######## iact_router_stream_tx_flat ########
iact_router_stream_tx_flat, I/O nets highlighted:
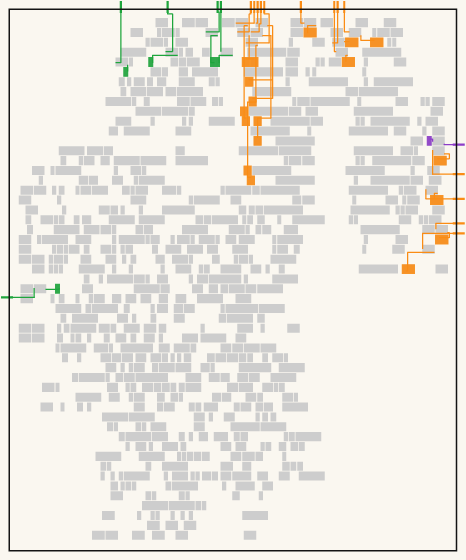
iact_router_stream_tx_flat, routing congestion:
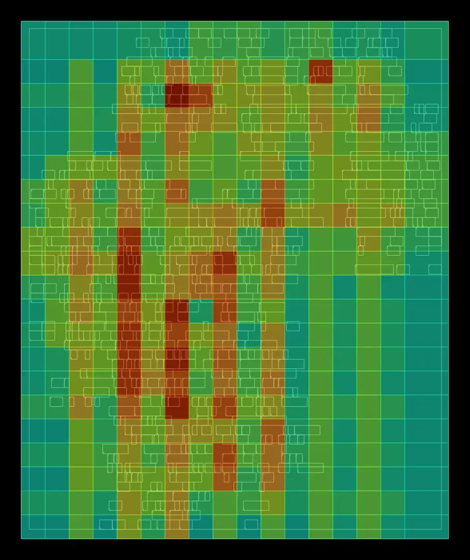
**src/rtl/iact_router_stream_tx_pkg.sv**
```systemverilog
// Shared widths, channel tags and FSM encoding for the iact router transmit path.
package iact_stream_pkg;
  localparam int unsigned IACT_ADDR_W  = 8;
  localparam int unsigned IACT_DATA_W  = 13;
  localparam int unsigned IACT_ENTRY_W = IACT_DATA_W + 1;

  typedef enum logic { TAG_ADDR = 1'b0, TAG_DATA = 1'b1 } iact_tag_e;

  typedef enum logic [1:0] { IDLE, ADDR, DATA, DRAIN } iact_state_e;
endpackage

```
**src/rtl/iact_router_stream_tx_if.sv**
```systemverilog
// iact link toward the PE cluster: address/data valid+bits pairs and the row ready.
interface iact_router_stream_tx_if;
  import iact_stream_pkg::*;

  logic                   pe_ready;
  logic                   iact_address_out_valid;
  logic [IACT_ADDR_W-1:0] iact_address_out_bits;
  logic                   iact_data_out_valid;
  logic [IACT_DATA_W-1:0] iact_data_out_bits;

  modport master (
    input  pe_ready,
    output iact_address_out_valid, iact_address_out_bits,
    output iact_data_out_valid, iact_data_out_bits
  );

  modport slave (
    output pe_ready,
    input  iact_address_out_valid, iact_address_out_bits,
    input  iact_data_out_valid, iact_data_out_bits
  );
endinterface

```
**src/rtl/iact_router_stream_tx_fifo.sv**
```systemverilog
// Two-entry synchronous FIFO used as the skid buffer between SRAM read data and the PE link.
module iact_skid_fifo2 #(
  parameter int unsigned W = 14
) (
  input  logic         clk,
  input  logic         rst_n,
  input  logic         push,
  input  logic [W-1:0] wdata,
  input  logic         pop,
  output logic [W-1:0] rdata,
  output logic         full,
  output logic         empty,
  output logic [1:0]   count
);
  logic [W-1:0] mem_q [2];
  logic         wptr_q, rptr_q;
  logic [1:0]   count_q;

  always_ff @(posedge clk) begin
    if (!rst_n) begin
      for (int unsigned i = 0; i < 2; i++) mem_q[i] <= '0;
      wptr_q  <= 1'b0;
      rptr_q  <= 1'b0;
      count_q <= '0;
    end else begin
      if (push) begin
        mem_q[wptr_q] <= wdata;
        wptr_q        <= ~wptr_q;
      end
      if (pop) rptr_q <= ~rptr_q;
      count_q <= count_q + {1'b0, push} - {1'b0, pop};
    end
  end

  assign rdata = mem_q[rptr_q];
  assign count = count_q;
  assign full  = (count_q == 2'd2);
  assign empty = (count_q == 2'd0);
endmodule

```
**src/rtl/iact_router_stream_tx.sv**
```systemverilog
// Reads one compressed iact column-group (address vector then data vector) from the GLB
// SRAMs and streams it to the PE row through a 2-entry skid buffer with back-pressure.
module iact_router_stream_tx
  import iact_stream_pkg::*;
#(
  parameter int unsigned ADDR_AW = 5,
  parameter int unsigned DATA_AW = 7,
  parameter int unsigned LEN_W   = 8
) (
  input  logic                   clk,
  input  logic                   rst_n,
  input  logic                   start,
  input  logic [ADDR_AW-1:0]     addr_base,
  input  logic [LEN_W-1:0]       addr_len,
  input  logic [DATA_AW-1:0]     data_base,
  input  logic [LEN_W-1:0]       data_len,
  output logic                   busy,
  output logic                   done,
  output logic                   addr_sram_ren,
  output logic [ADDR_AW-1:0]     addr_sram_raddr,
  input  logic [IACT_ADDR_W-1:0] addr_sram_rdata,
  output logic                   data_sram_ren,
  output logic [DATA_AW-1:0]     data_sram_raddr,
  input  logic [IACT_DATA_W-1:0] data_sram_rdata,
  iact_router_stream_tx_if.master pe
);
  localparam logic [LEN_W-1:0] LEN_ONE = 1;
  localparam logic [LEN_W:0]   CNT_ONE = 1;

  iact_state_e          state_q, state_d;
  logic [ADDR_AW-1:0]   abase_q, abase_d;
  logic [DATA_AW-1:0]   dbase_q, dbase_d;
  logic [LEN_W-1:0]     alen_q, alen_d, dlen_q, dlen_d, icnt_q, icnt_d;
  logic [LEN_W:0]       pcnt_q, pcnt_d, total;
  logic                 infl_q;
  iact_tag_e            infl_tag_q;

  logic [IACT_ENTRY_W-1:0] fifo_wdata, fifo_rdata;
  logic                    fifo_full, fifo_empty, pop, credit_ok;
  logic [1:0]              fifo_count;
  logic [2:0]              occ_sum;
  iact_tag_e               head_tag;
  logic                    a_ren, d_ren, done_c;

  assign head_tag = iact_tag_e'(fifo_rdata[IACT_ENTRY_W-1]);
  assign pop      = !fifo_empty && pe.pe_ready;
  assign total    = {1'b0, alen_q} + {1'b0, dlen_q};

  // A read issued now lands in the FIFO one cycle later; a pop this cycle frees one slot in time.
  assign occ_sum   = {1'b0, fifo_count} + {2'b0, infl_q};
  assign credit_ok = pop ? (occ_sum < 3'd3) : (!fifo_full && occ_sum < 3'd2);

  always_comb begin
    state_d = state_q;
    abase_d = abase_q;
    dbase_d = dbase_q;
    alen_d  = alen_q;
    dlen_d  = dlen_q;
    icnt_d  = icnt_q;
    pcnt_d  = pcnt_q + {{LEN_W{1'b0}}, pop};
    a_ren   = 1'b0;
    d_ren   = 1'b0;
    done_c  = 1'b0;
    case (state_q)
      IDLE: begin
        if (start) begin
          abase_d = addr_base;
          dbase_d = data_base;
          alen_d  = (addr_len == '0) ? LEN_ONE : addr_len;
          dlen_d  = data_len;
          icnt_d  = '0;
          pcnt_d  = '0;
          state_d = ADDR;
        end
      end
      ADDR: begin
        if (credit_ok) begin
          a_ren = 1'b1;
          if (icnt_q == alen_q - LEN_ONE) begin
            icnt_d  = '0;
            state_d = (dlen_q == '0) ? DRAIN : DATA;
          end else begin
            icnt_d = icnt_q + LEN_ONE;
          end
        end
      end
      DATA: begin
        if (credit_ok) begin
          d_ren = 1'b1;
          if (icnt_q == dlen_q - LEN_ONE) begin
            icnt_d  = '0;
            state_d = DRAIN;
          end else begin
            icnt_d = icnt_q + LEN_ONE;
          end
        end
      end
      DRAIN: begin
        if (pop && (pcnt_q + CNT_ONE) == total) begin
          done_c  = 1'b1;
          state_d = IDLE;
        end
      end
      default: state_d = IDLE;
    endcase
  end

  always_ff @(posedge clk) begin
    if (!rst_n) begin
      state_q    <= IDLE;
      abase_q    <= '0;
      dbase_q    <= '0;
      alen_q     <= '0;
      dlen_q     <= '0;
      icnt_q     <= '0;
      pcnt_q     <= '0;
      infl_q     <= 1'b0;
      infl_tag_q <= TAG_ADDR;
    end else begin
      state_q    <= state_d;
      abase_q    <= abase_d;
      dbase_q    <= dbase_d;
      alen_q     <= alen_d;
      dlen_q     <= dlen_d;
      icnt_q     <= icnt_d;
      pcnt_q     <= pcnt_d;
      infl_q     <= a_ren || d_ren;
      infl_tag_q <= d_ren ? TAG_DATA : TAG_ADDR;
    end
  end

  assign fifo_wdata = (infl_tag_q == TAG_DATA)
                    ? {1'b1, data_sram_rdata}
                    : {1'b0, {(IACT_DATA_W-IACT_ADDR_W){1'b0}}, addr_sram_rdata};

  iact_skid_fifo2 #(.W(IACT_ENTRY_W)) u_fifo (
    .clk   (clk),
    .rst_n (rst_n),
    .push  (infl_q),
    .wdata (fifo_wdata),
    .pop   (pop),
    .rdata (fifo_rdata),
    .full  (fifo_full),
    .empty (fifo_empty),
    .count (fifo_count)
  );

  assign busy            = (state_q != IDLE);
  assign done            = done_c;
  assign addr_sram_ren   = a_ren;
  assign addr_sram_raddr = a_ren ? abase_q + icnt_q[ADDR_AW-1:0] : '0;
  assign data_sram_ren   = d_ren;
  assign data_sram_raddr = d_ren ? dbase_q + icnt_q[DATA_AW-1:0] : '0;

  assign pe.iact_address_out_valid = !fifo_empty && head_tag == TAG_ADDR;
  assign pe.iact_data_out_valid    = !fifo_empty && head_tag == TAG_DATA;
  assign pe.iact_address_out_bits  = pe.iact_address_out_valid ? fifo_rdata[IACT_ADDR_W-1:0] : '0;
  assign pe.iact_data_out_bits     = pe.iact_data_out_valid ? fifo_rdata[IACT_DATA_W-1:0] : '0;
endmodule
```
**src/flat_wrapper.sv**
```systemverilog
// flat-port wrapper written by rule: the top's interface ports become plain ports
module iact_router_stream_tx_flat import iact_stream_pkg::*;
#(
  parameter int unsigned ADDR_AW = 5,
  parameter int unsigned DATA_AW = 7,
  parameter int unsigned LEN_W   = 8
)
  (clk, rst_n, start, addr_base, addr_len, data_base, data_len, busy, done, addr_sram_ren, addr_sram_raddr, addr_sram_rdata, data_sram_ren, data_sram_raddr, data_sram_rdata, pe_pe_ready, pe_iact_address_out_valid, pe_iact_address_out_bits, pe_iact_data_out_valid, pe_iact_data_out_bits);
  iact_router_stream_tx_if pe_i ();
  input  logic clk;
  input  logic rst_n;
  input  logic start;
  input  logic [ADDR_AW-1:0] addr_base;
  input  logic [LEN_W-1:0] addr_len;
  input  logic [DATA_AW-1:0] data_base;
  input  logic [LEN_W-1:0] data_len;
  output logic busy;
  output logic done;
  output logic addr_sram_ren;
  output logic [ADDR_AW-1:0] addr_sram_raddr;
  input  logic [IACT_ADDR_W-1:0] addr_sram_rdata;
  output logic data_sram_ren;
  output logic [DATA_AW-1:0] data_sram_raddr;
  input  logic [IACT_DATA_W-1:0] data_sram_rdata;
  input wire logic [$bits(pe_i.pe_ready)-1:0] pe_pe_ready;
  output wire logic [$bits(pe_i.iact_address_out_valid)-1:0] pe_iact_address_out_valid;
  output wire logic [$bits(pe_i.iact_address_out_bits)-1:0] pe_iact_address_out_bits;
  output wire logic [$bits(pe_i.iact_data_out_valid)-1:0] pe_iact_data_out_valid;
  output wire logic [$bits(pe_i.iact_data_out_bits)-1:0] pe_iact_data_out_bits;
  assign pe_i.pe_ready = pe_pe_ready;
  assign pe_iact_address_out_valid = pe_i.iact_address_out_valid;
  assign pe_iact_address_out_bits = pe_i.iact_address_out_bits;
  assign pe_iact_data_out_valid = pe_i.iact_data_out_valid;
  assign pe_iact_data_out_bits = pe_i.iact_data_out_bits;
  iact_router_stream_tx #(.ADDR_AW(ADDR_AW), .DATA_AW(DATA_AW), .LEN_W(LEN_W)) u_core (.clk(clk), .rst_n(rst_n), .start(start), .addr_base(addr_base), .addr_len(addr_len), .data_base(data_base), .data_len(data_len), .busy(busy), .done(done), .addr_sram_ren(addr_sram_ren), .addr_sram_raddr(addr_sram_raddr), .addr_sram_rdata(addr_sram_rdata), .data_sram_ren(data_sram_ren), .data_sram_raddr(data_sram_raddr), .data_sram_rdata(data_sram_rdata), .pe(pe_i));
endmodule
```
**config.mk**
```make
export PLATFORM = sky130hd
export DESIGN_NAME = iact_router_stream_tx_flat
export DESIGN_NICKNAME = d
export VERILOG_FILES = /design/src/rtl/iact_router_stream_tx_pkg.sv /design/src/rtl/iact_router_stream_tx_if.sv /design/src/rtl/iact_router_stream_tx_fifo.sv /design/src/rtl/iact_router_stream_tx.sv /design/src/flat_wrapper.sv
export SDC_FILE = /design/constraint.sdc
export NUM_CORES = 1
export LEC_CHECK = 0
export ABC_CLOCK_PERIOD_IN_PS = 8200
export CAP_MARGIN = 15
export CORE_AREA = 2 2 121 147
export DETAILED_ROUTE_END_ITERATION = 6
export DIE_AREA = 0 0 123 149
export HOLD_SLACK_MARGIN = 0.1
export PLACE_DENSITY = 0.61
export SLEW_MARGIN = 20
export SYNTH_ARGS = -nofsm -noshare
export SYNTH_HDL_FRONTEND = slang
export SYNTH_SLANG_ARGS = --single-unit
export TNS_END_PERCENT = 5
```
**constraint.sdc**
```tcl
create_clock -name clk -period 8.2 [get_ports clk]
set_input_delay 1.64 -clock clk [delete_from_list [all_inputs] [get_ports clk]]
set_output_delay 1.64 -clock clk [all_outputs]
set_load 0.1 [all_outputs]
```
==> ds_physical_params.txt <==
Implementation parameters

Parameter                              Value

Global route
  Via count of the first global-routing pass    4,036
  Number of antenna violations at the first check in global routing    0
  Met3 Resource Use GR    0.0206

Worst setup path
  Data arrival time of the critical path    5.04 ns
  Max Fanout on Critical Path    4
  Sort of element at the start of the critical path    primary input
  Cell family contributing the most delay on the critical path    buffers and inverters

Pwr
  Clock power share    0.231
  Clock network power    0.402 mW
  Sw Ratio    0.441
  Power density over the cells    271 mW/mm2
  Maximum resistive drop on vdd    0.253 mV
  Static leakage power    2.59 nW
  Group drawing the most power    combinational logic

Layout
  Clock buffer instance count of the final layout    9
  Register containing the most flip-flops in the final layout    u_core.u_fifo.mem_q
  Multi-input combinational gate total    441

Yosys
  Synthesized Nets    659
  Number of instances in the synthesized netlist    568

Routing
  Total length of routed met3 wires    382 um
  Total length of routed wires    12.0 mm

Die
  FP Util    0.293
  Site row count    53

Worst hold path
  Hold Path Sink    u_core.dbase_q[2]

Clock network
  H-tree levels    3

Final timing
  Min Hold Slack    0.464 ns
  Highest clock frequency the design can meet    150 MHz
  Headroom to the max-slew limit    0.293

Status
  Outcome    complete, no violations
Notes on 'I/O nets highlighted' of iact_router_stream_tx_flat above:
[addr_base] green | bits: 5 | direction: input | edge: 4 top, 1 left | end cells: 5 | wire: 89.9 um
[data_sram_rdata] orange | bits: 13 | direction: input | edge: 9 top, 4 right | end cells: 18 | wire: 305 um
[pe_iact_address_out_valid] purple | bits: 1 | direction: output | edge: right | end cells: 1 | wire: 4.50 um
number of top-level design ports: 92
number of input and output port buffers inserted: 91

Notes on 'routing congestion' of iact_router_stream_tx_flat above:
met2 capacity usage during global routing: 0.239
utilization after layout: 0.375
Total Routing Usage GR: 0.134
drt wl/cell: 13.8 um


######## cpu_boot_ctrl ########
cpu_boot_ctrl, routed metal per tile:
Bar = 20 um. The die is cut into 19 by 19 equal tiles; dark purple is low, yellow is high, scaled to the fullest tile. Values are wire area over tile area, all layers added.
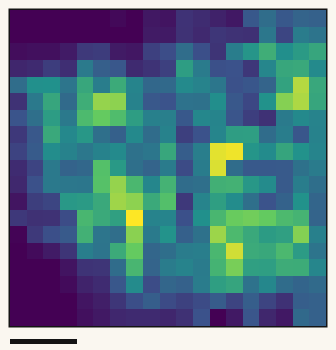
cpu_boot_ctrl, routing congestion:
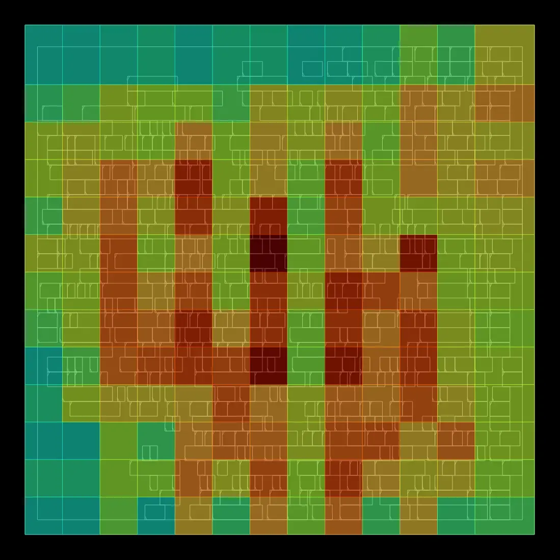
cpu_boot_ctrl, I/O nets highlighted:
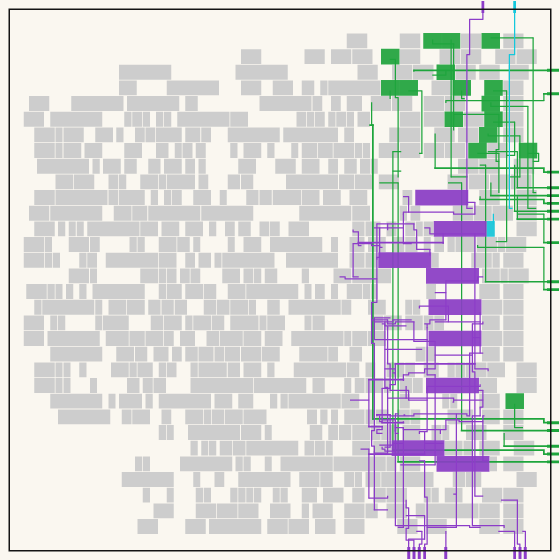
[src/rtl/cpu_boot_ctrl.sv]
// Boot and run sequencer for the NanoCPU: streams a program image into memory
// with the CPU held in reset, then hands the memory port over and supervises the run.
module cpu_boot_ctrl #(
    parameter int ADDR_W = 8,
    parameter int DATA_W = 16,
    parameter int CNT_W  = 16
) (
    input  logic              ck,
    input  logic              rst,
    input  logic              start,
    input  logic [ADDR_W:0]   load_len,
    input  logic [CNT_W-1:0]  run_limit,
    input  logic              stop,
    input  logic              in_valid,
    input  logic [DATA_W-1:0] in_data,
    output logic              in_ready,
    output logic              cpu_rst,
    input  logic [ADDR_W-1:0] cpu_address,
    input  logic [DATA_W-1:0] cpu_dataW,
    input  logic              cpu_ce,
    input  logic              cpu_we,
    output logic [DATA_W-1:0] cpu_dataR,
    output logic [ADDR_W-1:0] mem_address,
    output logic [DATA_W-1:0] mem_dataW,
    output logic              mem_ce,
    output logic              mem_we,
    input  logic [DATA_W-1:0] mem_dataR,
    output logic              busy,
    output logic              done,
    output logic              timeout,
    output logic [ADDR_W:0]   words_loaded,
    output logic [CNT_W-1:0]  run_cycles
);

    // state   | meaning
    // IDLE    | CPU in reset, memory port idle, waiting for start
    // LOAD    | loader owns the memory port, accepting stream words
    // RELEASE | one-cycle gap; cpu_rst deasserts at the end of it
    // RUN     | CPU owns the memory port, run_cycles counting
    // HALT    | CPU back in reset, results held until next start
    typedef enum logic [2:0] {
        S_IDLE    = 3'd0,
        S_LOAD    = 3'd1,
        S_RELEASE = 3'd2,
        S_RUN     = 3'd3,
        S_HALT    = 3'd4
    } state_t;

    localparam logic [ADDR_W:0] MAX_LEN = {1'b1, {ADDR_W{1'b0}}};

    state_t             r_state;
    logic               r_cpu_rst;
    logic [ADDR_W:0]    r_len;
    logic [CNT_W-1:0]   r_limit;
    logic [ADDR_W:0]    r_words;
    logic [CNT_W-1:0]   r_cycles;
    logic               r_timeout;

    logic [ADDR_W:0]    w_len_clamped;
    logic [ADDR_W:0]    w_words_next;
    logic               w_xfer;
    logic               w_budget_end;

    assign w_len_clamped = (load_len > MAX_LEN) ? MAX_LEN : load_len;
    assign w_words_next  = r_words + (ADDR_W+1)'(1);
    assign w_xfer        = (r_state == S_LOAD) && in_valid;
    // The CPU gets exactly run_limit cycles: leave on the last one.
    assign w_budget_end  = (r_limit != '0) && (r_cycles == r_limit - CNT_W'(1));

    always_ff @(posedge ck or posedge rst) begin
        if (rst) begin
            r_state   <= S_IDLE;
            r_cpu_rst <= 1'b1;
            r_len     <= '0;
            r_limit   <= '0;
            r_words   <= '0;
            r_cycles  <= '0;
            r_timeout <= 1'b0;
        end else begin
            case (r_state)
                S_IDLE, S_HALT: begin
                    r_cpu_rst <= 1'b1;
                    if (start) begin
                        r_len     <= w_len_clamped;
                        r_limit   <= run_limit;
                        r_words   <= '0;
                        r_cycles  <= '0;
                        r_timeout <= 1'b0;
                        r_state   <= (w_len_clamped != '0) ? S_LOAD : S_RELEASE;
                    end
                end
                S_LOAD: begin
                    if (w_xfer) begin
                        r_words <= w_words_next;
                        if (w_words_next == r_len) begin
                            r_state <= S_RELEASE;
                        end
                    end
                end
                S_RELEASE: begin
                    r_cpu_rst <= 1'b0;
                    r_state   <= S_RUN;
                end
                S_RUN: begin
                    if (r_cycles != '1) begin
                        r_cycles <= r_cycles + CNT_W'(1);
                    end
                    if (stop) begin
                        r_timeout <= 1'b0;
                        r_cpu_rst <= 1'b1;
                        r_state   <= S_HALT;
                    end else if (w_budget_end) begin
                        r_timeout <= 1'b1;
                        r_cpu_rst <= 1'b1;
                        r_state   <= S_HALT;
                    end
                end
                default: begin
                    r_cpu_rst <= 1'b1;
                    r_state   <= S_IDLE;
                end
            endcase
        end
    end

    always_comb begin
        mem_address = '0;
        mem_dataW   = '0;
        mem_ce      = 1'b0;
        mem_we      = 1'b0;
        if (w_xfer) begin
            mem_address = r_words[ADDR_W-1:0];
            mem_dataW   = in_data;
            mem_ce      = 1'b1;
            mem_we      = 1'b1;
        end else if (r_state == S_RUN) begin
            mem_address = cpu_address;
            mem_dataW   = cpu_dataW;
            mem_ce      = cpu_ce;
            mem_we      = cpu_we;
        end
    end

    assign cpu_dataR    = mem_dataR;
    assign cpu_rst      = r_cpu_rst;
    assign in_ready     = (r_state == S_LOAD);
    assign busy         = (r_state == S_LOAD) || (r_state == S_RELEASE) || (r_state == S_RUN);
    assign done         = (r_state == S_HALT);
    assign timeout      = r_timeout;
    assign words_loaded = r_words;
    assign run_cycles   = r_cycles;

endmodule
[config.mk]
export PLATFORM = sky130hd
export DESIGN_NAME = cpu_boot_ctrl
export DESIGN_NICKNAME = d
export VERILOG_FILES = /design/src/rtl/cpu_boot_ctrl.sv
export SDC_FILE = /design/constraint.sdc
export NUM_CORES = 1
export LEC_CHECK = 0
export ABC_CLOCK_PERIOD_IN_PS = 5300
export CAP_MARGIN = 5
export CORE_MARGIN = 2
export CORE_UTILIZATION = 47
export CTS_CLUSTER_DIAMETER = 40
export DETAILED_ROUTE_END_ITERATION = 10
export PLACE_DENSITY = 0.87
export SLEW_MARGIN = 20
export SYNTH_ARGS = -nofsm -noshare
export SYNTH_HDL_FRONTEND = slang
export SYNTH_SLANG_ARGS = --single-unit
[constraint.sdc]
create_clock -name ck -period 5.3 [get_ports ck]
set_input_delay 1.06 -clock ck [delete_from_list [all_inputs] [get_ports ck]]
set_output_delay 1.06 -clock ck [all_outputs]
set_load 0.005 [all_outputs]
==> ds_physical_params.txt <==
Implementation parameters

Parameter                              Value

Yosys
  Post-Syn Area per Cell    8.13 um2
  Count of state elements after synthesis    55
  Adder and majority cell fraction of the synthesized area    0.00991
  Share of the synthesized area in the top cell type    0.357
  Synth top cell by count    sky130_fd_sc_hd__nand2_1

Pwr
  Group drawing the most power    combinational logic
  Power share of the sequential group    0.350

Routing
  Vias after detailed routing    3,889
  Sum of routed wire segments on met1    4.27 mm

Final timing
  Pin slew with the least headroom to its limit    1.14 ns
  Number of slew-limit violations in the final report    0
  Worst Slack Setup Final    1.49 ns
  Post-route clock period utilization    0.718

Worst hold path
  Hold wc startpoint    r_len[4]

Status
  Outcome    complete, no violations

Die
  Number of top-level design ports    160
  FP Util    0.488
  Site row count    32

Layout
  Biggest area consumer among cell classes    combinational gates
  Footprint of the flip-flops and latches    0.00138 mm2
  Fill count    664
  Fraction of area in registers    0.270

Clock network
  Buffer type at the clock tree root    sky130_fd_sc_hd__clkbuf_8

Worst setup path
  Cell depth of the worst setup path    5
  Cell family contributing the most delay on the critical path    simple AND/OR/NAND/NOR gates
  Max Fanout on Critical Path    13

Global route
  M1 GR Usage    0.277

Placed design
  DP Worst Slack    1.55 ns
About 'routed metal per tile' of cpu_boot_ctrl:
fullest tile: 0.63
emptiest ninth of the die: lower left
nearly empty tiles: 8.9%
tiles over half the peak: 25%
mean over tiles: 0.22
total length of routed wires: 11.8 mm
drt wl/cell: 17.7 um

About 'routing congestion' of cpu_boot_ctrl:
Total Routing Usage GR: 0.264
met2 capacity usage during global routing: 0.499
layer carrying the most global-route usage: met2

About 'I/O nets highlighted' of cpu_boot_ctrl:
[words_loaded] purple | bits: 9 | direction: output | edge: 8 bottom, 1 top | end cells: 9 | wire: 827 um
[mem_we] cyan | bits: 1 | direction: output | edge: top | end cells: 1 | wire: 37.2 um
[cpu_dataW] green | bits: 16 | direction: input | edge: right | end cells: 16 | wire: 754 um


######## ej32_pf_flat ########
ej32_pf_flat, I/O nets highlighted:
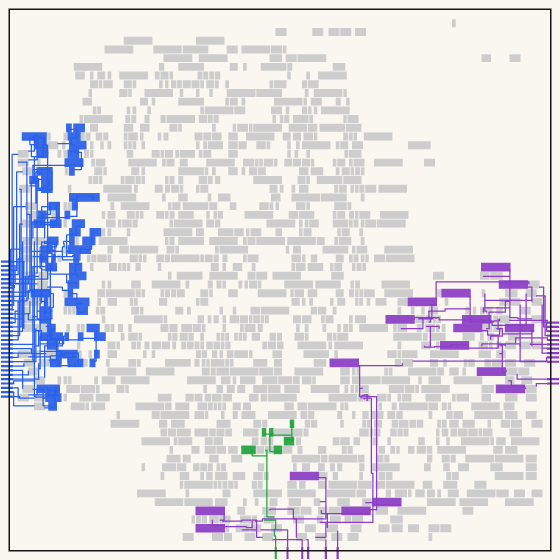
ej32_pf_flat, routed metal per tile:
Bar = 50 um. The die is cut into 34 by 34 equal tiles; dark purple is low, yellow is high, scaled to the fullest tile. Values are wire area over tile area, all layers added.
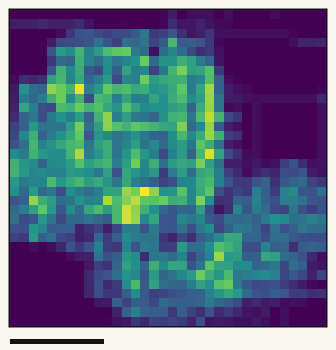
## src/rtl/ej32_pkg.sv

```systemverilog
// Shared eJ32 types and helpers used by the instruction prefetch stage.
package ej32_pkg;

  typedef enum logic [1:0] {PF_IDLE, PF_REQ, PF_DROP} pf_st_t;

  localparam int unsigned PF_WORD = 4;

  // Byte at offset 'off' of a big-endian (JVM order) word; offset 0 is the MSB.
  function automatic logic [7:0] be_byte(input logic [31:0] w, input logic [1:0] off);
    logic [7:0] b;
    unique case (off)
      2'd0: b = w[31:24];
      2'd1: b = w[23:16];
      2'd2: b = w[15:8];
      default: b = w[7:0];
    endcase
    return b;
  endfunction

endpackage

```

## src/rtl/ej32_pf_if.sv

```systemverilog
// Memory read port and decoder-facing byte stream of the prefetch stage.
interface ej32_pf_if #(
  parameter int unsigned A_W = 17
);
  logic           mem_req;
  logic [A_W-1:0] mem_addr;
  logic           mem_ack;
  logic [31:0]    mem_rdata;
  logic           pf_v;
  logic [7:0]     pf_data;
  logic [A_W-1:0] pf_p;
  logic           pf_adv;
  logic           redir;
  logic [A_W-1:0] redir_tgt;

  modport master (
    output mem_req, mem_addr, pf_v, pf_data, pf_p,
    input  mem_ack, mem_rdata, pf_adv, redir, redir_tgt
  );

  modport slave (
    input  mem_req, mem_addr, pf_v, pf_data, pf_p,
    output mem_ack, mem_rdata, pf_adv, redir, redir_tgt
  );
endinterface

```

## src/rtl/ej32_pf_fifo.sv

```systemverilog
// Byte queue: pushes up to four big-endian bytes of a word per cycle, pops one.
module ej32_pf_fifo import ej32_pkg::*; #(
  parameter int unsigned DEPTH = 8
) (
  input  logic                   clk,
  input  logic                   rst,
  input  logic                   flush,
  input  logic [2:0]             push_n,
  input  logic [1:0]             push_off,
  input  logic [31:0]            push_data,
  input  logic                   pop,
  output logic [7:0]             rd_data,
  output logic [$clog2(DEPTH):0] count
);
  localparam int unsigned PW = $clog2(DEPTH);

  logic [7:0]    mem_q [DEPTH];
  logic [PW-1:0] head_q, tail_q;
  logic [PW:0]   count_q;
  logic          pop_ok;

  assign pop_ok = pop && (count_q != '0);

  always_ff @(posedge clk or posedge rst) begin
    if (rst) begin
      head_q  <= '0;
      tail_q  <= '0;
      count_q <= '0;
      for (int i = 0; i < int'(DEPTH); i++) mem_q[i] <= '0;
    end else if (flush) begin
      head_q  <= '0;
      tail_q  <= '0;
      count_q <= '0;
    end else begin
      // Bytes push_off..push_off+push_n-1 of the word land at consecutive tail slots.
      for (int i = 0; i < int'(PF_WORD); i++) begin
        if (3'(i) < push_n) mem_q[tail_q + PW'(i)] <= be_byte(push_data, push_off + 2'(i));
      end
      head_q  <= head_q + PW'(pop_ok);
      tail_q  <= tail_q + PW'(push_n);
      count_q <= count_q + (PW+1)'(push_n) - (PW+1)'(pop_ok);
    end
  end

  assign rd_data = mem_q[head_q];
  assign count   = count_q;

endmodule

```

## src/rtl/ej32_pf.sv

```systemverilog
// eJ32 instruction prefetch: aligned word fetch, big-endian byte split, redirect/flush.
module ej32_pf import ej32_pkg::*; #(
  parameter int unsigned   A_W   = 17,
  parameter logic [A_W-1:0] COLD = '0,
  parameter int unsigned   DEPTH = 8
) (
  input logic        clk,
  input logic        rst,
  ej32_pf_if.master  bus
);
  localparam int unsigned CW = $clog2(DEPTH) + 1;

  pf_st_t         st_q;
  logic           mem_req_q;
  logic [A_W-1:0] mem_addr_q;
  logic [A_W-3:0] fw_q;       // fetch pointer, word part
  logic [A_W-3:0] fw_nxt;
  logic [1:0]     sk_q;       // bytes to skip in the next returned word
  logic [A_W-1:0] pf_p_q;
  logic [CW-1:0]  count, count_nxt;
  logic [2:0]     push_n;
  logic           ack_ok, pop, room_now, room_nxt;

  always_comb begin
    ack_ok    = (st_q == PF_REQ) && bus.mem_ack && !bus.redir;
    push_n    = ack_ok ? 3'(PF_WORD) - {1'b0, sk_q} : 3'd0;
    pop       = bus.pf_adv && (count != '0) && !bus.redir;
    count_nxt = count + CW'(push_n) - CW'(pop);
    room_now  = 32'(count) + PF_WORD <= DEPTH;
    room_nxt  = 32'(count_nxt) + PF_WORD <= DEPTH;
    fw_nxt    = fw_q + (A_W-2)'(1);
  end

  always_ff @(posedge clk or posedge rst) begin
    if (rst) begin
      st_q       <= PF_IDLE;
      mem_req_q  <= 1'b0;
      mem_addr_q <= {COLD[A_W-1:2], 2'b00};
      fw_q       <= COLD[A_W-1:2];
      sk_q       <= COLD[1:0];
      pf_p_q     <= COLD;
    end else begin
      if (bus.redir) pf_p_q <= bus.redir_tgt;
      else if (pop)  pf_p_q <= pf_p_q + 1'b1;

      if (bus.redir) begin
        fw_q <= bus.redir_tgt[A_W-1:2];
        sk_q <= bus.redir_tgt[1:0];
      end else if (ack_ok) begin
        fw_q <= fw_nxt;
        sk_q <= 2'd0;
      end

      unique case (st_q)
        PF_IDLE: begin
          if (!bus.redir && room_now) begin
            st_q       <= PF_REQ;
            mem_req_q  <= 1'b1;
            mem_addr_q <= {fw_q, 2'b00};
          end
        end
        PF_REQ: begin
          if (bus.redir) begin
            // An ack coinciding with the redirect closes the bus cycle right away.
            if (bus.mem_ack) begin
              st_q      <= PF_IDLE;
              mem_req_q <= 1'b0;
            end else begin
              st_q <= PF_DROP;
            end
          end else if (bus.mem_ack) begin
            if (room_nxt) begin
              mem_addr_q <= {fw_nxt, 2'b00};
            end else begin
              st_q      <= PF_IDLE;
              mem_req_q <= 1'b0;
            end
          end
        end
        PF_DROP: begin
          if (bus.mem_ack) begin
            st_q      <= PF_IDLE;
            mem_req_q <= 1'b0;
          end
        end
        default: begin
          st_q      <= PF_IDLE;
          mem_req_q <= 1'b0;
        end
      endcase
    end
  end

  ej32_pf_fifo #(
    .DEPTH(DEPTH)
  ) u_fifo (
    .clk      (clk),
    .rst      (rst),
    .flush    (bus.redir),
    .push_n   (push_n),
    .push_off (sk_q),
    .push_data(bus.mem_rdata),
    .pop      (pop),
    .rd_data  (bus.pf_data),
    .count    (count)
  );

  assign bus.mem_req  = mem_req_q;
  assign bus.mem_addr = mem_addr_q;
  assign bus.pf_v     = (count != '0);
  assign bus.pf_p     = pf_p_q;

endmodule
```

## src/flat_wrapper.sv

```systemverilog
// flat-port wrapper written by rule: the top's interface ports become plain ports
module ej32_pf_flat import ej32_pkg::*;
#(
  parameter int unsigned   A_W   = 17,
  parameter logic [A_W-1:0] COLD = '0,
  parameter int unsigned   DEPTH = 8
)
  (clk, rst, bus_mem_req, bus_mem_addr, bus_pf_v, bus_pf_data, bus_pf_p, bus_mem_ack, bus_mem_rdata, bus_pf_adv, bus_redir, bus_redir_tgt);
  ej32_pf_if #(.A_W(A_W)) bus_i ();
  input logic clk;
  input logic rst;
  output wire logic [$bits(bus_i.mem_req)-1:0] bus_mem_req;
  output wire logic [$bits(bus_i.mem_addr)-1:0] bus_mem_addr;
  output wire logic [$bits(bus_i.pf_v)-1:0] bus_pf_v;
  output wire logic [$bits(bus_i.pf_data)-1:0] bus_pf_data;
  output wire logic [$bits(bus_i.pf_p)-1:0] bus_pf_p;
  input wire logic [$bits(bus_i.mem_ack)-1:0] bus_mem_ack;
  input wire logic [$bits(bus_i.mem_rdata)-1:0] bus_mem_rdata;
  input wire logic [$bits(bus_i.pf_adv)-1:0] bus_pf_adv;
  input wire logic [$bits(bus_i.redir)-1:0] bus_redir;
  input wire logic [$bits(bus_i.redir_tgt)-1:0] bus_redir_tgt;
  assign bus_mem_req = bus_i.mem_req;
  assign bus_mem_addr = bus_i.mem_addr;
  assign bus_pf_v = bus_i.pf_v;
  assign bus_pf_data = bus_i.pf_data;
  assign bus_pf_p = bus_i.pf_p;
  assign bus_i.mem_ack = bus_mem_ack;
  assign bus_i.mem_rdata = bus_mem_rdata;
  assign bus_i.pf_adv = bus_pf_adv;
  assign bus_i.redir = bus_redir;
  assign bus_i.redir_tgt = bus_redir_tgt;
  ej32_pf #(.A_W(A_W), .COLD(COLD), .DEPTH(DEPTH)) u_core (.clk(clk), .rst(rst), .bus(bus_i));
endmodule
```

## config.mk

```make
export PLATFORM = sky130hd
export DESIGN_NAME = ej32_pf_flat
export DESIGN_NICKNAME = d
export VERILOG_FILES = /design/src/rtl/ej32_pkg.sv /design/src/rtl/ej32_pf_if.sv /design/src/rtl/ej32_pf_fifo.sv /design/src/rtl/ej32_pf.sv /design/src/flat_wrapper.sv
export SDC_FILE = /design/constraint.sdc
export NUM_CORES = 1
export LEC_CHECK = 0
export CORE_MARGIN = 2
export CORE_UTILIZATION = 35
export CTS_BUF_LIST = sky130_fd_sc_hd__clkbuf_8
export CTS_CLUSTER_DIAMETER = 100
export DETAILED_ROUTE_END_ITERATION = 10
export SYNTH_ARGS = -nofsm -noshare
export SYNTH_HDL_FRONTEND = slang
export SYNTH_SLANG_ARGS = --single-unit
```

## constraint.sdc

```tcl
create_clock -name clk -period 4.8 [get_ports clk]
set_clock_uncertainty 0.1 [all_clocks]
set_input_delay 0.96 -clock clk [delete_from_list [all_inputs] [get_ports clk]]
set_output_delay 0.96 -clock clk [all_outputs]
set_load 0.05 [all_outputs]
```

==> ds_physical_params.txt <==
Implementation parameters

Parameter                              Value

Worst setup path
  Endpoint of the worst register-to-register path    u_core.bus.mem_addr[10]
  Critical Setup Path Class    flop to primary output
  Cell family contributing the most delay on the critical path    buffers and inverters

Clock network
  Maximum buffer depth of the clock tree    2
  Number of hold buffers added after cts    0
  H-tree levels    4
  Total clock sinks    126

Worst hold path
  Hold Path Sink    u_core.bus.mem_addr[16]

Pwr
  Combinational group power    2.71 mW
  Group drawing the most power    combinational logic
  Maximum resistive drop on vdd    0.249 mV
  Cell internal pwr    2.85 mW

Yosys
  Synth top cell by count    sky130_fd_sc_hd__nand2_1
  Yosys warning tally    0
  Main flop type    sky130_fd_sc_hd__dfrtp_1
  Share of the synthesized area in the top cell type    0.332

Placed design
  DP Worst Slack    0.393 ns
  Gp weighted congestion    0.873
  Cell count after placement    1,524

Layout
  Final Instance Count excl. Fillers    1,556
  Clock buffers and inverters, area share    0.0347
  Fill count    2,659

Status
  Outcome    complete, no violations

Global route
  Met3 Resource Use GR    0.0306
  Global-route wire length before repair    50.4 mm

Final timing
  RSZ-0062 raised after global routing    false
  Pin slew with the least headroom to its limit    1.35 ns

Routing
  Number of violations reported at the end of detailed-routing iteration 0    952

Die
  Count of inserted tapcells    341
Notes on 'I/O nets highlighted' of ej32_pf_flat above:
[bus_mem_rdata] blue | bits: 32 | direction: input | edge: left | end cells: 80 | wire: 1,460 um
[bus_pf_p] purple | bits: 17 | direction: output | edge: 12 right, 5 bottom | end cells: 17 | wire: 819 um
[bus_mem_ack] green | bits: 1 | direction: input | edge: bottom | end cells: 7 | wire: 72.3 um
number of input and output port buffers inserted: 95
number of top-level design ports: 98

Notes on 'routed metal per tile' of ej32_pf_flat above:
densest ninth of the die: center
fullest tile: 0.61
tiles over half the peak: 22%
total length of routed wires: 31.5 mm
vias after detailed routing: 9,403
Total Routing Usage GR: 0.223


######## tmds_deserializer ########
tmds_deserializer, routing congestion:
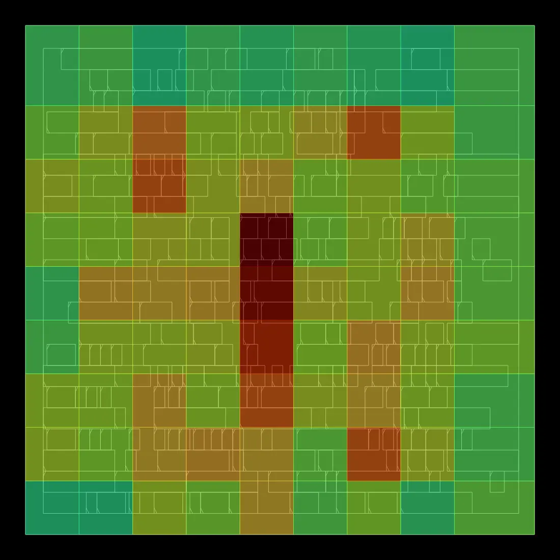
File: src/rtl/tmds_deserializer.sv
// Receive-side 1:10 TMDS deserializer and word aligner.
// Finds the symbol boundary from repeated control tokens and emits aligned 10-bit symbols.
module tmds_deserializer #(
  parameter int LOCK_COUNT    = 4,
  parameter int TIMEOUT_WORDS = 4096
) (
  input  logic       i_clk,
  input  logic       i_rst_n,
  input  logic       i_valid,
  input  logic       i_data,
  input  logic       i_resync,
  output logic [9:0] o_word,
  output logic       o_valid,
  output logic       o_token,
  output logic [1:0] o_ctrl,
  output logic       o_locked
);

  typedef enum logic [1:0] {
    ST_HUNT,
    ST_VERIFY,
    ST_LOCKED
  } state_e;

  localparam int                IDLE_W     = (TIMEOUT_WORDS > 1) ? $clog2(TIMEOUT_WORDS) : 1;
  localparam logic [IDLE_W-1:0] IDLE_LAST  = IDLE_W'(TIMEOUT_WORDS - 1);
  localparam logic [3:0]        MATCH_LAST = 4'(LOCK_COUNT - 1);

  state_e            state_q, state_d;
  logic [8:0]        sr_q, sr_d;
  logic [3:0]        ph_q, ph_d;
  logic [3:0]        match_q, match_d;
  logic [IDLE_W-1:0] idle_q, idle_d;
  logic [9:0]        word_q, word_d;
  logic              valid_q, valid_d;
  logic              token_q, token_d;
  logic [1:0]        ctrl_q, ctrl_d;
  logic              locked_q, locked_d;

  logic [9:0] cand;
  logic       is_token;
  logic [1:0] tok_ctrl;
  logic       boundary;

  // Only the nine most recent bits are kept; the current bit completes the candidate word.
  assign cand     = {i_data, sr_q};
  assign boundary = (ph_q == 4'd9);

  // NOTE: every variable written in an always_comb gets a default first, so no path infers a latch.
  always_comb begin
    is_token = 1'b1;
    tok_ctrl = 2'b00;
    case (cand)
      10'b1101010100: tok_ctrl = 2'b00;
      10'b0010101011: tok_ctrl = 2'b01;
      10'b0101010100: tok_ctrl = 2'b10;
      10'b1010101011: tok_ctrl = 2'b11;
      default:        is_token = 1'b0;
    endcase
  end

  always_comb begin
    state_d = state_q;
    sr_d    = sr_q;
    ph_d    = ph_q;
    match_d = match_q;
    idle_d  = idle_q;
    word_d  = word_q;
    valid_d = 1'b0;
    token_d = token_q;
    ctrl_d  = ctrl_q;

    if (i_resync) begin
      state_d = ST_HUNT;
      ph_d    = '0;
      match_d = '0;
      idle_d  = '0;
    end else if (i_valid) begin
      sr_d = cand[9:1];
      ph_d = boundary ? 4'd0 : ph_q + 4'd1;
      case (state_q)
        ST_HUNT: begin
          if (is_token) begin
            ph_d    = '0;
            match_d = 4'd1;
            state_d = ST_VERIFY;
          end
        end
        ST_VERIFY: begin
          if (boundary) begin
            if (!is_token) begin
              state_d = ST_HUNT;
              match_d = '0;
            end else if (match_q == MATCH_LAST) begin
              state_d = ST_LOCKED;
              match_d = '0;
              idle_d  = '0;
            end else begin
              match_d = match_q + 4'd1;
            end
          end
        end
        ST_LOCKED: begin
          if (boundary) begin
            word_d  = cand;
            valid_d = 1'b1;
            token_d = is_token;
            ctrl_d  = tok_ctrl;
            if (is_token) begin
              idle_d = '0;
            end else if (idle_q == IDLE_LAST) begin
              // The final word of a timeout is still emitted on the edge that drops lock.
              state_d = ST_HUNT;
              idle_d  = '0;
            end else begin
              idle_d = idle_q + IDLE_W'(1);
            end
          end
        end
        default: state_d = ST_HUNT;
      endcase
    end
  end

  assign locked_d = (state_d == ST_LOCKED);

  // NOTE: sequential state uses non-blocking assignments so every register samples pre-edge values.
  always_ff @(posedge i_clk or negedge i_rst_n) begin
    if (!i_rst_n) begin
      state_q  <= ST_HUNT;
      sr_q     <= '0;
      ph_q     <= '0;
      match_q  <= '0;
      idle_q   <= '0;
      word_q   <= '0;
      valid_q  <= 1'b0;
      token_q  <= 1'b0;
      ctrl_q   <= '0;
      locked_q <= 1'b0;
    end else begin
      state_q  <= state_d;
      sr_q     <= sr_d;
      ph_q     <= ph_d;
      match_q  <= match_d;
      idle_q   <= idle_d;
      word_q   <= word_d;
      valid_q  <= valid_d;
      token_q  <= token_d;
      ctrl_q   <= ctrl_d;
      locked_q <= locked_d;
    end
  end

  assign o_word   = word_q;
  assign o_valid  = valid_q;
  assign o_token  = token_q;
  assign o_ctrl   = ctrl_q;
  assign o_locked = locked_q;

endmodule

File: config.mk
export PLATFORM = sky130hd
export DESIGN_NAME = tmds_deserializer
export DESIGN_NICKNAME = d
export VERILOG_FILES = /design/src/rtl/tmds_deserializer.sv
export SDC_FILE = /design/constraint.sdc
export NUM_CORES = 1
export LEC_CHECK = 0
export CORE_MARGIN = 2
export CORE_UTILIZATION = 60
export CTS_CLUSTER_SIZE = 10
export DETAILED_ROUTE_END_ITERATION = 16
export GPL_ROUTABILITY_DRIVEN = 0
export PLACE_DENSITY = 0.78
export SLEW_MARGIN = 10
export SYNTH_ARGS = -nofsm -noshare
export SYNTH_HDL_FRONTEND = slang
export SYNTH_SLANG_ARGS = --single-unit
File: constraint.sdc
create_clock -name i_clk -period 5.5 [get_ports i_clk]
set_clock_uncertainty 0.15 [all_clocks]
set_input_delay 0.825 -clock i_clk [delete_from_list [all_inputs] [get_ports i_clk]]
set_output_delay 0.825 -clock i_clk [all_outputs]
set_load 0.01 [all_outputs]
==> ds_physical_params.txt <==
Implementation parameters

Parameter                              Value

Pwr
  Maximum resistive drop on vdd    0.201 mV
  Sw Ratio    0.263

Routing
  Residual antenna-violating net count after detailed routing    0
  Per-cell via count in the routed design    5.94
  Wire length on met2    2.14 mm
  Number of violations reported at the end of detailed-routing iteration 0    162
  Total length of routed wires    4.45 mm

Worst setup path
  Cell with the largest stage delay on the worst path    sky130_fd_sc_hd__clkdlybuf4s50_1
  Startpoint of the most critical setup path    i_valid
  Chain of cells forming the critical path    clkdlybuf4s50_1 -> nor2b_1 -> buf_4 -> nand3_1 -> inv_1 -> a32o_1

Worst hold path
  Class of the tightest hold or removal check    flop to flop

Yosys
  Tally of unique sky130hd cells used after synthesis    43
  Area of the mapped netlist    0.00227 mm2
  Sequential element share of the synthesized area    0.507
  Number of cells in the yosys synthesis report    239

Die
  Die outline area    0.00429 mm2
  Count of inserted tapcells    48

Layout
  Post-route standard cell area excluding fillers    0.00258 mm2
  Most frequent cells in the layout    51 x sky130_fd_sc_hd__nand2_1, 46 x sky130_fd_sc_hd__dfrtp_1, 18 x sky130_fd_sc_hd__clkdlybuf4s50_1, 15 x sky130_fd_sc_hd__o21ai_0, 13 x sky130_fd_sc_hd__nor2_1

Global route
  Total grt overflow    0
  Largest net degree at the start of global routing    47

Clock network
  Clock network latency to the later pin of the worst-skew pair    0.29 ns

Final timing
  Number of setup violations in the final report    0
  Worst Slack Setup Final    2.56 ns

Status
  Outcome    complete, no violations
About 'routing congestion' of tmds_deserializer:
met2 capacity usage during global routing: 0.395
M1 GR Usage: 0.306
met3 Resource Use GR: 0.0548


######## wb_select ########
wb_select, placed cells, one color a class:
Bar = 20 um.
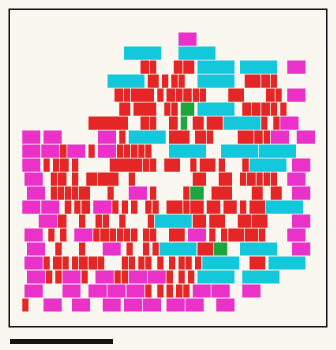
$ cat src/rtl/wb_pkg.sv
// -----------------------------------------------------------------------------
// wb_pkg
// Shared definitions for the write-back selector:
//   - wb_state_e      : FSM states (WB_IDLE, WB_WAIT_MEM)
//   - WB_* constants  : default parameter values for wb_select
//   - wb_slice()      : extract slice i of a packed source vector
// wb_slice works on a fixed-size container so it can serve any instance;
// callers zero-extend their packed vector to WB_MAX_VEC bits and truncate the
// WB_MAX_W-bit result back to their own width.
// -----------------------------------------------------------------------------
package wb_pkg;

    typedef enum logic [0:0] {
        WB_IDLE     = 1'b0,
        WB_WAIT_MEM = 1'b1
    } wb_state_e;

    localparam int WB_WIDTH       = 8;
    localparam int WB_NSRC        = 4;
    localparam int WB_DEST_W      = 3;
    localparam int WB_MEM_SRC     = 1;
    localparam int WB_MEM_TIMEOUT = 15;

    // Upper limits on slice width and packed vector size handled by wb_slice.
    localparam int WB_MAX_W   = 64;
    localparam int WB_MAX_VEC = 1024;

    // Return bits [idx*width +: width] of vec, zero-extended to WB_MAX_W.
    function automatic logic [WB_MAX_W-1:0] wb_slice(
        input logic [WB_MAX_VEC-1:0] vec,
        input int                    idx,
        input int                    width
    );
        logic [WB_MAX_VEC-1:0] shifted;
        logic [WB_MAX_W-1:0]   mask;
        shifted = vec >> (idx * width);
        mask    = {WB_MAX_W{1'b1}} >> (WB_MAX_W - width);
        return shifted[WB_MAX_W-1:0] & mask;
    endfunction

endpackage

$ cat src/rtl/wb_select_wait_ctr.sv
// -----------------------------------------------------------------------------
// wb_wait_ctr
// Clearable up-counter that measures how long wb_select has been waiting for
// the data memory.
// Ports:
//   clk, rst  : clock and synchronous active-high reset
//   clear     : force the count to zero (memory request accepted)
//   enable    : advance the count by one (one wait cycle elapsed)
//   terminal  : the wait cycle now ending is wait cycle MAX, i.e. the edge
//               about to be taken is the last one allowed before timeout
// -----------------------------------------------------------------------------
module wb_wait_ctr #(
    parameter int MAX = 15
) (
    input  logic clk,
    input  logic rst,
    input  logic clear,
    input  logic enable,
    output logic terminal
);

    localparam int CNT_W = $clog2(MAX + 1);

    logic [CNT_W-1:0] cnt_q;
    logic [CNT_W-1:0] cnt_d;

    // Next-count logic. Clear has priority so a new request always starts
    // counting from zero even if the counter was left at a stale value.
    always_comb begin
        cnt_d = cnt_q;
        if (clear) begin
            cnt_d = '0;
        end else if (enable) begin
            cnt_d = cnt_q + CNT_W'(1);
        end
    end

    // Count register.
    always_ff @(posedge clk) begin
        if (rst) begin
            cnt_q <= '0;
        end else begin
            cnt_q <= cnt_d;
        end
    end

    // cnt_q holds the number of wait cycles already completed, so the cycle
    // currently in progress is cnt_q+1; it is the final one at MAX-1.
    assign terminal = (cnt_q == CNT_W'(MAX - 1));

endmodule

$ cat src/rtl/wb_select.sv
// -----------------------------------------------------------------------------
// wb_select
// Registered write-back selector. Drives bus_d from one of NSRC packed
// sources, with a wait state for the variable-latency data-memory source.
// Ports:
//   clk, rst     : clock and synchronous active-high reset
//   req_valid    : request present
//   req_ready    : block can accept (combinational from state, high in IDLE)
//   req_sel      : source index
//   req_dest     : destination register tag
//   src_data     : packed sources, source i at [i*WIDTH +: WIDTH]
//   mem_valid    : data-memory source holds valid data this cycle
//   bus_d        : registered result data, held between results
//   bus_d_valid  : one-cycle pulse marking a new result
//   bus_d_dest   : tag of the current result
//   err_sel      : one-cycle pulse, accepted select was out of range
//   err_timeout  : one-cycle pulse, memory wait expired
// -----------------------------------------------------------------------------
module wb_select
    import wb_pkg::*;
#(
    parameter  int WIDTH       = WB_WIDTH,
    parameter  int NSRC        = WB_NSRC,
    parameter  int DEST_W      = WB_DEST_W,
    parameter  int MEM_SRC     = WB_MEM_SRC,
    parameter  int MEM_TIMEOUT = WB_MEM_TIMEOUT,
    localparam int SEL_W       = $clog2(NSRC)
) (
    input  logic                    clk,
    input  logic                    rst,
    input  logic                    req_valid,
    output logic                    req_ready,
    input  logic [SEL_W-1:0]        req_sel,
    input  logic [DEST_W-1:0]       req_dest,
    input  logic [NSRC*WIDTH-1:0]   src_data,
    input  logic                    mem_valid,
    output logic [WIDTH-1:0]        bus_d,
    output logic                    bus_d_valid,
    output logic [DEST_W-1:0]       bus_d_dest,
    output logic                    err_sel,
    output logic                    err_timeout
);

    wb_state_e         state_q,       state_d;
    logic [WIDTH-1:0]  bus_d_q,       bus_d_d;
    logic [DEST_W-1:0] dest_q,        dest_d;
    logic [DEST_W-1:0] tag_q,         tag_d;
    logic              valid_q,       valid_d;
    logic              err_sel_q,     err_sel_d;
    logic              err_timeout_q, err_timeout_d;

    logic                  ctr_clear;
    logic                  ctr_enable;
    logic                  ctr_terminal;
    logic [WB_MAX_VEC-1:0] src_ext;
    logic [WIDTH-1:0]      sel_data;
    logic [WIDTH-1:0]      mem_data;
    logic                  sel_oob;
    logic                  sel_is_mem;

    // Source decoding. The slice helper works on a fixed-size container, so
    // the packed sources are zero-extended into it first.
    assign src_ext    = WB_MAX_VEC'(src_data);
    assign sel_data   = WIDTH'(wb_slice(src_ext, int'(req_sel), WIDTH));
    assign mem_data   = WIDTH'(wb_slice(src_ext, MEM_SRC, WIDTH));
    assign sel_oob    = (int'(req_sel) >= NSRC);
    assign sel_is_mem = (int'(req_sel) == MEM_SRC);

    assign req_ready = (state_q == WB_IDLE);

    // Wait-cycle counter for the memory source.
    wb_wait_ctr #(
        .MAX (MEM_TIMEOUT)
    ) u_wait_ctr (
        .clk      (clk),
        .rst      (rst),
        .clear    (ctr_clear),
        .enable   (ctr_enable),
        .terminal (ctr_terminal)
    );

    // Next-state and next-output logic. Pulses default low every cycle and
    // data/tag registers default to holding. In IDLE any request is taken
    // because req_ready is high; mem_valid only matters inside WAIT_MEM, and
    // there it is tested before the timeout so data on the last cycle wins.
    always_comb begin
        state_d       = state_q;
        bus_d_d       = bus_d_q;
        dest_d        = dest_q;
        tag_d         = tag_q;
        valid_d       = 1'b0;
        err_sel_d     = 1'b0;
        err_timeout_d = 1'b0;
        ctr_clear     = 1'b0;
        ctr_enable    = 1'b0;
        case (state_q)
            WB_IDLE: begin
                if (req_valid) begin
                    if (sel_oob) begin
                        bus_d_d   = '0;
                        dest_d    = req_dest;
                        valid_d   = 1'b1;
                        err_sel_d = 1'b1;
                    end else if (sel_is_mem) begin
                        tag_d     = req_dest;
                        ctr_clear = 1'b1;
                        state_d   = WB_WAIT_MEM;
                    end else begin
                        bus_d_d = sel_data;
                        dest_d  = req_dest;
                        valid_d = 1'b1;
                    end
                end
            end
            WB_WAIT_MEM: begin
                ctr_enable = 1'b1;
                if (mem_valid) begin
                    bus_d_d = mem_data;
                    dest_d  = tag_q;
                    valid_d = 1'b1;
                    state_d = WB_IDLE;
                end else if (ctr_terminal) begin
                    err_timeout_d = 1'b1;
                    state_d       = WB_IDLE;
                end
            end
            default: begin
                state_d = WB_IDLE;
            end
        endcase
    end

    // State and output registers. Reset abandons any pending memory wait
    // without producing a result or an error.
    always_ff @(posedge clk) begin
        if (rst) begin
            state_q       <= WB_IDLE;
            bus_d_q       <= '0;
            dest_q        <= '0;
            tag_q         <= '0;
            valid_q       <= 1'b0;
            err_sel_q     <= 1'b0;
            err_timeout_q <= 1'b0;
        end else begin
            state_q       <= state_d;
            bus_d_q       <= bus_d_d;
            dest_q        <= dest_d;
            tag_q         <= tag_d;
            valid_q       <= valid_d;
            err_sel_q     <= err_sel_d;
            err_timeout_q <= err_timeout_d;
        end
    end

    assign bus_d       = bus_d_q;
    assign bus_d_dest  = dest_q;
    assign bus_d_valid = valid_q;
    assign err_sel     = err_sel_q;
    assign err_timeout = err_timeout_q;

endmodule

$ cat config.mk
export PLATFORM = sky130hd
export DESIGN_NAME = wb_select
export DESIGN_NICKNAME = d
export VERILOG_FILES = /design/src/rtl/wb_pkg.sv /design/src/rtl/wb_select_wait_ctr.sv /design/src/rtl/wb_select.sv
export SDC_FILE = /design/constraint.sdc
export NUM_CORES = 1
export LEC_CHECK = 0
export ABC_AREA = 1
export CORE_MARGIN = 2
export CORE_UTILIZATION = 41
export DETAILED_ROUTE_END_ITERATION = 6
export PLACE_DENSITY = 0.85
export SETUP_SLACK_MARGIN = 0.3
export SLEW_MARGIN = 20
export SYNTH_ARGS = -nofsm -noshare
export SYNTH_HDL_FRONTEND = slang
export SYNTH_SLANG_ARGS = --single-unit
$ cat constraint.sdc
create_clock -name clk -period 3.2 [get_ports clk]
set_input_delay 0.8 -clock clk [delete_from_list [all_inputs] [get_ports clk]]
set_output_delay 0.8 -clock clk [all_outputs]
set_load 0.01 [all_outputs]
==> ds_physical_params.txt <==
Implementation parameters

Parameter                              Value

Clock network
  Clock edge transition at the registers on the reported setup and hold paths    0.10 ns
  Count of cells resized by post-cts repair    0

Global route
  Layer carrying the most global-route usage    met2
  Total grt overflow    0

Routing
  Highest routing layer actually used    met4
  Wire length on met2    1.40 mm
  Per-cell via count in the routed design    4.51

Worst setup path
  Startpoint of the most critical setup path    state_q
  Buffering stage count on the worst path with inverters included    2
  Cell with the largest stage delay on the worst path    sky130_fd_sc_hd__dfxtp_1
  Capturing element of the worst setup path    req_ready
  Cell family contributing the most delay on the critical path    flip-flops

Layout
  Share of layout cells above drive strength 1    0.121
  Final Instance Count excl. Fillers    291
  Clock buffer instance count of the final layout    4
  Multi-input combinational gate total    142
  Max FFs per register    8
  Nets    291

Yosys
  Yosys chip area    0.00135 mm2
  Number of enable-type register cells in the synthesized netlist    0
  Area fraction in compound gates    0.114

Final timing
  Final critical-path required period    2.36 ns
  Number of setup violations in the final report    0

Pwr
  Maximum resistive drop on vdd    0.142 mV
  Clock network power    0.124 mW

Placed design
  Cell Area, Placed    0.00187 mm2
  Cell count after placement    287

Status
  Outcome    complete, no violations

Die
  Die Wd    61.4 um
## Picture notes: 'placed cells, one color a class' of wb_select
[clock drivers and dummy loads] green | cells: 4 | share of their area: 1.4%
[combinational and other logic] red | cells: 168 | share of their area: 46%
[sequential cells] cyan | cells: 21 | share of their area: 23%
[remaining buffers and delay cells] magenta | cells: 54 | share of their area: 29%
fraction of area in registers: 0.222
utilization after layout: 0.610
total core area: 0.00310 mm2
site row count: 20
post-route standard cell area excluding fillers: 0.00189 mm2


######## uart_tx_cfg ########
uart_tx_cfg, routed metal per tile:
Bar = 20 um. The die is cut into 18 by 18 equal tiles; dark purple is low, yellow is high, scaled to the fullest tile. Values are wire area over tile area, all layers added.
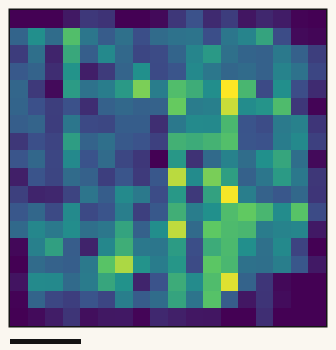
uart_tx_cfg, I/O nets highlighted:
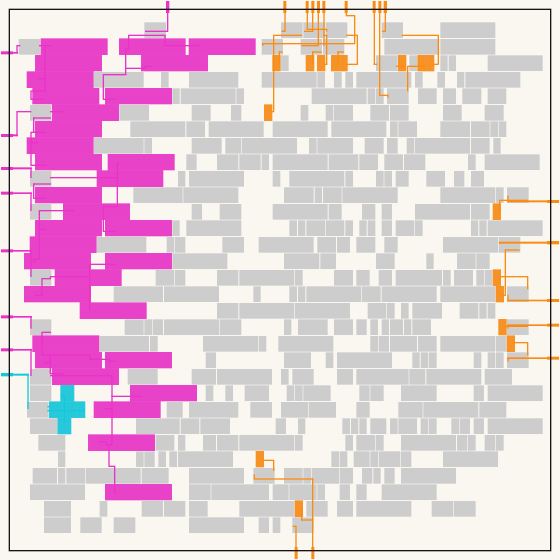
**src/rtl/uart_tx_cfg.sv**
```systemverilog
// uart_tx_cfg: FIFO-buffered UART transmitter with programmable baud divider.
//
// Build option: UART_TX_PARITY_EN adds parity_mode_in and a PARITY state
// (00 none, 01 even, 10 odd, 11 none).
//
// Ports:
//   clk_in, rst_in       clock, asynchronous active-high reset
//   baud_div_in          oversample tick every baud_div_in+1 cycles (latched per frame)
//   tx_valid_in/ready    write handshake into the TX FIFO
//   tx_data_in           word to send, LSB first
//   parity_mode_in       parity select (only with UART_TX_PARITY_EN, latched per frame)
//   tx_serial_out        serial line, idle high
//   tx_busy_out          high for the whole frame as seen on the line
//   tx_done_out          one-cycle pulse in the last cycle of the final stop bit
//   fifo_level_out       words held in the FIFO
module uart_tx_cfg #(
  parameter int DATA_BITS    = 8,
  parameter int OVERSAMPLING = 8,
  parameter int FIFO_DEPTH   = 4,
  parameter int STOP_BITS    = 1,
  parameter int DIV_WIDTH    = 16
) (
  input  logic                          clk_in,
  input  logic                          rst_in,
  input  logic [DIV_WIDTH-1:0]          baud_div_in,
  input  logic                          tx_valid_in,
  input  logic [DATA_BITS-1:0]          tx_data_in,
  output logic                          tx_ready_out,
`ifdef UART_TX_PARITY_EN
  input  logic [1:0]                    parity_mode_in,
`endif
  output logic                          tx_serial_out,
  output logic                          tx_busy_out,
  output logic                          tx_done_out,
  output logic [$clog2(FIFO_DEPTH):0]   fifo_level_out
);
  localparam int PW  = $clog2(FIFO_DEPTH);
  localparam int LW  = PW + 1;
  localparam int OSW = $clog2(OVERSAMPLING);
  localparam int BW  = 4;
  localparam logic [OSW-1:0] OS_LAST   = OSW'(OVERSAMPLING - 1);
  localparam logic [BW-1:0]  DATA_LAST = BW'(DATA_BITS - 1);
  localparam logic [BW-1:0]  STOP_LAST = BW'(STOP_BITS - 1);
  localparam logic [LW-1:0]  DEPTH_L   = LW'(FIFO_DEPTH);

`ifdef UART_TX_PARITY_EN
  typedef enum logic [2:0] {IDLE, START, DATA, PARITY, STOP} state_t;
`else
  typedef enum logic [2:0] {IDLE, START, DATA, STOP} state_t;
`endif

  state_t                 state_q, state_d;
  logic [DIV_WIDTH-1:0]   presc_q, presc_d, div_q, div_d;
  logic [OSW-1:0]         os_q, os_d;
  logic [BW-1:0]          bit_q, bit_d;
  logic [DATA_BITS-1:0]   shreg_q, shreg_d;
  logic [PW-1:0]          wr_ptr_q, wr_ptr_d, rd_ptr_q, rd_ptr_d;
  logic [LW-1:0]          level_q, level_d;
  logic                   serial_q, serial_d, busy_q, busy_d, done_q, done_d;
`ifdef UART_TX_PARITY_EN
  logic                   par_q, par_d, par_en_q, par_en_d;
`endif
  logic [DATA_BITS-1:0]   mem_q [FIFO_DEPTH];

  logic push, pop, tick, bit_end, last_stop;

  assign tx_ready_out   = (level_q != DEPTH_L);
  assign push           = tx_valid_in && tx_ready_out;
  assign tick           = (presc_q == div_q);
  assign bit_end        = tick && (os_q == OS_LAST);
  assign last_stop      = (state_q == STOP) && bit_end && (bit_q == STOP_LAST);

  // Outputs are registered from the current state, so the line, busy and
  // done all lag the FSM by one cycle and stay mutually aligned.
  assign tx_serial_out  = serial_q;
  assign tx_busy_out    = busy_q;
  assign tx_done_out    = done_q;
  assign fifo_level_out = level_q;

  always_comb begin
    state_d  = state_q;
    presc_d  = presc_q;
    div_d    = div_q;
    os_d     = os_q;
    bit_d    = bit_q;
    shreg_d  = shreg_q;
    wr_ptr_d = wr_ptr_q;
    rd_ptr_d = rd_ptr_q;
    pop      = 1'b0;
    done_d   = 1'b0;
    busy_d   = (state_q != IDLE);
`ifdef UART_TX_PARITY_EN
    par_d    = par_q;
    par_en_d = par_en_q;
`endif

    case (state_q)
      START:   serial_d = 1'b0;
      DATA:    serial_d = shreg_q[0];
`ifdef UART_TX_PARITY_EN
      PARITY:  serial_d = par_q;
`endif
      default: serial_d = 1'b1;
    endcase

    // Prescaler and oversample counter run only inside a frame.
    if (state_q != IDLE) begin
      presc_d = tick ? '0 : presc_q + 1'b1;
      if (tick) os_d = (os_q == OS_LAST) ? '0 : os_q + 1'b1;
    end

    case (state_q)
      IDLE: ;
      START: if (bit_end) begin
        state_d = DATA;
        bit_d   = '0;
      end
      DATA: if (bit_end) begin
        shreg_d = shreg_q >> 1;
        if (bit_q == DATA_LAST) begin
          bit_d   = '0;
`ifdef UART_TX_PARITY_EN
          state_d = par_en_q ? PARITY : STOP;
`else
          state_d = STOP;
`endif
        end else begin
          bit_d = bit_q + 1'b1;
        end
      end
`ifdef UART_TX_PARITY_EN
      PARITY: if (bit_end) begin
        state_d = STOP;
        bit_d   = '0;
      end
`endif
      STOP: if (bit_end) begin
        if (bit_q == STOP_LAST) begin
          done_d  = 1'b1;
          state_d = IDLE;
        end else begin
          bit_d = bit_q + 1'b1;
        end
      end
      default: state_d = IDLE;
    endcase

    // Frame start: from IDLE, or straight out of the final stop cycle so
    // queued words go out back to back with no idle bit.
    if ((level_q != '0) && ((state_q == IDLE) || last_stop)) begin
      pop      = 1'b1;
      state_d  = START;
      shreg_d  = mem_q[rd_ptr_q];
      div_d    = baud_div_in;
      presc_d  = '0;
      os_d     = '0;
      bit_d    = '0;
      rd_ptr_d = rd_ptr_q + 1'b1;
`ifdef UART_TX_PARITY_EN
      par_en_d = (parity_mode_in == 2'b01) || (parity_mode_in == 2'b10);
      par_d    = (^mem_q[rd_ptr_q]) ^ (parity_mode_in == 2'b10);
`endif
    end

    if (push) wr_ptr_d = wr_ptr_q + 1'b1;

    case ({push, pop})
      2'b10:   level_d = level_q + 1'b1;
      2'b01:   level_d = level_q - 1'b1;
      default: level_d = level_q;
    endcase
  end

  always_ff @(posedge clk_in or posedge rst_in) begin
    if (rst_in) begin
      state_q  <= IDLE;
      presc_q  <= '0;
      div_q    <= '0;
      os_q     <= '0;
      bit_q    <= '0;
      shreg_q  <= '0;
      wr_ptr_q <= '0;
      rd_ptr_q <= '0;
      level_q  <= '0;
      serial_q <= 1'b1;
      busy_q   <= 1'b0;
      done_q   <= 1'b0;
`ifdef UART_TX_PARITY_EN
      par_q    <= 1'b0;
      par_en_q <= 1'b0;
`endif
    end else begin
      state_q  <= state_d;
      presc_q  <= presc_d;
      div_q    <= div_d;
      os_q     <= os_d;
      bit_q    <= bit_d;
      shreg_q  <= shreg_d;
      wr_ptr_q <= wr_ptr_d;
      rd_ptr_q <= rd_ptr_d;
      level_q  <= level_d;
      serial_q <= serial_d;
      busy_q   <= busy_d;
      done_q   <= done_d;
`ifdef UART_TX_PARITY_EN
      par_q    <= par_d;
      par_en_q <= par_en_d;
`endif
    end
  end

  // Storage needs no reset: pointers and level define what is valid.
  always_ff @(posedge clk_in) begin
    if (push) mem_q[wr_ptr_q] <= tx_data_in;
  end

endmodule
```
**config.mk**
```make
export PLATFORM = sky130hd
export DESIGN_NAME = uart_tx_cfg
export DESIGN_NICKNAME = d
export VERILOG_FILES = /design/src/rtl/uart_tx_cfg.sv
export SDC_FILE = /design/constraint.sdc
export NUM_CORES = 1
export LEC_CHECK = 0
export CAP_MARGIN = 10
export CORE_UTILIZATION = 55
export CTS_CLUSTER_SIZE = 24
export DETAILED_ROUTE_END_ITERATION = 8
export GPL_ROUTABILITY_DRIVEN = 0
export PLACE_DENSITY_LB_ADDON = 0.08
export REMOVE_ABC_BUFFERS = 1
export SYNTH_ARGS = -nofsm -noshare
export SYNTH_HDL_FRONTEND = slang
export SYNTH_SLANG_ARGS = --single-unit
```
**constraint.sdc**
```tcl
create_clock -name clk_in -period 4.3 [get_ports clk_in]
set_clock_uncertainty 0.1 [all_clocks]
set_input_delay 0.43 -clock clk_in [delete_from_list [all_inputs] [get_ports clk_in]]
set_output_delay 0.43 -clock clk_in [all_outputs]
set_load 0.01 [all_outputs]
```
==> ds_physical_params.txt <==
Implementation parameters

Parameter                              Value

Status
  Outcome    complete, no violations

Yosys
  Tally of unique sky130hd cells used after synthesis    41
  Area of the mapped netlist    0.00416 mm2
  Cell taking the most area after synthesis    sky130_fd_sc_hd__dfrtp_1
  Xor and xnor area share after synthesis    0.0757
  Adder and majority cell fraction of the synthesized area    0.0469
  Number of enable-type register cells in the synthesized netlist    32

Placed design
  Detailed-placement wirelength estimate    4.96 mm
  DP Worst Slack    1.23 ns

Job
  Count of tool warnings    32

Routing
  Per-cell via count in the routed design    5.29
  Sum of routed wire segments on met1    3.39 mm

Clock network
  Number of hold buffers added after cts    0
  Buffer type at the clock tree root    sky130_fd_sc_hd__clkbuf_8

Layout
  Max FFs per register    32
  Final Instance Count excl. Fillers    495
  Clock buffers and inverters, area share    0.0427
  Number of non-clock inverters in the layout    21

Die
  Total core area    0.00729 mm2
  Number of top-level design ports    34
  Chip Height    89.0 um
  Die Wd    89.0 um

Worst setup path
  Data arrival time of the critical path    3.30 ns
  Critical Setup Path Class    flop to flop
  Max stage delay on crit path    0.60 ns
  Chain of cells forming the critical path    xnor2_1 -> nand4_1 -> nor4_4 -> a41oi_2 -> buf_4 -> inv_2 -> ha_1 -> inv_1 -> fa_1 -> xor2_1 -> nor2_1 -> xor2_1

Pwr
  Sw Ratio    0.287
  Power density over the cells    406 mW/mm2

Final timing
  Highest clock frequency the design can meet    322 MHz
  Post-route clock period utilization    0.722
Notes on 'routed metal per tile' of uart_tx_cfg above:
nearly empty tiles: 7.4%
fullest tile: 0.42
mean over tiles: 0.14
tiles over half the peak: 18%
Total Routing Usage GR: 0.200
vias after detailed routing: 2,619
drt wl/cell: 14.4 um
total length of routed wires: 7.13 mm

Notes on 'I/O nets highlighted' of uart_tx_cfg above:
[tx_valid_in] cyan | bits: 1 | direction: input | edge: left | end cells: 5 | wire: 20.1 um
[tx_data_in] magenta | bits: 8 | direction: input | edge: 7 left, 1 top | end cells: 32 | wire: 254 um
[baud_div_in] orange | bits: 16 | direction: input | edge: 9 top, 5 right, 2 bottom | end cells: 16 | wire: 243 um


######## im_loader ########
<file path="src/rtl/im_loader_pkg.sv">
// Shared definitions for the instruction-memory boot loader.
package im_loader_pkg;

  localparam int unsigned IM_DEFAULT_ADDR_WIDTH = 8;
  localparam logic [31:0] CPU_RESET_PC          = 32'h0000_0000;

  typedef enum logic [2:0] {
    IDLE,
    LOAD,
    HOLD,
    RUN,
    ERR
  } ld_state_t;

endpackage

</file>
<file path="src/rtl/im_loader.sv">
// Boot-time loader: streams instruction words into IM from address 0,
// holds the CPU in reset while loading, then releases it.
module im_loader
  import im_loader_pkg::*;
#(
  parameter int ADDR_WIDTH = IM_DEFAULT_ADDR_WIDTH,
  parameter int RST_HOLD   = 4
) (
  input  logic                  clk,
  input  logic                  rst,
  input  logic                  start,
  input  logic                  s_valid,
  output logic                  s_ready,
  input  logic [31:0]           s_data,
  input  logic                  s_last,
  output logic                  im_we,
  output logic [ADDR_WIDTH-1:0] im_addr,
  output logic [31:0]           im_wdata,
  output logic                  cpu_rstn,
  output logic                  busy,
  output logic                  done,
  output logic                  err,
  output logic [ADDR_WIDTH:0]   word_count,
  output logic [31:0]           checksum
);

  localparam int DEPTH = 1 << ADDR_WIDTH;
  localparam int HW    = $clog2(RST_HOLD + 1) + 1;
  localparam logic [ADDR_WIDTH:0] LAST_IDX = (ADDR_WIDTH + 1)'(DEPTH - 1);
  localparam logic [HW-1:0]       HOLD_END = HW'(RST_HOLD);

  ld_state_t             state, state_n;
  logic [HW-1:0]         hold_cnt, hold_cnt_n;
  logic [ADDR_WIDTH:0]   word_count_n;
  logic [31:0]           checksum_n;
  logic                  im_we_n;
  logic [ADDR_WIDTH-1:0] im_addr_n;
  logic [31:0]           im_wdata_n;
  logic                  accept;

  // State and every output are registered; status flags are decoded from
  // the next state so they change on the same edge as the state itself.
  always_ff @(posedge clk or posedge rst) begin
    if (rst) begin
      state      <= IDLE;
      hold_cnt   <= '0;
      word_count <= '0;
      checksum   <= '0;
      im_we      <= 1'b0;
      im_addr    <= '0;
      im_wdata   <= '0;
      s_ready    <= 1'b0;
      busy       <= 1'b0;
      done       <= 1'b0;
      err        <= 1'b0;
      cpu_rstn   <= 1'b0;
    end else begin
      state      <= state_n;
      hold_cnt   <= hold_cnt_n;
      word_count <= word_count_n;
      checksum   <= checksum_n;
      im_we      <= im_we_n;
      im_addr    <= im_addr_n;
      im_wdata   <= im_wdata_n;
      s_ready    <= (state_n == LOAD);
      busy       <= (state_n == LOAD) || (state_n == HOLD);
      done       <= (state_n == RUN);
      err        <= (state_n == ERR);
      cpu_rstn   <= (state_n == RUN);
    end
  end

  // Next-state, write-port and counter logic.
  always_comb begin
    state_n      = state;
    hold_cnt_n   = hold_cnt;
    word_count_n = word_count;
    checksum_n   = checksum;
    im_we_n      = 1'b0;
    im_addr_n    = im_addr;
    im_wdata_n   = im_wdata;
    accept       = s_valid & s_ready;

    unique case (state)
      IDLE, RUN, ERR: begin
        if (start) begin
          state_n      = LOAD;
          word_count_n = '0;
          checksum_n   = '0;
        end
      end
      LOAD: begin
        if (accept) begin
          im_we_n      = 1'b1;
          im_addr_n    = word_count[ADDR_WIDTH-1:0];
          im_wdata_n   = s_data;
          word_count_n = word_count + (ADDR_WIDTH + 1)'(1);
          checksum_n   = checksum ^ s_data;
          if (s_last) begin
            state_n    = HOLD;
            hold_cnt_n = '0;
          end else if (word_count == LAST_IDX) begin
            state_n = ERR;
          end
        end
      end
      HOLD: begin
        if (hold_cnt == HOLD_END) begin
          state_n = RUN;
        end else begin
          hold_cnt_n = hold_cnt + HW'(1);
        end
      end
      default: state_n = IDLE;
    endcase
  end

endmodule

</file>
<file path="config.mk">
export PLATFORM = sky130hd
export DESIGN_NAME = im_loader
export DESIGN_NICKNAME = d
export VERILOG_FILES = /design/src/rtl/im_loader_pkg.sv /design/src/rtl/im_loader.sv
export SDC_FILE = /design/constraint.sdc
export NUM_CORES = 1
export LEC_CHECK = 0
export ABC_AREA = 1
export CAP_MARGIN = 15
export CORE_MARGIN = 1
export CORE_UTILIZATION = 50
export DETAILED_ROUTE_END_ITERATION = 6
export PLACE_DENSITY = 0.81
export SLEW_MARGIN = 20
export SYNTH_ARGS = -nofsm -noshare
export SYNTH_HDL_FRONTEND = slang
export SYNTH_SLANG_ARGS = --single-unit
</file>
<file path="constraint.sdc">
create_clock -name clk -period 4.65 [get_ports clk]
set_clock_uncertainty 0.2 [all_clocks]
set_input_delay 0.465 -clock clk [delete_from_list [all_inputs] [get_ports clk]]
set_output_delay 0.465 -clock clk [all_outputs]
set_load 0.1 [all_outputs]
</file>
im_loader, routed metal per tile:
Bar = 20 um. The die is cut into 19 by 19 equal tiles; dark purple is low, yellow is high, scaled to the fullest tile. Values are wire area over tile area, all layers added.
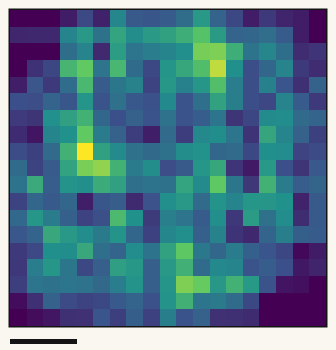
tiles over half the peak: 21%
fullest tile: 0.50
emptiest ninth of the die: lower right

im_loader, drive-strength map:
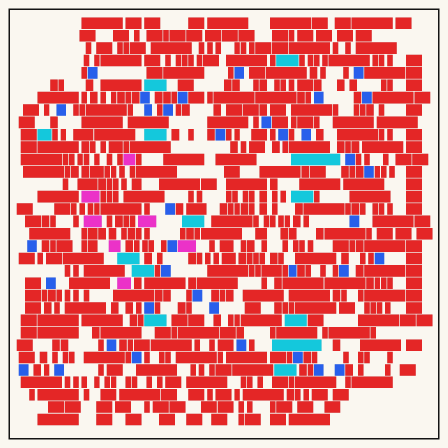
[_6 and larger] cyan | cells: 13
[_2 cells] blue | cells: 36
[_3 and _4 cells] magenta | cells: 7
[_0 and _1 cells] red | cells: 581

==> ds_physical_params.txt <==
Implementation parameters

Parameter                              Value

Routing
  First-pass detailed-route iteration total    4
  Vias after detailed routing    3,773
  Per-cell via count in the routed design    5.08
  Highest routing layer actually used    met4

Worst hold path
  Hold wc startpoint    im_wdata[0]
  Class of the tightest hold or removal check    flop to flop

Layout
  Comb area share    0.302
  Number of non-clock inverters in the layout    21
  Final Instance Count excl. Fillers    742
  Signed area change from the synthesized netlist to the final layout    35.5%
  Utilization after layout    0.699

Clock network
  CTS Buf Count    9

Global route
  Met2 capacity usage during global routing    0.423
  Met3 Resource Use GR    0.0348
  Total Routing Usage GR    0.234

Yosys
  Area of the mapped netlist    0.00424 mm2
  Adder and majority cell fraction of the synthesized area    0.0118
  Tally of unique sky130hd cells used after synthesis    20
  Synth top cell by count    sky130_fd_sc_hd__nand2_1
  Dominant combinational family    simple AND/OR/NAND/NOR gates

Worst setup path
  Number of cells traversed by the worst register-to-register path    8
  Critical path endpoint category    primary output
  Capturing element of the worst setup path    word_count[0]

Job
  Number of max-cap violations    0

Placed design
  Cell count after placement    726
  DP Worst Slack    1.84 ns

Status
  Outcome    complete, no violations

######## id_ex_pipe_reg ########
`src/rtl/cpu_pkg.sv`:
```
// Shared types and default widths for the ID->EX pipeline register.
package cpu_pkg;

    localparam int unsigned DEF_DATA_W      = 32;
    localparam int unsigned DEF_IMM_W       = 16;
    localparam int unsigned DEF_ALU_OP_W    = 5;
    localparam int unsigned DEF_SEL_W       = 2;
    localparam int unsigned DEF_STALL_CNT_W = 16;

    typedef enum logic [1:0] {
        PS_EMPTY = 2'd0,
        PS_ONE   = 2'd1,
        PS_TWO   = 2'd2
    } pipe_state_e;

endpackage

```
`src/rtl/pipe_skid_buffer.sv`:
```
// Generic two-entry valid/ready stage with a registered input ready.
// The skid entry catches the one instruction already in flight when the output stalls.
module pipe_skid_buffer
    import cpu_pkg::*;
#(
    parameter type T = logic
) (
    input  logic clk,
    input  logic rst_n,
    input  logic flush,
    input  logic in_valid,
    output logic in_ready,
    input  T     in_data,
    output logic out_valid,
    input  logic out_ready,
    output T     out_data
);

    pipe_state_e state_q;
    logic        ready_q;
    T            main_q;
    T            skid_q;

    logic accept;
    logic consume;

    assign accept    = in_valid & ready_q;
    assign consume   = (state_q != PS_EMPTY) & out_ready;
    assign in_ready  = ready_q;
    assign out_valid = (state_q != PS_EMPTY);
    assign out_data  = main_q;

    always_ff @(posedge clk) begin
        if (!rst_n) begin
            state_q <= PS_EMPTY;
            ready_q <= 1'b1;
            main_q  <= '0;
            skid_q  <= '0;
        end else if (flush) begin
            // Data registers keep their contents; only occupancy is discarded.
            state_q <= PS_EMPTY;
            ready_q <= 1'b1;
        end else begin
            ready_q <= 1'b1;
            unique case (state_q)
                PS_EMPTY: begin
                    if (accept) begin
                        main_q  <= in_data;
                        state_q <= PS_ONE;
                    end
                end
                PS_ONE: begin
                    if (accept && consume) begin
                        main_q <= in_data;
                    end else if (accept) begin
                        skid_q  <= in_data;
                        state_q <= PS_TWO;
                        ready_q <= 1'b0;
                    end else if (consume) begin
                        state_q <= PS_EMPTY;
                    end
                end
                PS_TWO: begin
                    if (consume) begin
                        main_q  <= skid_q;
                        state_q <= PS_ONE;
                    end else begin
                        ready_q <= 1'b0;
                    end
                end
                default: begin
                    state_q <= PS_EMPTY;
                end
            endcase
        end
    end

endmodule

```
`src/rtl/id_ex_pipe_reg.sv`:
```
// ID->EX pipeline register: packs decode fields into one bundle, gates side-effecting
// controls on bubbles and counts EX back-pressure cycles.
module id_ex_pipe_reg
    import cpu_pkg::*;
#(
    parameter int unsigned DATA_W      = DEF_DATA_W,
    parameter int unsigned IMM_W       = DEF_IMM_W,
    parameter int unsigned ALU_OP_W    = DEF_ALU_OP_W,
    parameter int unsigned SEL_W       = DEF_SEL_W,
    parameter int unsigned STALL_CNT_W = DEF_STALL_CNT_W
) (
    input  logic                   clk,
    input  logic                   rst_n,
    input  logic                   flush,
    input  logic                   id_valid,
    output logic                   id_ready,
    input  logic                   id_ret_enable,
    input  logic [SEL_W-1:0]       id_rf_d_sel,
    input  logic                   id_dm_we,
    input  logic [SEL_W-1:0]       id_rd_sel,
    input  logic [ALU_OP_W-1:0]    id_alu_op,
    input  logic                   id_dm_addr_sel,
    input  logic [IMM_W-1:0]       id_immediate,
    input  logic [DATA_W-1:0]      id_mux_a,
    input  logic [DATA_W-1:0]      id_mux_b,
    input  logic [DATA_W-1:0]      id_next_pc,
    output logic                   ex_valid,
    input  logic                   ex_ready,
    output logic                   ex_ret_enable,
    output logic [SEL_W-1:0]       ex_rf_d_sel,
    output logic                   ex_dm_we,
    output logic [SEL_W-1:0]       ex_rd_sel,
    output logic [ALU_OP_W-1:0]    ex_alu_op,
    output logic                   ex_dm_addr_sel,
    output logic [IMM_W-1:0]       ex_immediate,
    output logic [DATA_W-1:0]      ex_mux_a,
    output logic [DATA_W-1:0]      ex_mux_b,
    output logic [DATA_W-1:0]      ex_next_pc,
    output logic [STALL_CNT_W-1:0] stall_cnt
);

    // Sized by this instance's parameters, so it lives here rather than in cpu_pkg.
    typedef struct packed {
        logic                ret_enable;
        logic [SEL_W-1:0]    rf_d_sel;
        logic                dm_we;
        logic [SEL_W-1:0]    rd_sel;
        logic [ALU_OP_W-1:0] alu_op;
        logic                dm_addr_sel;
        logic [IMM_W-1:0]    immediate;
        logic [DATA_W-1:0]   mux_a;
        logic [DATA_W-1:0]   mux_b;
        logic [DATA_W-1:0]   next_pc;
    } id_ex_bundle_t;

    id_ex_bundle_t in_bundle;
    id_ex_bundle_t out_bundle;
    logic [STALL_CNT_W-1:0] stall_cnt_q;

    assign in_bundle = {id_ret_enable, id_rf_d_sel, id_dm_we, id_rd_sel, id_alu_op,
                        id_dm_addr_sel, id_immediate, id_mux_a, id_mux_b, id_next_pc};

    pipe_skid_buffer #(
        .T(id_ex_bundle_t)
    ) u_skid (
        .clk      (clk),
        .rst_n    (rst_n),
        .flush    (flush),
        .in_valid (id_valid),
        .in_ready (id_ready),
        .in_data  (in_bundle),
        .out_valid(ex_valid),
        .out_ready(ex_ready),
        .out_data (out_bundle)
    );

    // Only the fields with side effects in EX need squashing on a bubble.
    assign ex_ret_enable  = out_bundle.ret_enable & ex_valid;
    assign ex_dm_we       = out_bundle.dm_we & ex_valid;
    assign ex_rf_d_sel    = out_bundle.rf_d_sel;
    assign ex_rd_sel      = out_bundle.rd_sel;
    assign ex_alu_op      = out_bundle.alu_op;
    assign ex_dm_addr_sel = out_bundle.dm_addr_sel;
    assign ex_immediate   = out_bundle.immediate;
    assign ex_mux_a       = out_bundle.mux_a;
    assign ex_mux_b       = out_bundle.mux_b;
    assign ex_next_pc     = out_bundle.next_pc;

    always_ff @(posedge clk) begin
        if (!rst_n) begin
            stall_cnt_q <= '0;
        end else if (ex_valid && !ex_ready && (stall_cnt_q != '1)) begin
            stall_cnt_q <= stall_cnt_q + 1'b1;
        end
    end

    assign stall_cnt = stall_cnt_q;

endmodule

```
`config.mk`:
```
export PLATFORM = sky130hd
export DESIGN_NAME = id_ex_pipe_reg
export DESIGN_NICKNAME = d
export VERILOG_FILES = /design/src/rtl/cpu_pkg.sv /design/src/rtl/pipe_skid_buffer.sv /design/src/rtl/id_ex_pipe_reg.sv
export SDC_FILE = /design/constraint.sdc
export NUM_CORES = 1
export LEC_CHECK = 0
export CELL_PAD_IN_SITES_DETAIL_PLACEMENT = 1
export CELL_PAD_IN_SITES_GLOBAL_PLACEMENT = 2
export CORE_MARGIN = 1
export CORE_UTILIZATION = 33
export CTS_BUF_LIST = sky130_fd_sc_hd__clkbuf_2
export CTS_CLUSTER_SIZE = 12
export DETAILED_ROUTE_END_ITERATION = 10
export PLACE_DENSITY = 0.91
export SYNTH_ARGS = -nofsm -noshare
export SYNTH_HDL_FRONTEND = slang
export SYNTH_SLANG_ARGS = --single-unit
```
`constraint.sdc`:
```
create_clock -name clk -period 4.4 [get_ports clk]
set_clock_uncertainty 0.05 [all_clocks]
set_input_delay 0.88 -clock clk [delete_from_list [all_inputs] [get_ports clk]]
set_output_delay 0.88 -clock clk [all_outputs]
set_load 0.02 [all_outputs]
```
id_ex_pipe_reg, drive-strength map:
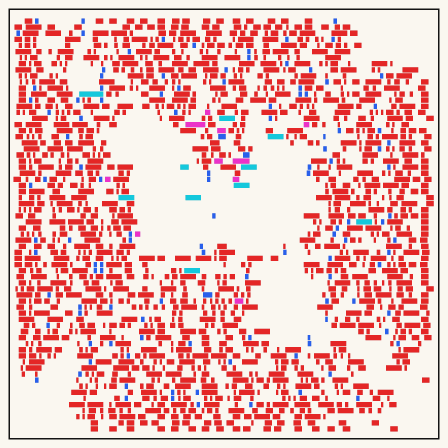
[_3 and _4 cells] magenta | cells: 10
[_0 and _1 cells] red | cells: 1,399
[_6 and larger] cyan | cells: 10
[_2 cells] blue | cells: 118
buffers outside the clock class: 282
Worst Slack Setup Final: 0.825 ns

id_ex_pipe_reg, placed cells, one color a class:
Bar = 50 um.
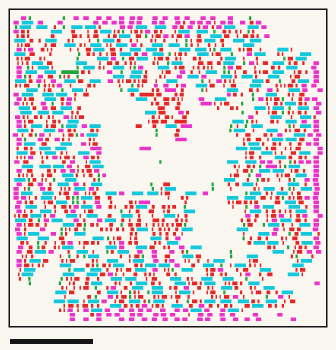
[sequential cells] cyan | cells: 267 | share of their area: 38%
[remaining buffers and delay cells] magenta | cells: 282 | share of their area: 21%
[combinational and other logic] red | cells: 862 | share of their area: 37%
[clock drivers and dummy loads] green | cells: 126 | share of their area: 4.6%

id_ex_pipe_reg, routing congestion:
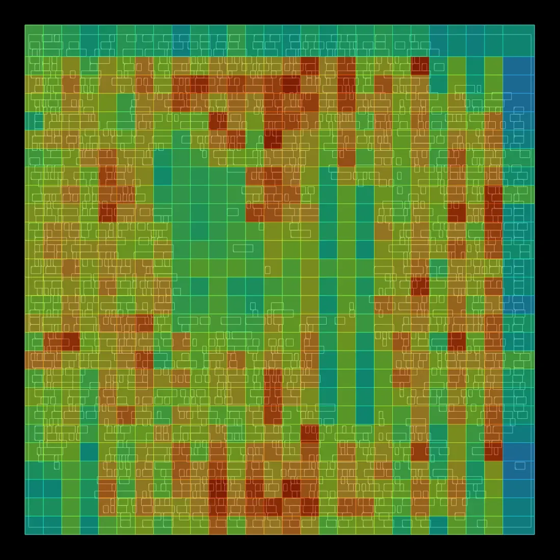
Total Routing Usage GR: 0.191
utilization after layout: 0.418
met2 capacity usage during global routing: 0.332
layer carrying the most global-route usage: met2
met3 Resource Use GR: 0.0725

==> ds_physical_params.txt <==
Implementation parameters

Parameter                              Value

Worst setup path
  Endpoint of the worst register-to-register path    u_skid.out_data[34]
  Startpoint of the most critical setup path    u_skid.state_q[1]

Global route
  Total grt overflow    0
  Number of antenna violations at the first check in global routing    3

Layout
  Fraction of area in non-clock buffers    0.198
  Clock buffer instance count of the final layout    109
  Post-route standard cell area excluding fillers    0.0146 mm2
  Top cell excl fill/tap    sky130_fd_sc_hd__clkdlybuf4s50_1

Routing
  Highest routing layer actually used    met5

Clock network
  Clock edge transition at the registers on the reported setup and hold paths    0.08 ns
  Total clock sinks    267
  Clock network latency to the later pin of the worst-skew pair    0.88 ns

Final timing
  Pin slew with the least headroom to its limit    1.05 ns

Pwr
  Clock power share    0.330

Yosys
  Yosys chip area    0.0118 mm2
  Area fraction in compound gates    0.203
  Share of the synthesized area in the top cell type    0.452
  Proportion of synthesized flip-flops having asynchronous set or reset    0

Status
  Outcome    complete, no violations

######## butterfly_pipe ########
**src/rtl/butterfly_pipe.sv**
```systemverilog
// Radix-2 complex butterfly: X = A + W*B, Y = A - W*B.
// Three-stage pipeline (products, complex combine, add/sub) with a single
// global stall enable driven by output backpressure. Fixed-point data with
// FRAC fractional bits; every add/sub saturates and reports into a sticky flag.

module butterfly_pipe #(
    parameter int WIDTH = 16,
    parameter int FRAC  = 6
) (
    input  logic                    clk,
    input  logic                    rst_n,

    input  logic                    in_valid,
    output logic                    in_ready,
    input  logic signed [WIDTH-1:0] a_re,
    input  logic signed [WIDTH-1:0] a_im,
    input  logic signed [WIDTH-1:0] b_re,
    input  logic signed [WIDTH-1:0] b_im,
    input  logic signed [WIDTH-1:0] w_re,
    input  logic signed [WIDTH-1:0] w_im,

    output logic                    out_valid,
    input  logic                    out_ready,
    output logic signed [WIDTH-1:0] x_re,
    output logic signed [WIDTH-1:0] x_im,
    output logic signed [WIDTH-1:0] y_re,
    output logic signed [WIDTH-1:0] y_im,

    output logic                    sat_flag,
    input  logic                    sat_clr,
    output logic [15:0]             bfly_count
);

    // ------------------------------------------------------------------
    // Arithmetic helpers
    // ------------------------------------------------------------------

    // Sign-magnitude fixed-point multiply. The magnitude is formed from the
    // 15-bit magnitudes of both operands, shifted right by FRAC and wrapped
    // to 15 bits; the most negative code therefore has magnitude zero.
    // A zero magnitude always returns +0.
    function automatic logic signed [WIDTH-1:0] fx_mul(
        input logic signed [WIDTH-1:0] op_x,
        input logic signed [WIDTH-1:0] op_y
    );
        logic [WIDTH-1:0]   neg_x;
        logic [WIDTH-1:0]   neg_y;
        logic [WIDTH-2:0]   mag_x;
        logic [WIDTH-2:0]   mag_y;
        logic [2*WIDTH-3:0] prod;
        logic [WIDTH-2:0]   mag;
        logic [WIDTH-1:0]   ext;
        logic               sgn;
        neg_x = -op_x;
        neg_y = -op_y;
        mag_x = op_x[WIDTH-1] ? neg_x[WIDTH-2:0] : op_x[WIDTH-2:0];
        mag_y = op_y[WIDTH-1] ? neg_y[WIDTH-2:0] : op_y[WIDTH-2:0];
        prod  = {{(WIDTH-1){1'b0}}, mag_x} * {{(WIDTH-1){1'b0}}, mag_y};
        mag   = prod[FRAC +: (WIDTH-1)];
        sgn   = op_x[WIDTH-1] ^ op_y[WIDTH-1];
        ext   = {1'b0, mag};
        if (mag == '0) begin
            return '0;
        end else if (sgn) begin
            return $signed(~ext + 1'b1);
        end else begin
            return $signed(ext);
        end
    endfunction

    // True when a WIDTH+1 bit result does not fit in WIDTH bits.
    function automatic logic is_ovf(input logic signed [WIDTH:0] v);
        return v[WIDTH] ^ v[WIDTH-1];
    endfunction

    // Clamp a WIDTH+1 bit result to the WIDTH-bit signed range.
    function automatic logic signed [WIDTH-1:0] sat(input logic signed [WIDTH:0] v);
        if (is_ovf(v)) begin
            return v[WIDTH] ? $signed({1'b1, {(WIDTH-1){1'b0}}})
                            : $signed({1'b0, {(WIDTH-1){1'b1}}});
        end else begin
            return v[WIDTH-1:0];
        end
    endfunction

    // Sign-extending add / subtract into WIDTH+1 bits.
    function automatic logic signed [WIDTH:0] add_w(
        input logic signed [WIDTH-1:0] p,
        input logic signed [WIDTH-1:0] q
    );
        return {p[WIDTH-1], p} + {q[WIDTH-1], q};
    endfunction

    function automatic logic signed [WIDTH:0] sub_w(
        input logic signed [WIDTH-1:0] p,
        input logic signed [WIDTH-1:0] q
    );
        return {p[WIDTH-1], p} - {q[WIDTH-1], q};
    endfunction

    // ------------------------------------------------------------------
    // Pipeline state
    // ------------------------------------------------------------------
    logic                    w_en;

    logic                    r_vld_p1;
    logic signed [WIDTH-1:0] r_prr_p1;
    logic signed [WIDTH-1:0] r_pii_p1;
    logic signed [WIDTH-1:0] r_pri_p1;
    logic signed [WIDTH-1:0] r_pir_p1;
    logic signed [WIDTH-1:0] r_are_p1;
    logic signed [WIDTH-1:0] r_aim_p1;

    logic                    r_vld_p2;
    logic signed [WIDTH-1:0] r_tre_p2;
    logic signed [WIDTH-1:0] r_tim_p2;
    logic signed [WIDTH-1:0] r_are_p2;
    logic signed [WIDTH-1:0] r_aim_p2;

    logic                    r_vld_p3;
    logic signed [WIDTH-1:0] r_xre_p3;
    logic signed [WIDTH-1:0] r_xim_p3;
    logic signed [WIDTH-1:0] r_yre_p3;
    logic signed [WIDTH-1:0] r_yim_p3;

    logic                    r_sat_flag;
    logic [15:0]             r_count;

    logic signed [WIDTH:0]   w_tre_wide;
    logic signed [WIDTH:0]   w_tim_wide;
    logic signed [WIDTH:0]   w_xre_wide;
    logic signed [WIDTH:0]   w_xim_wide;
    logic signed [WIDTH:0]   w_yre_wide;
    logic signed [WIDTH:0]   w_yim_wide;
    logic                    w_sat_s2;
    logic                    w_sat_s3;
    logic                    w_sat_set;
    logic                    w_out_xfer;

    // The whole pipe moves together; it only stalls when a result is
    // waiting at the output and downstream is not taking it.
    assign w_en       = !r_vld_p3 || out_ready;
    assign in_ready   = w_en;
    assign w_out_xfer = r_vld_p3 && out_ready;

    // Stage 2 / stage 3 wide arithmetic and overflow detection.
    assign w_tre_wide = sub_w(r_prr_p1, r_pii_p1);
    assign w_tim_wide = add_w(r_pri_p1, r_pir_p1);
    assign w_xre_wide = add_w(r_are_p2, r_tre_p2);
    assign w_xim_wide = add_w(r_aim_p2, r_tim_p2);
    assign w_yre_wide = sub_w(r_are_p2, r_tre_p2);
    assign w_yim_wide = sub_w(r_aim_p2, r_tim_p2);

    // Saturation only counts for real data that actually moves forward.
    assign w_sat_s2  = r_vld_p1 && (is_ovf(w_tre_wide) || is_ovf(w_tim_wide));
    assign w_sat_s3  = r_vld_p2 && (is_ovf(w_xre_wide) || is_ovf(w_xim_wide) ||
                                    is_ovf(w_yre_wide) || is_ovf(w_yim_wide));
    assign w_sat_set = w_en && (w_sat_s2 || w_sat_s3);

    // ---- stage boundary: S1 (twiddle products) ----
    // Stage-1 data: four partial products and A delayed alongside.
    always_ff @(posedge clk) begin
        if (w_en) begin
            r_prr_p1 <= fx_mul(b_re, w_re);
            r_pii_p1 <= fx_mul(b_im, w_im);
            r_pri_p1 <= fx_mul(b_re, w_im);
            r_pir_p1 <= fx_mul(b_im, w_re);
            r_are_p1 <= a_re;
            r_aim_p1 <= a_im;
        end
    end

    // ---- stage boundary: S2 (complex combine, t = W*B) ----
    // Stage-2 data: saturated real/imag parts of W*B plus delayed A.
    always_ff @(posedge clk) begin
        if (w_en) begin
            r_tre_p2 <= sat(w_tre_wide);
            r_tim_p2 <= sat(w_tim_wide);
            r_are_p2 <= r_are_p1;
            r_aim_p2 <= r_aim_p1;
        end
    end

    // ---- stage boundary: S3 (butterfly add/sub, registered outputs) ----
    // Output data registers; cleared by reset so nothing stale is visible.
    always_ff @(posedge clk) begin
        if (!rst_n) begin
            r_xre_p3 <= '0;
            r_xim_p3 <= '0;
            r_yre_p3 <= '0;
            r_yim_p3 <= '0;
        end else if (w_en) begin
            r_xre_p3 <= sat(w_xre_wide);
            r_xim_p3 <= sat(w_xim_wide);
            r_yre_p3 <= sat(w_yre_wide);
            r_yim_p3 <= sat(w_yim_wide);
        end
    end

    // Valid bits travel with the data; bubbles are carried, not collapsed.
    always_ff @(posedge clk) begin
        if (!rst_n) begin
            r_vld_p1 <= 1'b0;
            r_vld_p2 <= 1'b0;
            r_vld_p3 <= 1'b0;
        end else if (w_en) begin
            r_vld_p1 <= in_valid;
            r_vld_p2 <= r_vld_p1;
            r_vld_p3 <= r_vld_p2;
        end
    end

    // Sticky saturation flag; a new saturation beats a simultaneous clear.
    always_ff @(posedge clk) begin
        if (!rst_n) begin
            r_sat_flag <= 1'b0;
        end else if (w_sat_set) begin
            r_sat_flag <= 1'b1;
        end else if (sat_clr) begin
            r_sat_flag <= 1'b0;
        end
    end

    // Count of results handed downstream, wrapping naturally at 16 bits.
    always_ff @(posedge clk) begin
        if (!rst_n) begin
            r_count <= '0;
        end else if (w_out_xfer) begin
            r_count <= r_count + 16'd1;
        end
    end

    assign out_valid  = r_vld_p3;
    assign x_re       = r_xre_p3;
    assign x_im       = r_xim_p3;
    assign y_re       = r_yre_p3;
    assign y_im       = r_yim_p3;
    assign sat_flag   = r_sat_flag;
    assign bfly_count = r_count;

endmodule

```
**config.mk**
```make
export PLATFORM = sky130hd
export DESIGN_NAME = butterfly_pipe
export DESIGN_NICKNAME = d
export VERILOG_FILES = /design/src/rtl/butterfly_pipe.sv
export SDC_FILE = /design/constraint.sdc
export NUM_CORES = 2
export LEC_CHECK = 0
export ABC_AREA = 1
export CAP_MARGIN = 20
export CORE_ASPECT_RATIO = 0.9
export CORE_MARGIN = 2
export CORE_UTILIZATION = 60
export DETAILED_ROUTE_END_ITERATION = 6
export DONT_BUFFER_PORTS = 1
export PLACE_DENSITY = 0.76
export SYNTH_ARGS = -nofsm -noshare
export SYNTH_HDL_FRONTEND = slang
export SYNTH_SLANG_ARGS = --single-unit
```
**constraint.sdc**
```tcl
create_clock -name clk -period 11.73 [get_ports clk]
set_input_delay 1.7595 -clock clk [delete_from_list [all_inputs] [get_ports clk]]
set_output_delay 1.7595 -clock clk [all_outputs]
set_load 0.02 [all_outputs]
```
butterfly_pipe, routing congestion:
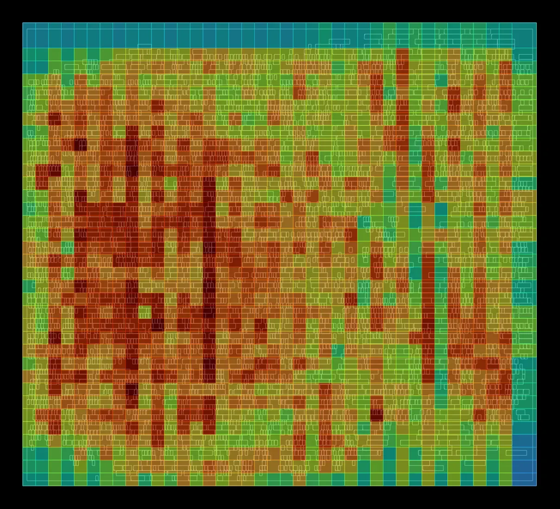
Total Routing Usage GR: 0.317
met2 capacity usage during global routing: 0.517
drt wl/cell: 17.6 um
utilization after layout: 0.628

==> ds_physical_params.txt <==
Implementation parameters

Parameter                              Value

Layout
  Share of layout cells above drive strength 1    0.0298
  Signed area change from the synthesized netlist to the final layout    3.59%
  Comb area share    0.679
  Buffers outside the clock class    33
  Post-route standard cell area excluding fillers    0.0412 mm2

Global route
  M1 GR Usage    0.410

Yosys
  Synthesized Nets    6,277
  Sequential element share of the synthesized area    0.163
  Area of the mapped netlist    0.0397 mm2
  Largest cells by area after synthesis    sky130_fd_sc_hd__fa_1 27%, sky130_fd_sc_hd__edfxtp_1 12%, sky130_fd_sc_hd__inv_1 11%
  Area fraction in compound gates    0.0730

Status
  Outcome    complete, no violations

Routing
  Total length of routed wires    107 mm
  Per-cell via count in the routed design    5.54
  DRC violations left    0

Worst setup path
  Cell depth of the worst setup path    37

Job
  Count of tool warnings    60

Die
  Count of inserted tapcells    864
  Total core area    0.0656 mm2

######## pipe_stage_hs ########
pipe_stage_hs, drive-strength map:
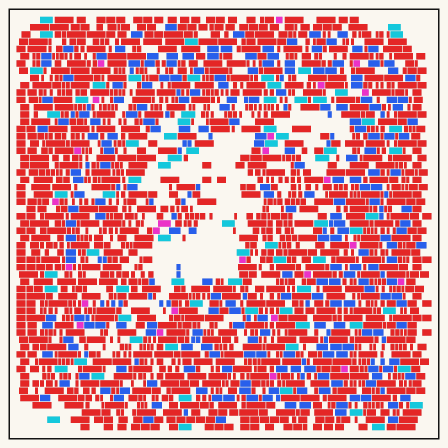
pipe_stage_hs, routed metal per tile:
Bar = 50 um. The die is cut into 32 by 32 equal tiles; dark purple is low, yellow is high, scaled to the fullest tile. Values are wire area over tile area, all layers added.
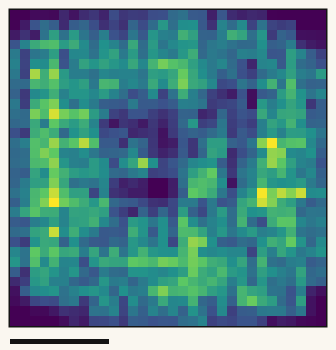
--- src/rtl/pipe_pkg.sv ---
// Shared definitions for the inter-stage pipeline registers: per-stage bundle
// widths, control-bundle bit positions and the stage occupancy state.
package pipe_pkg;

  // Per-stage bundle widths (control, data).
  localparam int IFID_CTRL_W  = 1;
  localparam int IFID_DATA_W  = 64;
  localparam int IDEX_CTRL_W  = 10;
  localparam int IDEX_DATA_W  = 170;
  localparam int EXMEM_CTRL_W = 5;
  localparam int EXMEM_DATA_W = 137;
  localparam int MEMWB_CTRL_W = 3;
  localparam int MEMWB_DATA_W = 105;

  // Control bundle layout: {RegWrite, MemToReg[1:0], MemRead, MemWrite}.
  localparam int REGWRITE_B   = 4;
  localparam int MEMTOREG_LSB = 2;
  localparam int MEMREAD_B    = 1;
  localparam int MEMWRITE_B   = 0;

  // Number of entries held by the stage.
  typedef enum logic [1:0] {
    EMPTY = 2'd0,
    ONE   = 2'd1,
    TWO   = 2'd2
  } state_e;

endpackage

--- src/rtl/pipe_entry_reg.sv ---
// One pipeline entry: valid bit plus opaque control and data bundles.
// Priority: rst > clear (bubble, data kept) > load > drop.
module pipe_entry_reg #(
  parameter int CTRL_W = 5,
  parameter int DATA_W = 137
) (
  input  logic              clk,
  input  logic              rst,
  input  logic              clear_i,
  input  logic              load_i,
  input  logic              drop_i,
  input  logic [CTRL_W-1:0] ctrl_i,
  input  logic [DATA_W-1:0] data_i,
  output logic              valid_o,
  output logic [CTRL_W-1:0] ctrl_o,
  output logic [DATA_W-1:0] data_o
);

  logic              valid_q, valid_d;
  logic [CTRL_W-1:0] ctrl_q, ctrl_d;
  logic [DATA_W-1:0] data_q, data_d;

  always_comb begin
    valid_d = valid_q;
    ctrl_d  = ctrl_q;
    data_d  = data_q;
    if (clear_i) begin
      // A flushed entry becomes a bubble; its data is left untouched.
      valid_d = 1'b0;
      ctrl_d  = '0;
    end else if (load_i) begin
      valid_d = 1'b1;
      ctrl_d  = ctrl_i;
      data_d  = data_i;
    end else if (drop_i) begin
      valid_d = 1'b0;
    end
  end

  always_ff @(posedge clk) begin
    if (rst) begin
      valid_q <= 1'b0;
      ctrl_q  <= '0;
      data_q  <= '0;
    end else begin
      valid_q <= valid_d;
      ctrl_q  <= ctrl_d;
      data_q  <= data_d;
    end
  end

  assign valid_o = valid_q;
  assign ctrl_o  = ctrl_q;
  assign data_o  = data_q;

endmodule

--- src/rtl/pipe_stage_hs.sv ---
// Pipeline-stage register with valid/ready handshake, optional two-entry skid
// buffer, flush-to-bubble and a saturating downstream stall counter.
//
// Handshake: a transfer happens on a rising edge where valid and ready are both
// 1. in_ready never depends on in_valid; with SKID=1 it also never depends on
// out_ready. Once out_valid is raised the head is held stable until taken or
// flushed.
module pipe_stage_hs
  import pipe_pkg::*;
#(
  parameter int CTRL_W = 5,
  parameter int DATA_W = 137,
  parameter int SKID   = 1,
  parameter int CNT_W  = 16
) (
  input  logic              clk,
  input  logic              rst,
  input  logic              flush,
  input  logic              in_valid,
  output logic              in_ready,
  input  logic [CTRL_W-1:0] in_ctrl,
  input  logic [DATA_W-1:0] in_data,
  output logic              out_valid,
  input  logic              out_ready,
  output logic [CTRL_W-1:0] out_ctrl,
  output logic [DATA_W-1:0] out_data,
  output logic [CNT_W-1:0]  stall_cnt,
  output state_e            dbg_state_o
);

  if (CTRL_W < 1 || DATA_W < 1) begin : g_bad_width
    $error("pipe_stage_hs: CTRL_W and DATA_W must both be at least 1");
  end

  localparam logic [CNT_W-1:0] CNT_ONE = {{(CNT_W-1){1'b0}}, 1'b1};
  localparam logic [CNT_W-1:0] CNT_MAX = '1;

  state_e state_q, state_d;

  logic              head_valid, skid_valid;
  logic [CTRL_W-1:0] head_ctrl, skid_ctrl, head_ctrl_in;
  logic [DATA_W-1:0] head_data, skid_data, head_data_in;

  logic head_load, head_from_skid, head_drop;
  logic skid_load, skid_drop;
  logic in_xfer, out_xfer;

  logic [CNT_W-1:0] cnt_q, cnt_d;

  assign out_xfer = head_valid & out_ready;
  // Input offered during a flush is discarded even if in_ready is high.
  assign in_xfer  = in_valid & in_ready & ~flush;

  // Occupancy FSM. With SKID=0 in_ready guarantees that an input in ONE always
  // coincides with an output, so TWO is never reached.
  always_comb begin
    state_d        = state_q;
    head_load      = 1'b0;
    head_from_skid = 1'b0;
    head_drop      = 1'b0;
    skid_load      = 1'b0;
    skid_drop      = 1'b0;
    case (state_q)
      EMPTY: begin
        if (in_xfer) begin
          state_d   = ONE;
          head_load = 1'b1;
        end
      end
      ONE: begin
        if (in_xfer && !out_xfer) begin
          state_d   = TWO;
          skid_load = 1'b1;
        end else if (in_xfer) begin
          head_load = 1'b1;
        end else if (out_xfer) begin
          state_d   = EMPTY;
          head_drop = 1'b1;
        end
      end
      TWO: begin
        if (out_xfer) begin
          state_d        = ONE;
          head_load      = 1'b1;
          head_from_skid = 1'b1;
          skid_drop      = 1'b1;
        end
      end
      default: state_d = EMPTY;
    endcase
    if (flush) state_d = EMPTY;
  end

  always_ff @(posedge clk) begin
    if (rst) state_q <= EMPTY;
    else     state_q <= state_d;
  end

  assign head_ctrl_in = head_from_skid ? skid_ctrl : in_ctrl;
  assign head_data_in = head_from_skid ? skid_data : in_data;

  pipe_entry_reg #(
    .CTRL_W (CTRL_W),
    .DATA_W (DATA_W)
  ) u_head (
    .clk     (clk),
    .rst     (rst),
    .clear_i (flush),
    .load_i  (head_load),
    .drop_i  (head_drop),
    .ctrl_i  (head_ctrl_in),
    .data_i  (head_data_in),
    .valid_o (head_valid),
    .ctrl_o  (head_ctrl),
    .data_o  (head_data)
  );

  if (SKID != 0) begin : g_skid
    pipe_entry_reg #(
      .CTRL_W (CTRL_W),
      .DATA_W (DATA_W)
    ) u_skid (
      .clk     (clk),
      .rst     (rst),
      .clear_i (flush),
      .load_i  (skid_load),
      .drop_i  (skid_drop),
      .ctrl_i  (in_ctrl),
      .data_i  (in_data),
      .valid_o (skid_valid),
      .ctrl_o  (skid_ctrl),
      .data_o  (skid_data)
    );
    // Purely a register output: breaks the out_ready -> in_ready path.
    assign in_ready = ~skid_valid;
  end else begin : g_noskid
    assign skid_valid = 1'b0;
    assign skid_ctrl  = '0;
    assign skid_data  = '0;
    assign in_ready   = ~head_valid | out_ready;
  end

  // Stall counter: saturates, survives flush, cleared only by reset.
  always_comb begin
    cnt_d = cnt_q;
    if (head_valid && !out_ready && cnt_q != CNT_MAX) cnt_d = cnt_q + CNT_ONE;
  end

  always_ff @(posedge clk) begin
    if (rst) cnt_q <= '0;
    else     cnt_q <= cnt_d;
  end

  assign out_valid   = head_valid;
  assign out_ctrl    = head_valid ? head_ctrl : '0;
  assign out_data    = head_data;
  assign stall_cnt   = cnt_q;
  assign dbg_state_o = state_q;

endmodule

--- config.mk ---
export PLATFORM = sky130hd
export DESIGN_NAME = pipe_stage_hs
export DESIGN_NICKNAME = d
export VERILOG_FILES = /design/src/rtl/pipe_pkg.sv /design/src/rtl/pipe_entry_reg.sv /design/src/rtl/pipe_stage_hs.sv
export SDC_FILE = /design/constraint.sdc
export NUM_CORES = 1
export LEC_CHECK = 0
export CORE_MARGIN = 2
export CORE_UTILIZATION = 56
export CTS_BUF_LIST = sky130_fd_sc_hd__clkbuf_4 sky130_fd_sc_hd__clkbuf_8
export DETAILED_ROUTE_END_ITERATION = 6
export GPL_TIMING_DRIVEN = 0
export MAX_ROUTING_LAYER = met4
export PLACE_DENSITY = 0.88
export SYNTH_ARGS = -nofsm -noshare
export SYNTH_HDL_FRONTEND = slang
export SYNTH_SLANG_ARGS = --single-unit
--- constraint.sdc ---
create_clock -name clk -period 6.1 [get_ports clk]
set_input_delay 1.22 -clock clk [delete_from_list [all_inputs] [get_ports clk]]
set_output_delay 1.22 -clock clk [all_outputs]
set_load 0.05 [all_outputs]
==> ds_physical_params.txt <==
Implementation parameters

Parameter                              Value

Status
  Outcome    complete, no violations

Global route
  Total Routing Usage GR    0.326

Layout
  Area of combinational cells with multiple inputs    0.00680 mm2
  Footprint of the flip-flops and latches    0.00609 mm2
  Number of non-clock inverters in the layout    2

Worst setup path
  Startpoint of the most critical setup path    u_head.valid_o

Yosys
  Main flop type    sky130_fd_sc_hd__dfxtp_1
  Area of the mapped netlist    0.0136 mm2
  Proportion of synthesized flip-flops having asynchronous set or reset    0
  Synth top cell by count    sky130_fd_sc_hd__dfxtp_1

Die
  FP Util    0.566

Pwr
  Power Sequential    2.09 mW

Worst hold path
  Hold Path Sink    g_skid.u_skid.data_o[109]

Clock network
  Maximum buffer depth of the clock tree    3

Final timing
  Number of setup violations in the final report    0
  Headroom to the max-slew limit    0.387
About 'drive-strength map' of pipe_stage_hs:
[_3 and _4 cells] magenta | cells: 25
[_6 and larger] cyan | cells: 73
[_0 and _1 cells] red | cells: 1,572
[_2 cells] blue | cells: 284
buffers outside the clock class: 457
signed area change from the synthesized netlist to the final layout: 33.1%
post-route standard cell area excluding fillers: 0.0182 mm2
Worst Slack Setup Final: 2.44 ns

About 'routed metal per tile' of pipe_stage_hs:
fullest tile: 0.66
mean over tiles: 0.27
nearly empty tiles: 2.6%
tiles over half the peak: 33%


######## anim_timer_bank ########
anim_timer_bank, routing congestion:
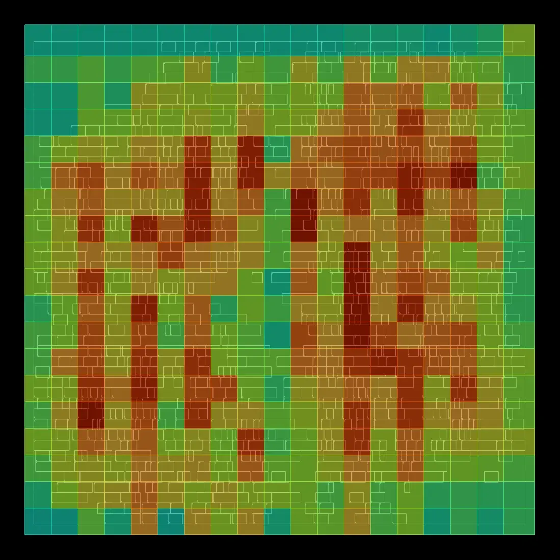
anim_timer_bank, I/O nets highlighted:
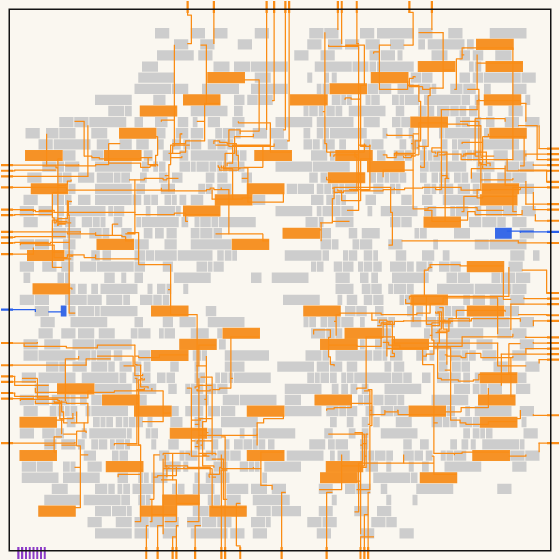
anim_timer_bank, routed metal per tile:
Bar = 50 um. The die is cut into 26 by 26 equal tiles; dark purple is low, yellow is high, scaled to the fullest tile. Values are wire area over tile area, all layers added.
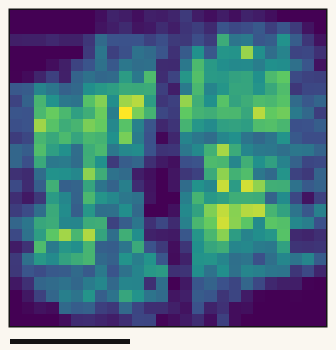
$ cat src/rtl/anim_timer_bank.sv
// anim_timer_bank: CHANNELS independent one-shot/auto-reload down-counters sharing one tick.
// Build option ANIM_TIMER_PRESCALE_EN: when defined, the tick is divided by presc_div_in+1.
module anim_timer_bank #(
  parameter int CHANNELS = 2,
  parameter int CNT_W    = 32,
  parameter int PRESC_W  = 8
) (
  input  logic                      clk,
  input  logic                      rst,
  input  logic [CHANNELS-1:0]       load_in,
  input  logic [CHANNELS*CNT_W-1:0] load_data_in,
  input  logic [CHANNELS-1:0]       auto_reload_in,
  input  logic [PRESC_W-1:0]        presc_div_in,
  input  logic                      pause_in,
  output logic [CHANNELS-1:0]       active_out,
  output logic [CHANNELS-1:0]       expire_out,
  output logic [CHANNELS*CNT_W-1:0] count_out
);

  localparam logic [CNT_W-1:0] C_ONE = CNT_W'(1);

  logic w_tick;

`ifdef ANIM_TIMER_PRESCALE_EN
  logic [PRESC_W-1:0] r_presc_cnt;

  // >= rather than == so a divider lowered mid-count ticks on the next unpaused cycle
  assign w_tick = (r_presc_cnt >= presc_div_in) & ~pause_in;

  always_ff @(posedge clk or posedge rst) begin
    if (rst) begin
      r_presc_cnt <= '0;
    end else if (w_tick) begin
      r_presc_cnt <= '0;
    end else if (!pause_in) begin
      r_presc_cnt <= r_presc_cnt + PRESC_W'(1);
    end
  end
`else
  logic w_unused_presc_div;

  assign w_unused_presc_div = ^presc_div_in;
  assign w_tick             = ~pause_in;
`endif

  genvar gi;
  generate
    for (gi = 0; gi < CHANNELS; gi++) begin : g_chan
      logic [CNT_W-1:0] r_cnt;
      logic [CNT_W-1:0] r_reload;
      logic             r_mode;
      logic             r_expire;
      logic [CNT_W-1:0] w_data;

      assign w_data = load_data_in[gi*CNT_W +: CNT_W];

      // Load beats expiry; a counter parked at zero simply holds.
      always_ff @(posedge clk or posedge rst) begin
        if (rst) begin
          r_cnt    <= '0;
          r_reload <= '0;
          r_mode   <= 1'b0;
          r_expire <= 1'b0;
        end else begin
          r_expire <= 1'b0;
          if (load_in[gi]) begin
            r_cnt    <= w_data;
            r_reload <= w_data;
            r_mode   <= auto_reload_in[gi];
          end else if (w_tick && (r_cnt == C_ONE)) begin
            r_cnt    <= (r_mode && (r_reload != '0)) ? r_reload : '0;
            r_expire <= 1'b1;
          end else if (w_tick && (r_cnt > C_ONE)) begin
            r_cnt <= r_cnt - C_ONE;
          end
        end
      end

      assign count_out[gi*CNT_W +: CNT_W] = r_cnt;
      assign active_out[gi]               = |r_cnt;
      assign expire_out[gi]               = r_expire;
    end
  endgenerate

endmodule

$ cat config.mk
export PLATFORM = sky130hd
export DESIGN_NAME = anim_timer_bank
export DESIGN_NICKNAME = d
export VERILOG_FILES = /design/src/rtl/anim_timer_bank.sv
export SDC_FILE = /design/constraint.sdc
export NUM_CORES = 1
export LEC_CHECK = 0
export CORE_MARGIN = 2
export CORE_UTILIZATION = 45
export DETAILED_ROUTE_END_ITERATION = 16
export PLACE_DENSITY = 0.71
export SLEW_MARGIN = 20
export SYNTH_ARGS = -nofsm -noshare
export SYNTH_HDL_FRONTEND = slang
export SYNTH_SLANG_ARGS = --single-unit
$ cat constraint.sdc
create_clock -name clk -period 4.7 [get_ports clk]
set_input_delay 1.41 -clock clk [delete_from_list [all_inputs] [get_ports clk]]
set_output_delay 1.41 -clock clk [all_outputs]
set_load 0.05 [all_outputs]
==> ds_physical_params.txt <==
Implementation parameters

Parameter                              Value

Status
  Outcome    complete, no violations

Worst hold path
  Hold Path Sink    g_chan[1].r_reload[23]

Yosys
  Number of instances in the synthesized netlist    784
  Synth top cell by count    sky130_fd_sc_hd__dfrtp_1

Routing
  First-pass detailed-route iteration total    5
  Wire length on met2    10.8 mm
  DRC violations left    0

Placed design
  Detailed-placement wirelength estimate    15.5 mm
  Cell count after placement    1,109

Die
  Chip Height    132 um

Pwr
  Sw Ratio    0.339
  Combinational group power    0.864 mW
  Static leakage power    3.71 nW
  Cell internal pwr    2.34 mW

Final timing
  Worst Slack Setup Final    0.306 ns

Global route
  Global-route wire length before repair    36.6 mm
  Layer carrying the most global-route usage    met2
  Via count of the first global-routing pass    6,865

Worst setup path
  Capturing element of the worst setup path    active_out[0]

Layout
  Multi-input combinational gate total    569
Notes on 'routing congestion' of anim_timer_bank above:
Total Routing Usage GR: 0.261
met3 Resource Use GR: 0.0604
met2 capacity usage during global routing: 0.435
utilization after layout: 0.598

Notes on 'I/O nets highlighted' of anim_timer_bank above:
[count_out] orange | bits: 64 | direction: output | edge: 23 right, 17 left, 13 bottom, 11 top | end cells: 64 | wire: 3,910 um
[presc_div_in] purple | bits: 8 | direction: input | edge: bottom | end cells: 0
[auto_reload_in] blue | bits: 2 | direction: input | edge: 1 left, 1 right | end cells: 2 | wire: 23.0 um
number of top-level design ports: 147
number of input and output port buffers inserted: 138

Notes on 'routed metal per tile' of anim_timer_bank above:
emptiest ninth of the die: upper left
tiles over half the peak: 27%
nearly empty tiles: 9.6%
mean over tiles: 0.21
fullest tile: 0.61
total length of routed wires: 22.4 mm
vias after detailed routing: 6,914
drt wl/cell: 19.7 um


######## serial_paralelo_rx ########
serial_paralelo_rx, drive-strength map:
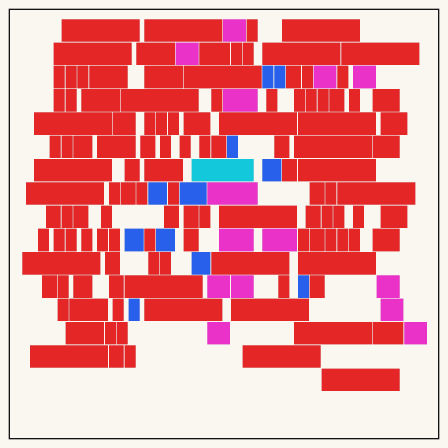
serial_paralelo_rx, routing congestion:
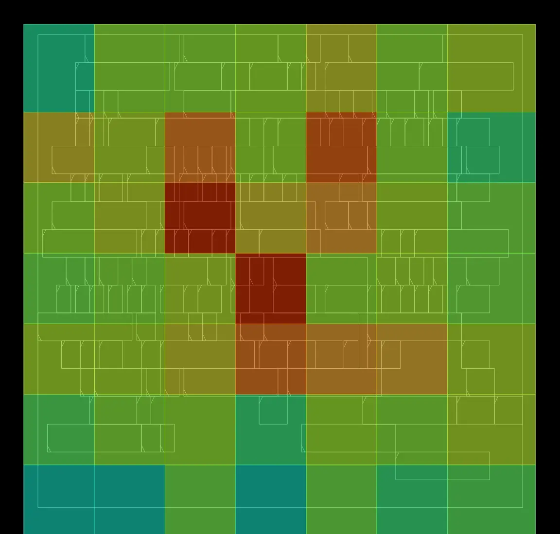
File: src/rtl/phy_pkg.sv
// Shared PHY definitions: comma character, byte width and receiver alignment states.
package phy_pkg;

  localparam int unsigned BYTE_W      = 8;
  localparam logic [7:0]  COM_DEFAULT = 8'hBC;

  typedef enum logic [1:0] {
    HUNT   = 2'b00,
    ALIGN  = 2'b01,
    LOCKED = 2'b10
  } rx_state_e;

endpackage

File: src/rtl/serial_paralelo_rx.sv
// Serial-to-parallel receiver: hunts for the comma at bit granularity, locks after
// BC_LOCK aligned commas, then emits one byte per 8 bit times with commas stripped.
module serial_paralelo_rx
  import phy_pkg::*;
#(
  parameter logic [BYTE_W-1:0] COM     = COM_DEFAULT,
  parameter int unsigned       BC_LOCK = 4
) (
  input  logic              clk_32f,
  input  logic              reset,
  input  logic              data_in,
  output logic [BYTE_W-1:0] data_out,
  output logic              valid_out,
  output logic              active,
  output logic              byte_strobe
);

  localparam int unsigned CNT_W = 3;
  localparam int unsigned BC_W  = 4;
  localparam logic [BC_W-1:0] BC_LOCK_C = BC_W'(BC_LOCK);

  rx_state_e          state_q, state_d;
  logic [BYTE_W-2:0]  shreg_q, shreg_d;
  logic [CNT_W-1:0]   cnt_q, cnt_d;
  logic [BC_W-1:0]    bc_q, bc_d;
  logic [BYTE_W-1:0]  data_q, data_d;
  logic               valid_q, valid_d;
  logic               active_q, active_d;
  logic               strobe_q, strobe_d;

  logic [BYTE_W-1:0]  cand;
  logic               is_com;
  logic               byte_done;
  logic [BC_W-1:0]    bc_inc;

  assign cand      = {shreg_q, data_in};
  assign is_com    = (cand == COM);
  assign byte_done = (cnt_q == CNT_W'(7));
  assign bc_inc    = bc_q + BC_W'(1);

  always_ff @(posedge clk_32f or negedge reset) begin
    if (!reset) begin
      state_q  <= HUNT;
      shreg_q  <= '0;
      cnt_q    <= '0;
      bc_q     <= '0;
      data_q   <= '0;
      valid_q  <= 1'b0;
      active_q <= 1'b0;
      strobe_q <= 1'b0;
    end else begin
      state_q  <= state_d;
      shreg_q  <= shreg_d;
      cnt_q    <= cnt_d;
      bc_q     <= bc_d;
      data_q   <= data_d;
      valid_q  <= valid_d;
      active_q <= active_d;
      strobe_q <= strobe_d;
    end
  end

  // Alignment FSM; valid/strobe/active are forced low outside LOCKED by the defaults.
  always_comb begin
    state_d  = state_q;
    shreg_d  = cand[BYTE_W-2:0];
    cnt_d    = cnt_q + CNT_W'(1);
    bc_d     = bc_q;
    data_d   = data_q;
    valid_d  = 1'b0;
    active_d = 1'b0;
    strobe_d = 1'b0;

    case (state_q)
      HUNT: begin
        if (is_com) begin
          cnt_d = '0;
          bc_d  = BC_W'(1);
          if (BC_LOCK_C == BC_W'(1)) begin
            state_d  = LOCKED;
            active_d = 1'b1;
          end else begin
            state_d = ALIGN;
          end
        end
      end

      ALIGN: begin
        if (byte_done) begin
          if (is_com) begin
            bc_d = bc_inc;
            if (bc_inc == BC_LOCK_C) begin
              state_d  = LOCKED;
              active_d = 1'b1;
            end
          end else begin
            bc_d    = '0;
            state_d = HUNT;
          end
        end
      end

      LOCKED: begin
        active_d = 1'b1;
        valid_d  = valid_q;
        if (byte_done) begin
          strobe_d = 1'b1;
          if (is_com) begin
            valid_d = 1'b0;
          end else begin
            data_d  = cand;
            valid_d = 1'b1;
          end
        end
      end

      default: begin
        state_d = HUNT;
        bc_d    = '0;
        cnt_d   = '0;
      end
    endcase
  end

  assign data_out    = data_q;
  assign valid_out   = valid_q;
  assign active      = active_q;
  assign byte_strobe = strobe_q;

endmodule

File: config.mk
export PLATFORM = sky130hd
export DESIGN_NAME = serial_paralelo_rx
export DESIGN_NICKNAME = d
export VERILOG_FILES = /design/src/rtl/phy_pkg.sv /design/src/rtl/serial_paralelo_rx.sv
export SDC_FILE = /design/constraint.sdc
export NUM_CORES = 1
export LEC_CHECK = 0
export ABC_AREA = 1
export CORE_MARGIN = 1
export CORE_UTILIZATION = 54
export DETAILED_ROUTE_END_ITERATION = 6
export PLACE_DENSITY = 0.89
export SLEW_MARGIN = 15
export SYNTH_ARGS = -nofsm -noshare
export SYNTH_HDL_FRONTEND = slang
export SYNTH_SLANG_ARGS = --single-unit
File: constraint.sdc
create_clock -name clk_32f -period 1.8 [get_ports clk_32f]
set_clock_uncertainty 0.05 [all_clocks]
set_input_delay 0.27 -clock clk_32f [delete_from_list [all_inputs] [get_ports clk_32f]]
set_output_delay 0.27 -clock clk_32f [all_outputs]
set_load 0.05 [all_outputs]
==> ds_physical_params.txt <==
Implementation parameters

Parameter                              Value

Worst setup path
  Cell with the largest stage delay on the worst path    sky130_fd_sc_hd__dlygate4sd2_1
  Capturing element of the worst setup path    data_out[2]
  FF-to-FF Start    cnt_q[0]
  Buffering stage count on the worst path with inverters included    1

Global route
  Met2 capacity usage during global routing    0.307
  Total Routing Usage GR    0.192
  Total grt overflow    0
  M1 GR Usage    0.235
  Via count of the first global-routing pass    837

Yosys
  Synth top cell by count    sky130_fd_sc_hd__nand2_1
  Top cells by count    36 x sky130_fd_sc_hd__nand2_1, 27 x sky130_fd_sc_hd__dfrtp_1, 12 x sky130_fd_sc_hd__inv_1, 12 x sky130_fd_sc_hd__nand3_1, 8 x sky130_fd_sc_hd__ha_1

Layout
  Final sequential cell count    27
  Footprint of the flip-flops and latches    676 um2
  Post-route standard cell area excluding fillers    0.00142 mm2
  Area of combinational cells with multiple inputs    493 um2
  Clock buffer instance count of the final layout    3

Clock network
  Number of buffers inserted to repair setup after CTS    0
  Count of cells resized by post-cts repair    6
  Clock edge transition at the registers on the reported setup and hold paths    0.15 ns

Die
  Site row count    17

Pwr
  Combinational group power    0.346 mW
  Power share of the sequential group    0.543
  Relative contribution of combinational cells to total power    0.258
  Power density over the cells    946 mW/mm2

Status
  Outcome    complete, no violations

Routing
  Highest routing layer actually used    met4

Final timing
  RSZ-0062 raised after global routing    false

Job
  Number of max-cap violations    0
Notes on 'drive-strength map' of serial_paralelo_rx above:
[_6 and larger] cyan | cells: 1
[_0 and _1 cells] red | cells: 121
[_2 cells] blue | cells: 11
[_3 and _4 cells] magenta | cells: 14
Worst Slack Setup Final: 0.249 ns
signed area change from the synthesized netlist to the final layout: 13.8%

Notes on 'routing congestion' of serial_paralelo_rx above:
utilization after layout: 0.646
met3 Resource Use GR: 0.0370
layer carrying the most global-route usage: met2



==> gallery <==
Routed metal per tile.
image #1
Bar = 20 um. The die is cut into 13 by 13 equal tiles; dark purple is low, yellow is high, scaled to the fullest tile. Values are wire area over tile area, all layers added.
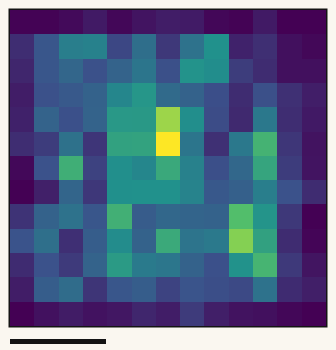
image #2
Bar = 20 um. The die is cut into 12 by 12 equal tiles; dark purple is low, yellow is high, scaled to the fullest tile. Values are wire area over tile area, all layers added.
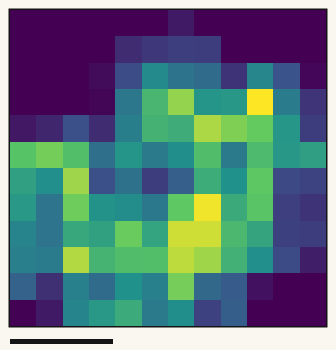
image #3
Bar = 10 um. The die is cut into 10 by 10 equal tiles; dark purple is low, yellow is high, scaled to the fullest tile. Values are wire area over tile area, all layers added.
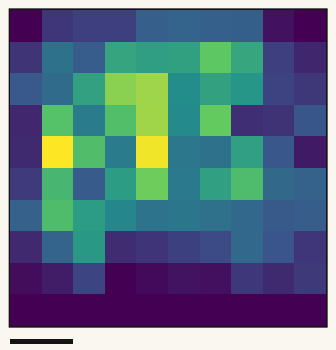
image #4
Bar = 50 um. The die is cut into 38 by 38 equal tiles; dark purple is low, yellow is high, scaled to the fullest tile. Values are wire area over tile area, all layers added.
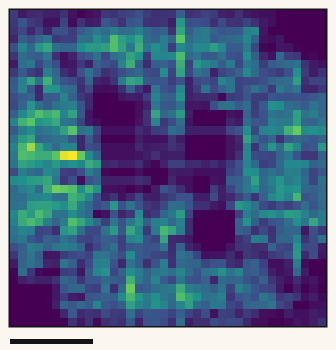
image #5
Bar = 20 um. The die is cut into 25 by 30 equal tiles; dark purple is low, yellow is high, scaled to the fullest tile. Values are wire area over tile area, all layers added.
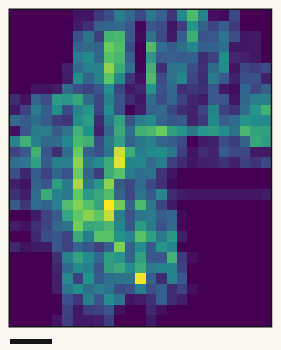
image #6
Bar = 100 um. The die is cut into 28 by 25 equal tiles; dark purple is low, yellow is high, scaled to the fullest tile. Values are wire area over tile area, all layers added.
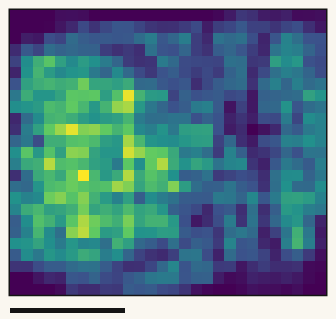
Of these, smallest die: image #3
Of these, largest die: image #6
image #5: iact_router_stream_tx_flat
image #2: wb_select
image #3: serial_paralelo_rx
image #4: id_ex_pipe_reg
image #6: butterfly_pipe
image #1: tmds_deserializer

Key to image #3:
tiles over half the peak: 26%
fullest tile: 0.39
emptiest ninth of the die: bottom center
nearly empty tiles: 13%
mean over tiles: 0.13


==> gallery <==
Placed cells, one color a class.
(a)
Bar = 20 um.
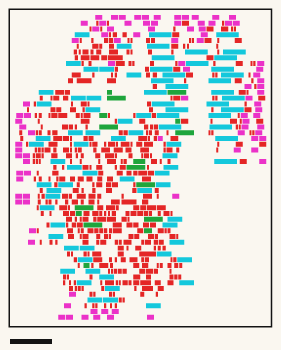
(b)
Bar = 20 um.
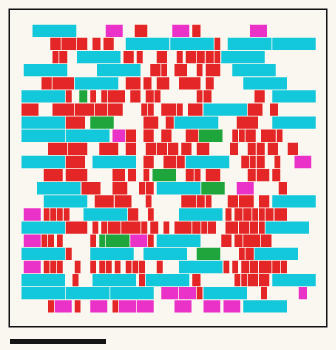
(c)
Bar = 50 um.
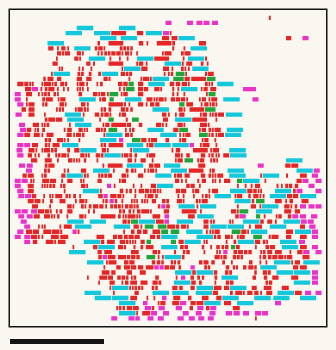
(d)
Bar = 20 um.
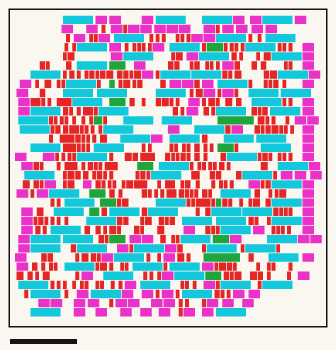
(e)
Bar = 100 um.
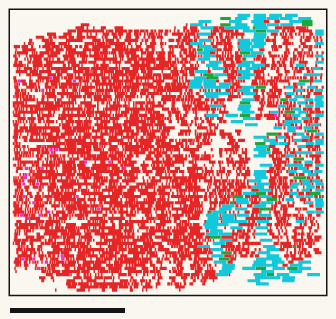
(f)
Bar = 50 um.
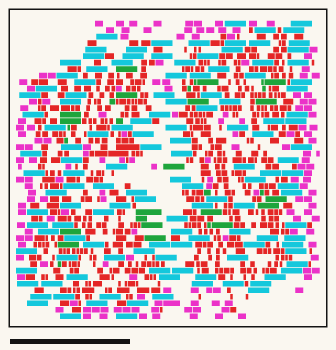
butterfly_pipe -> (e)
tmds_deserializer -> (b)
im_loader -> (d)
anim_timer_bank -> (f)
iact_router_stream_tx_flat -> (a)
ej32_pf_flat -> (c)
- fewest sequential cells: (b)

Power figures rest on the tool's default switching activity, not on a simulated workload.
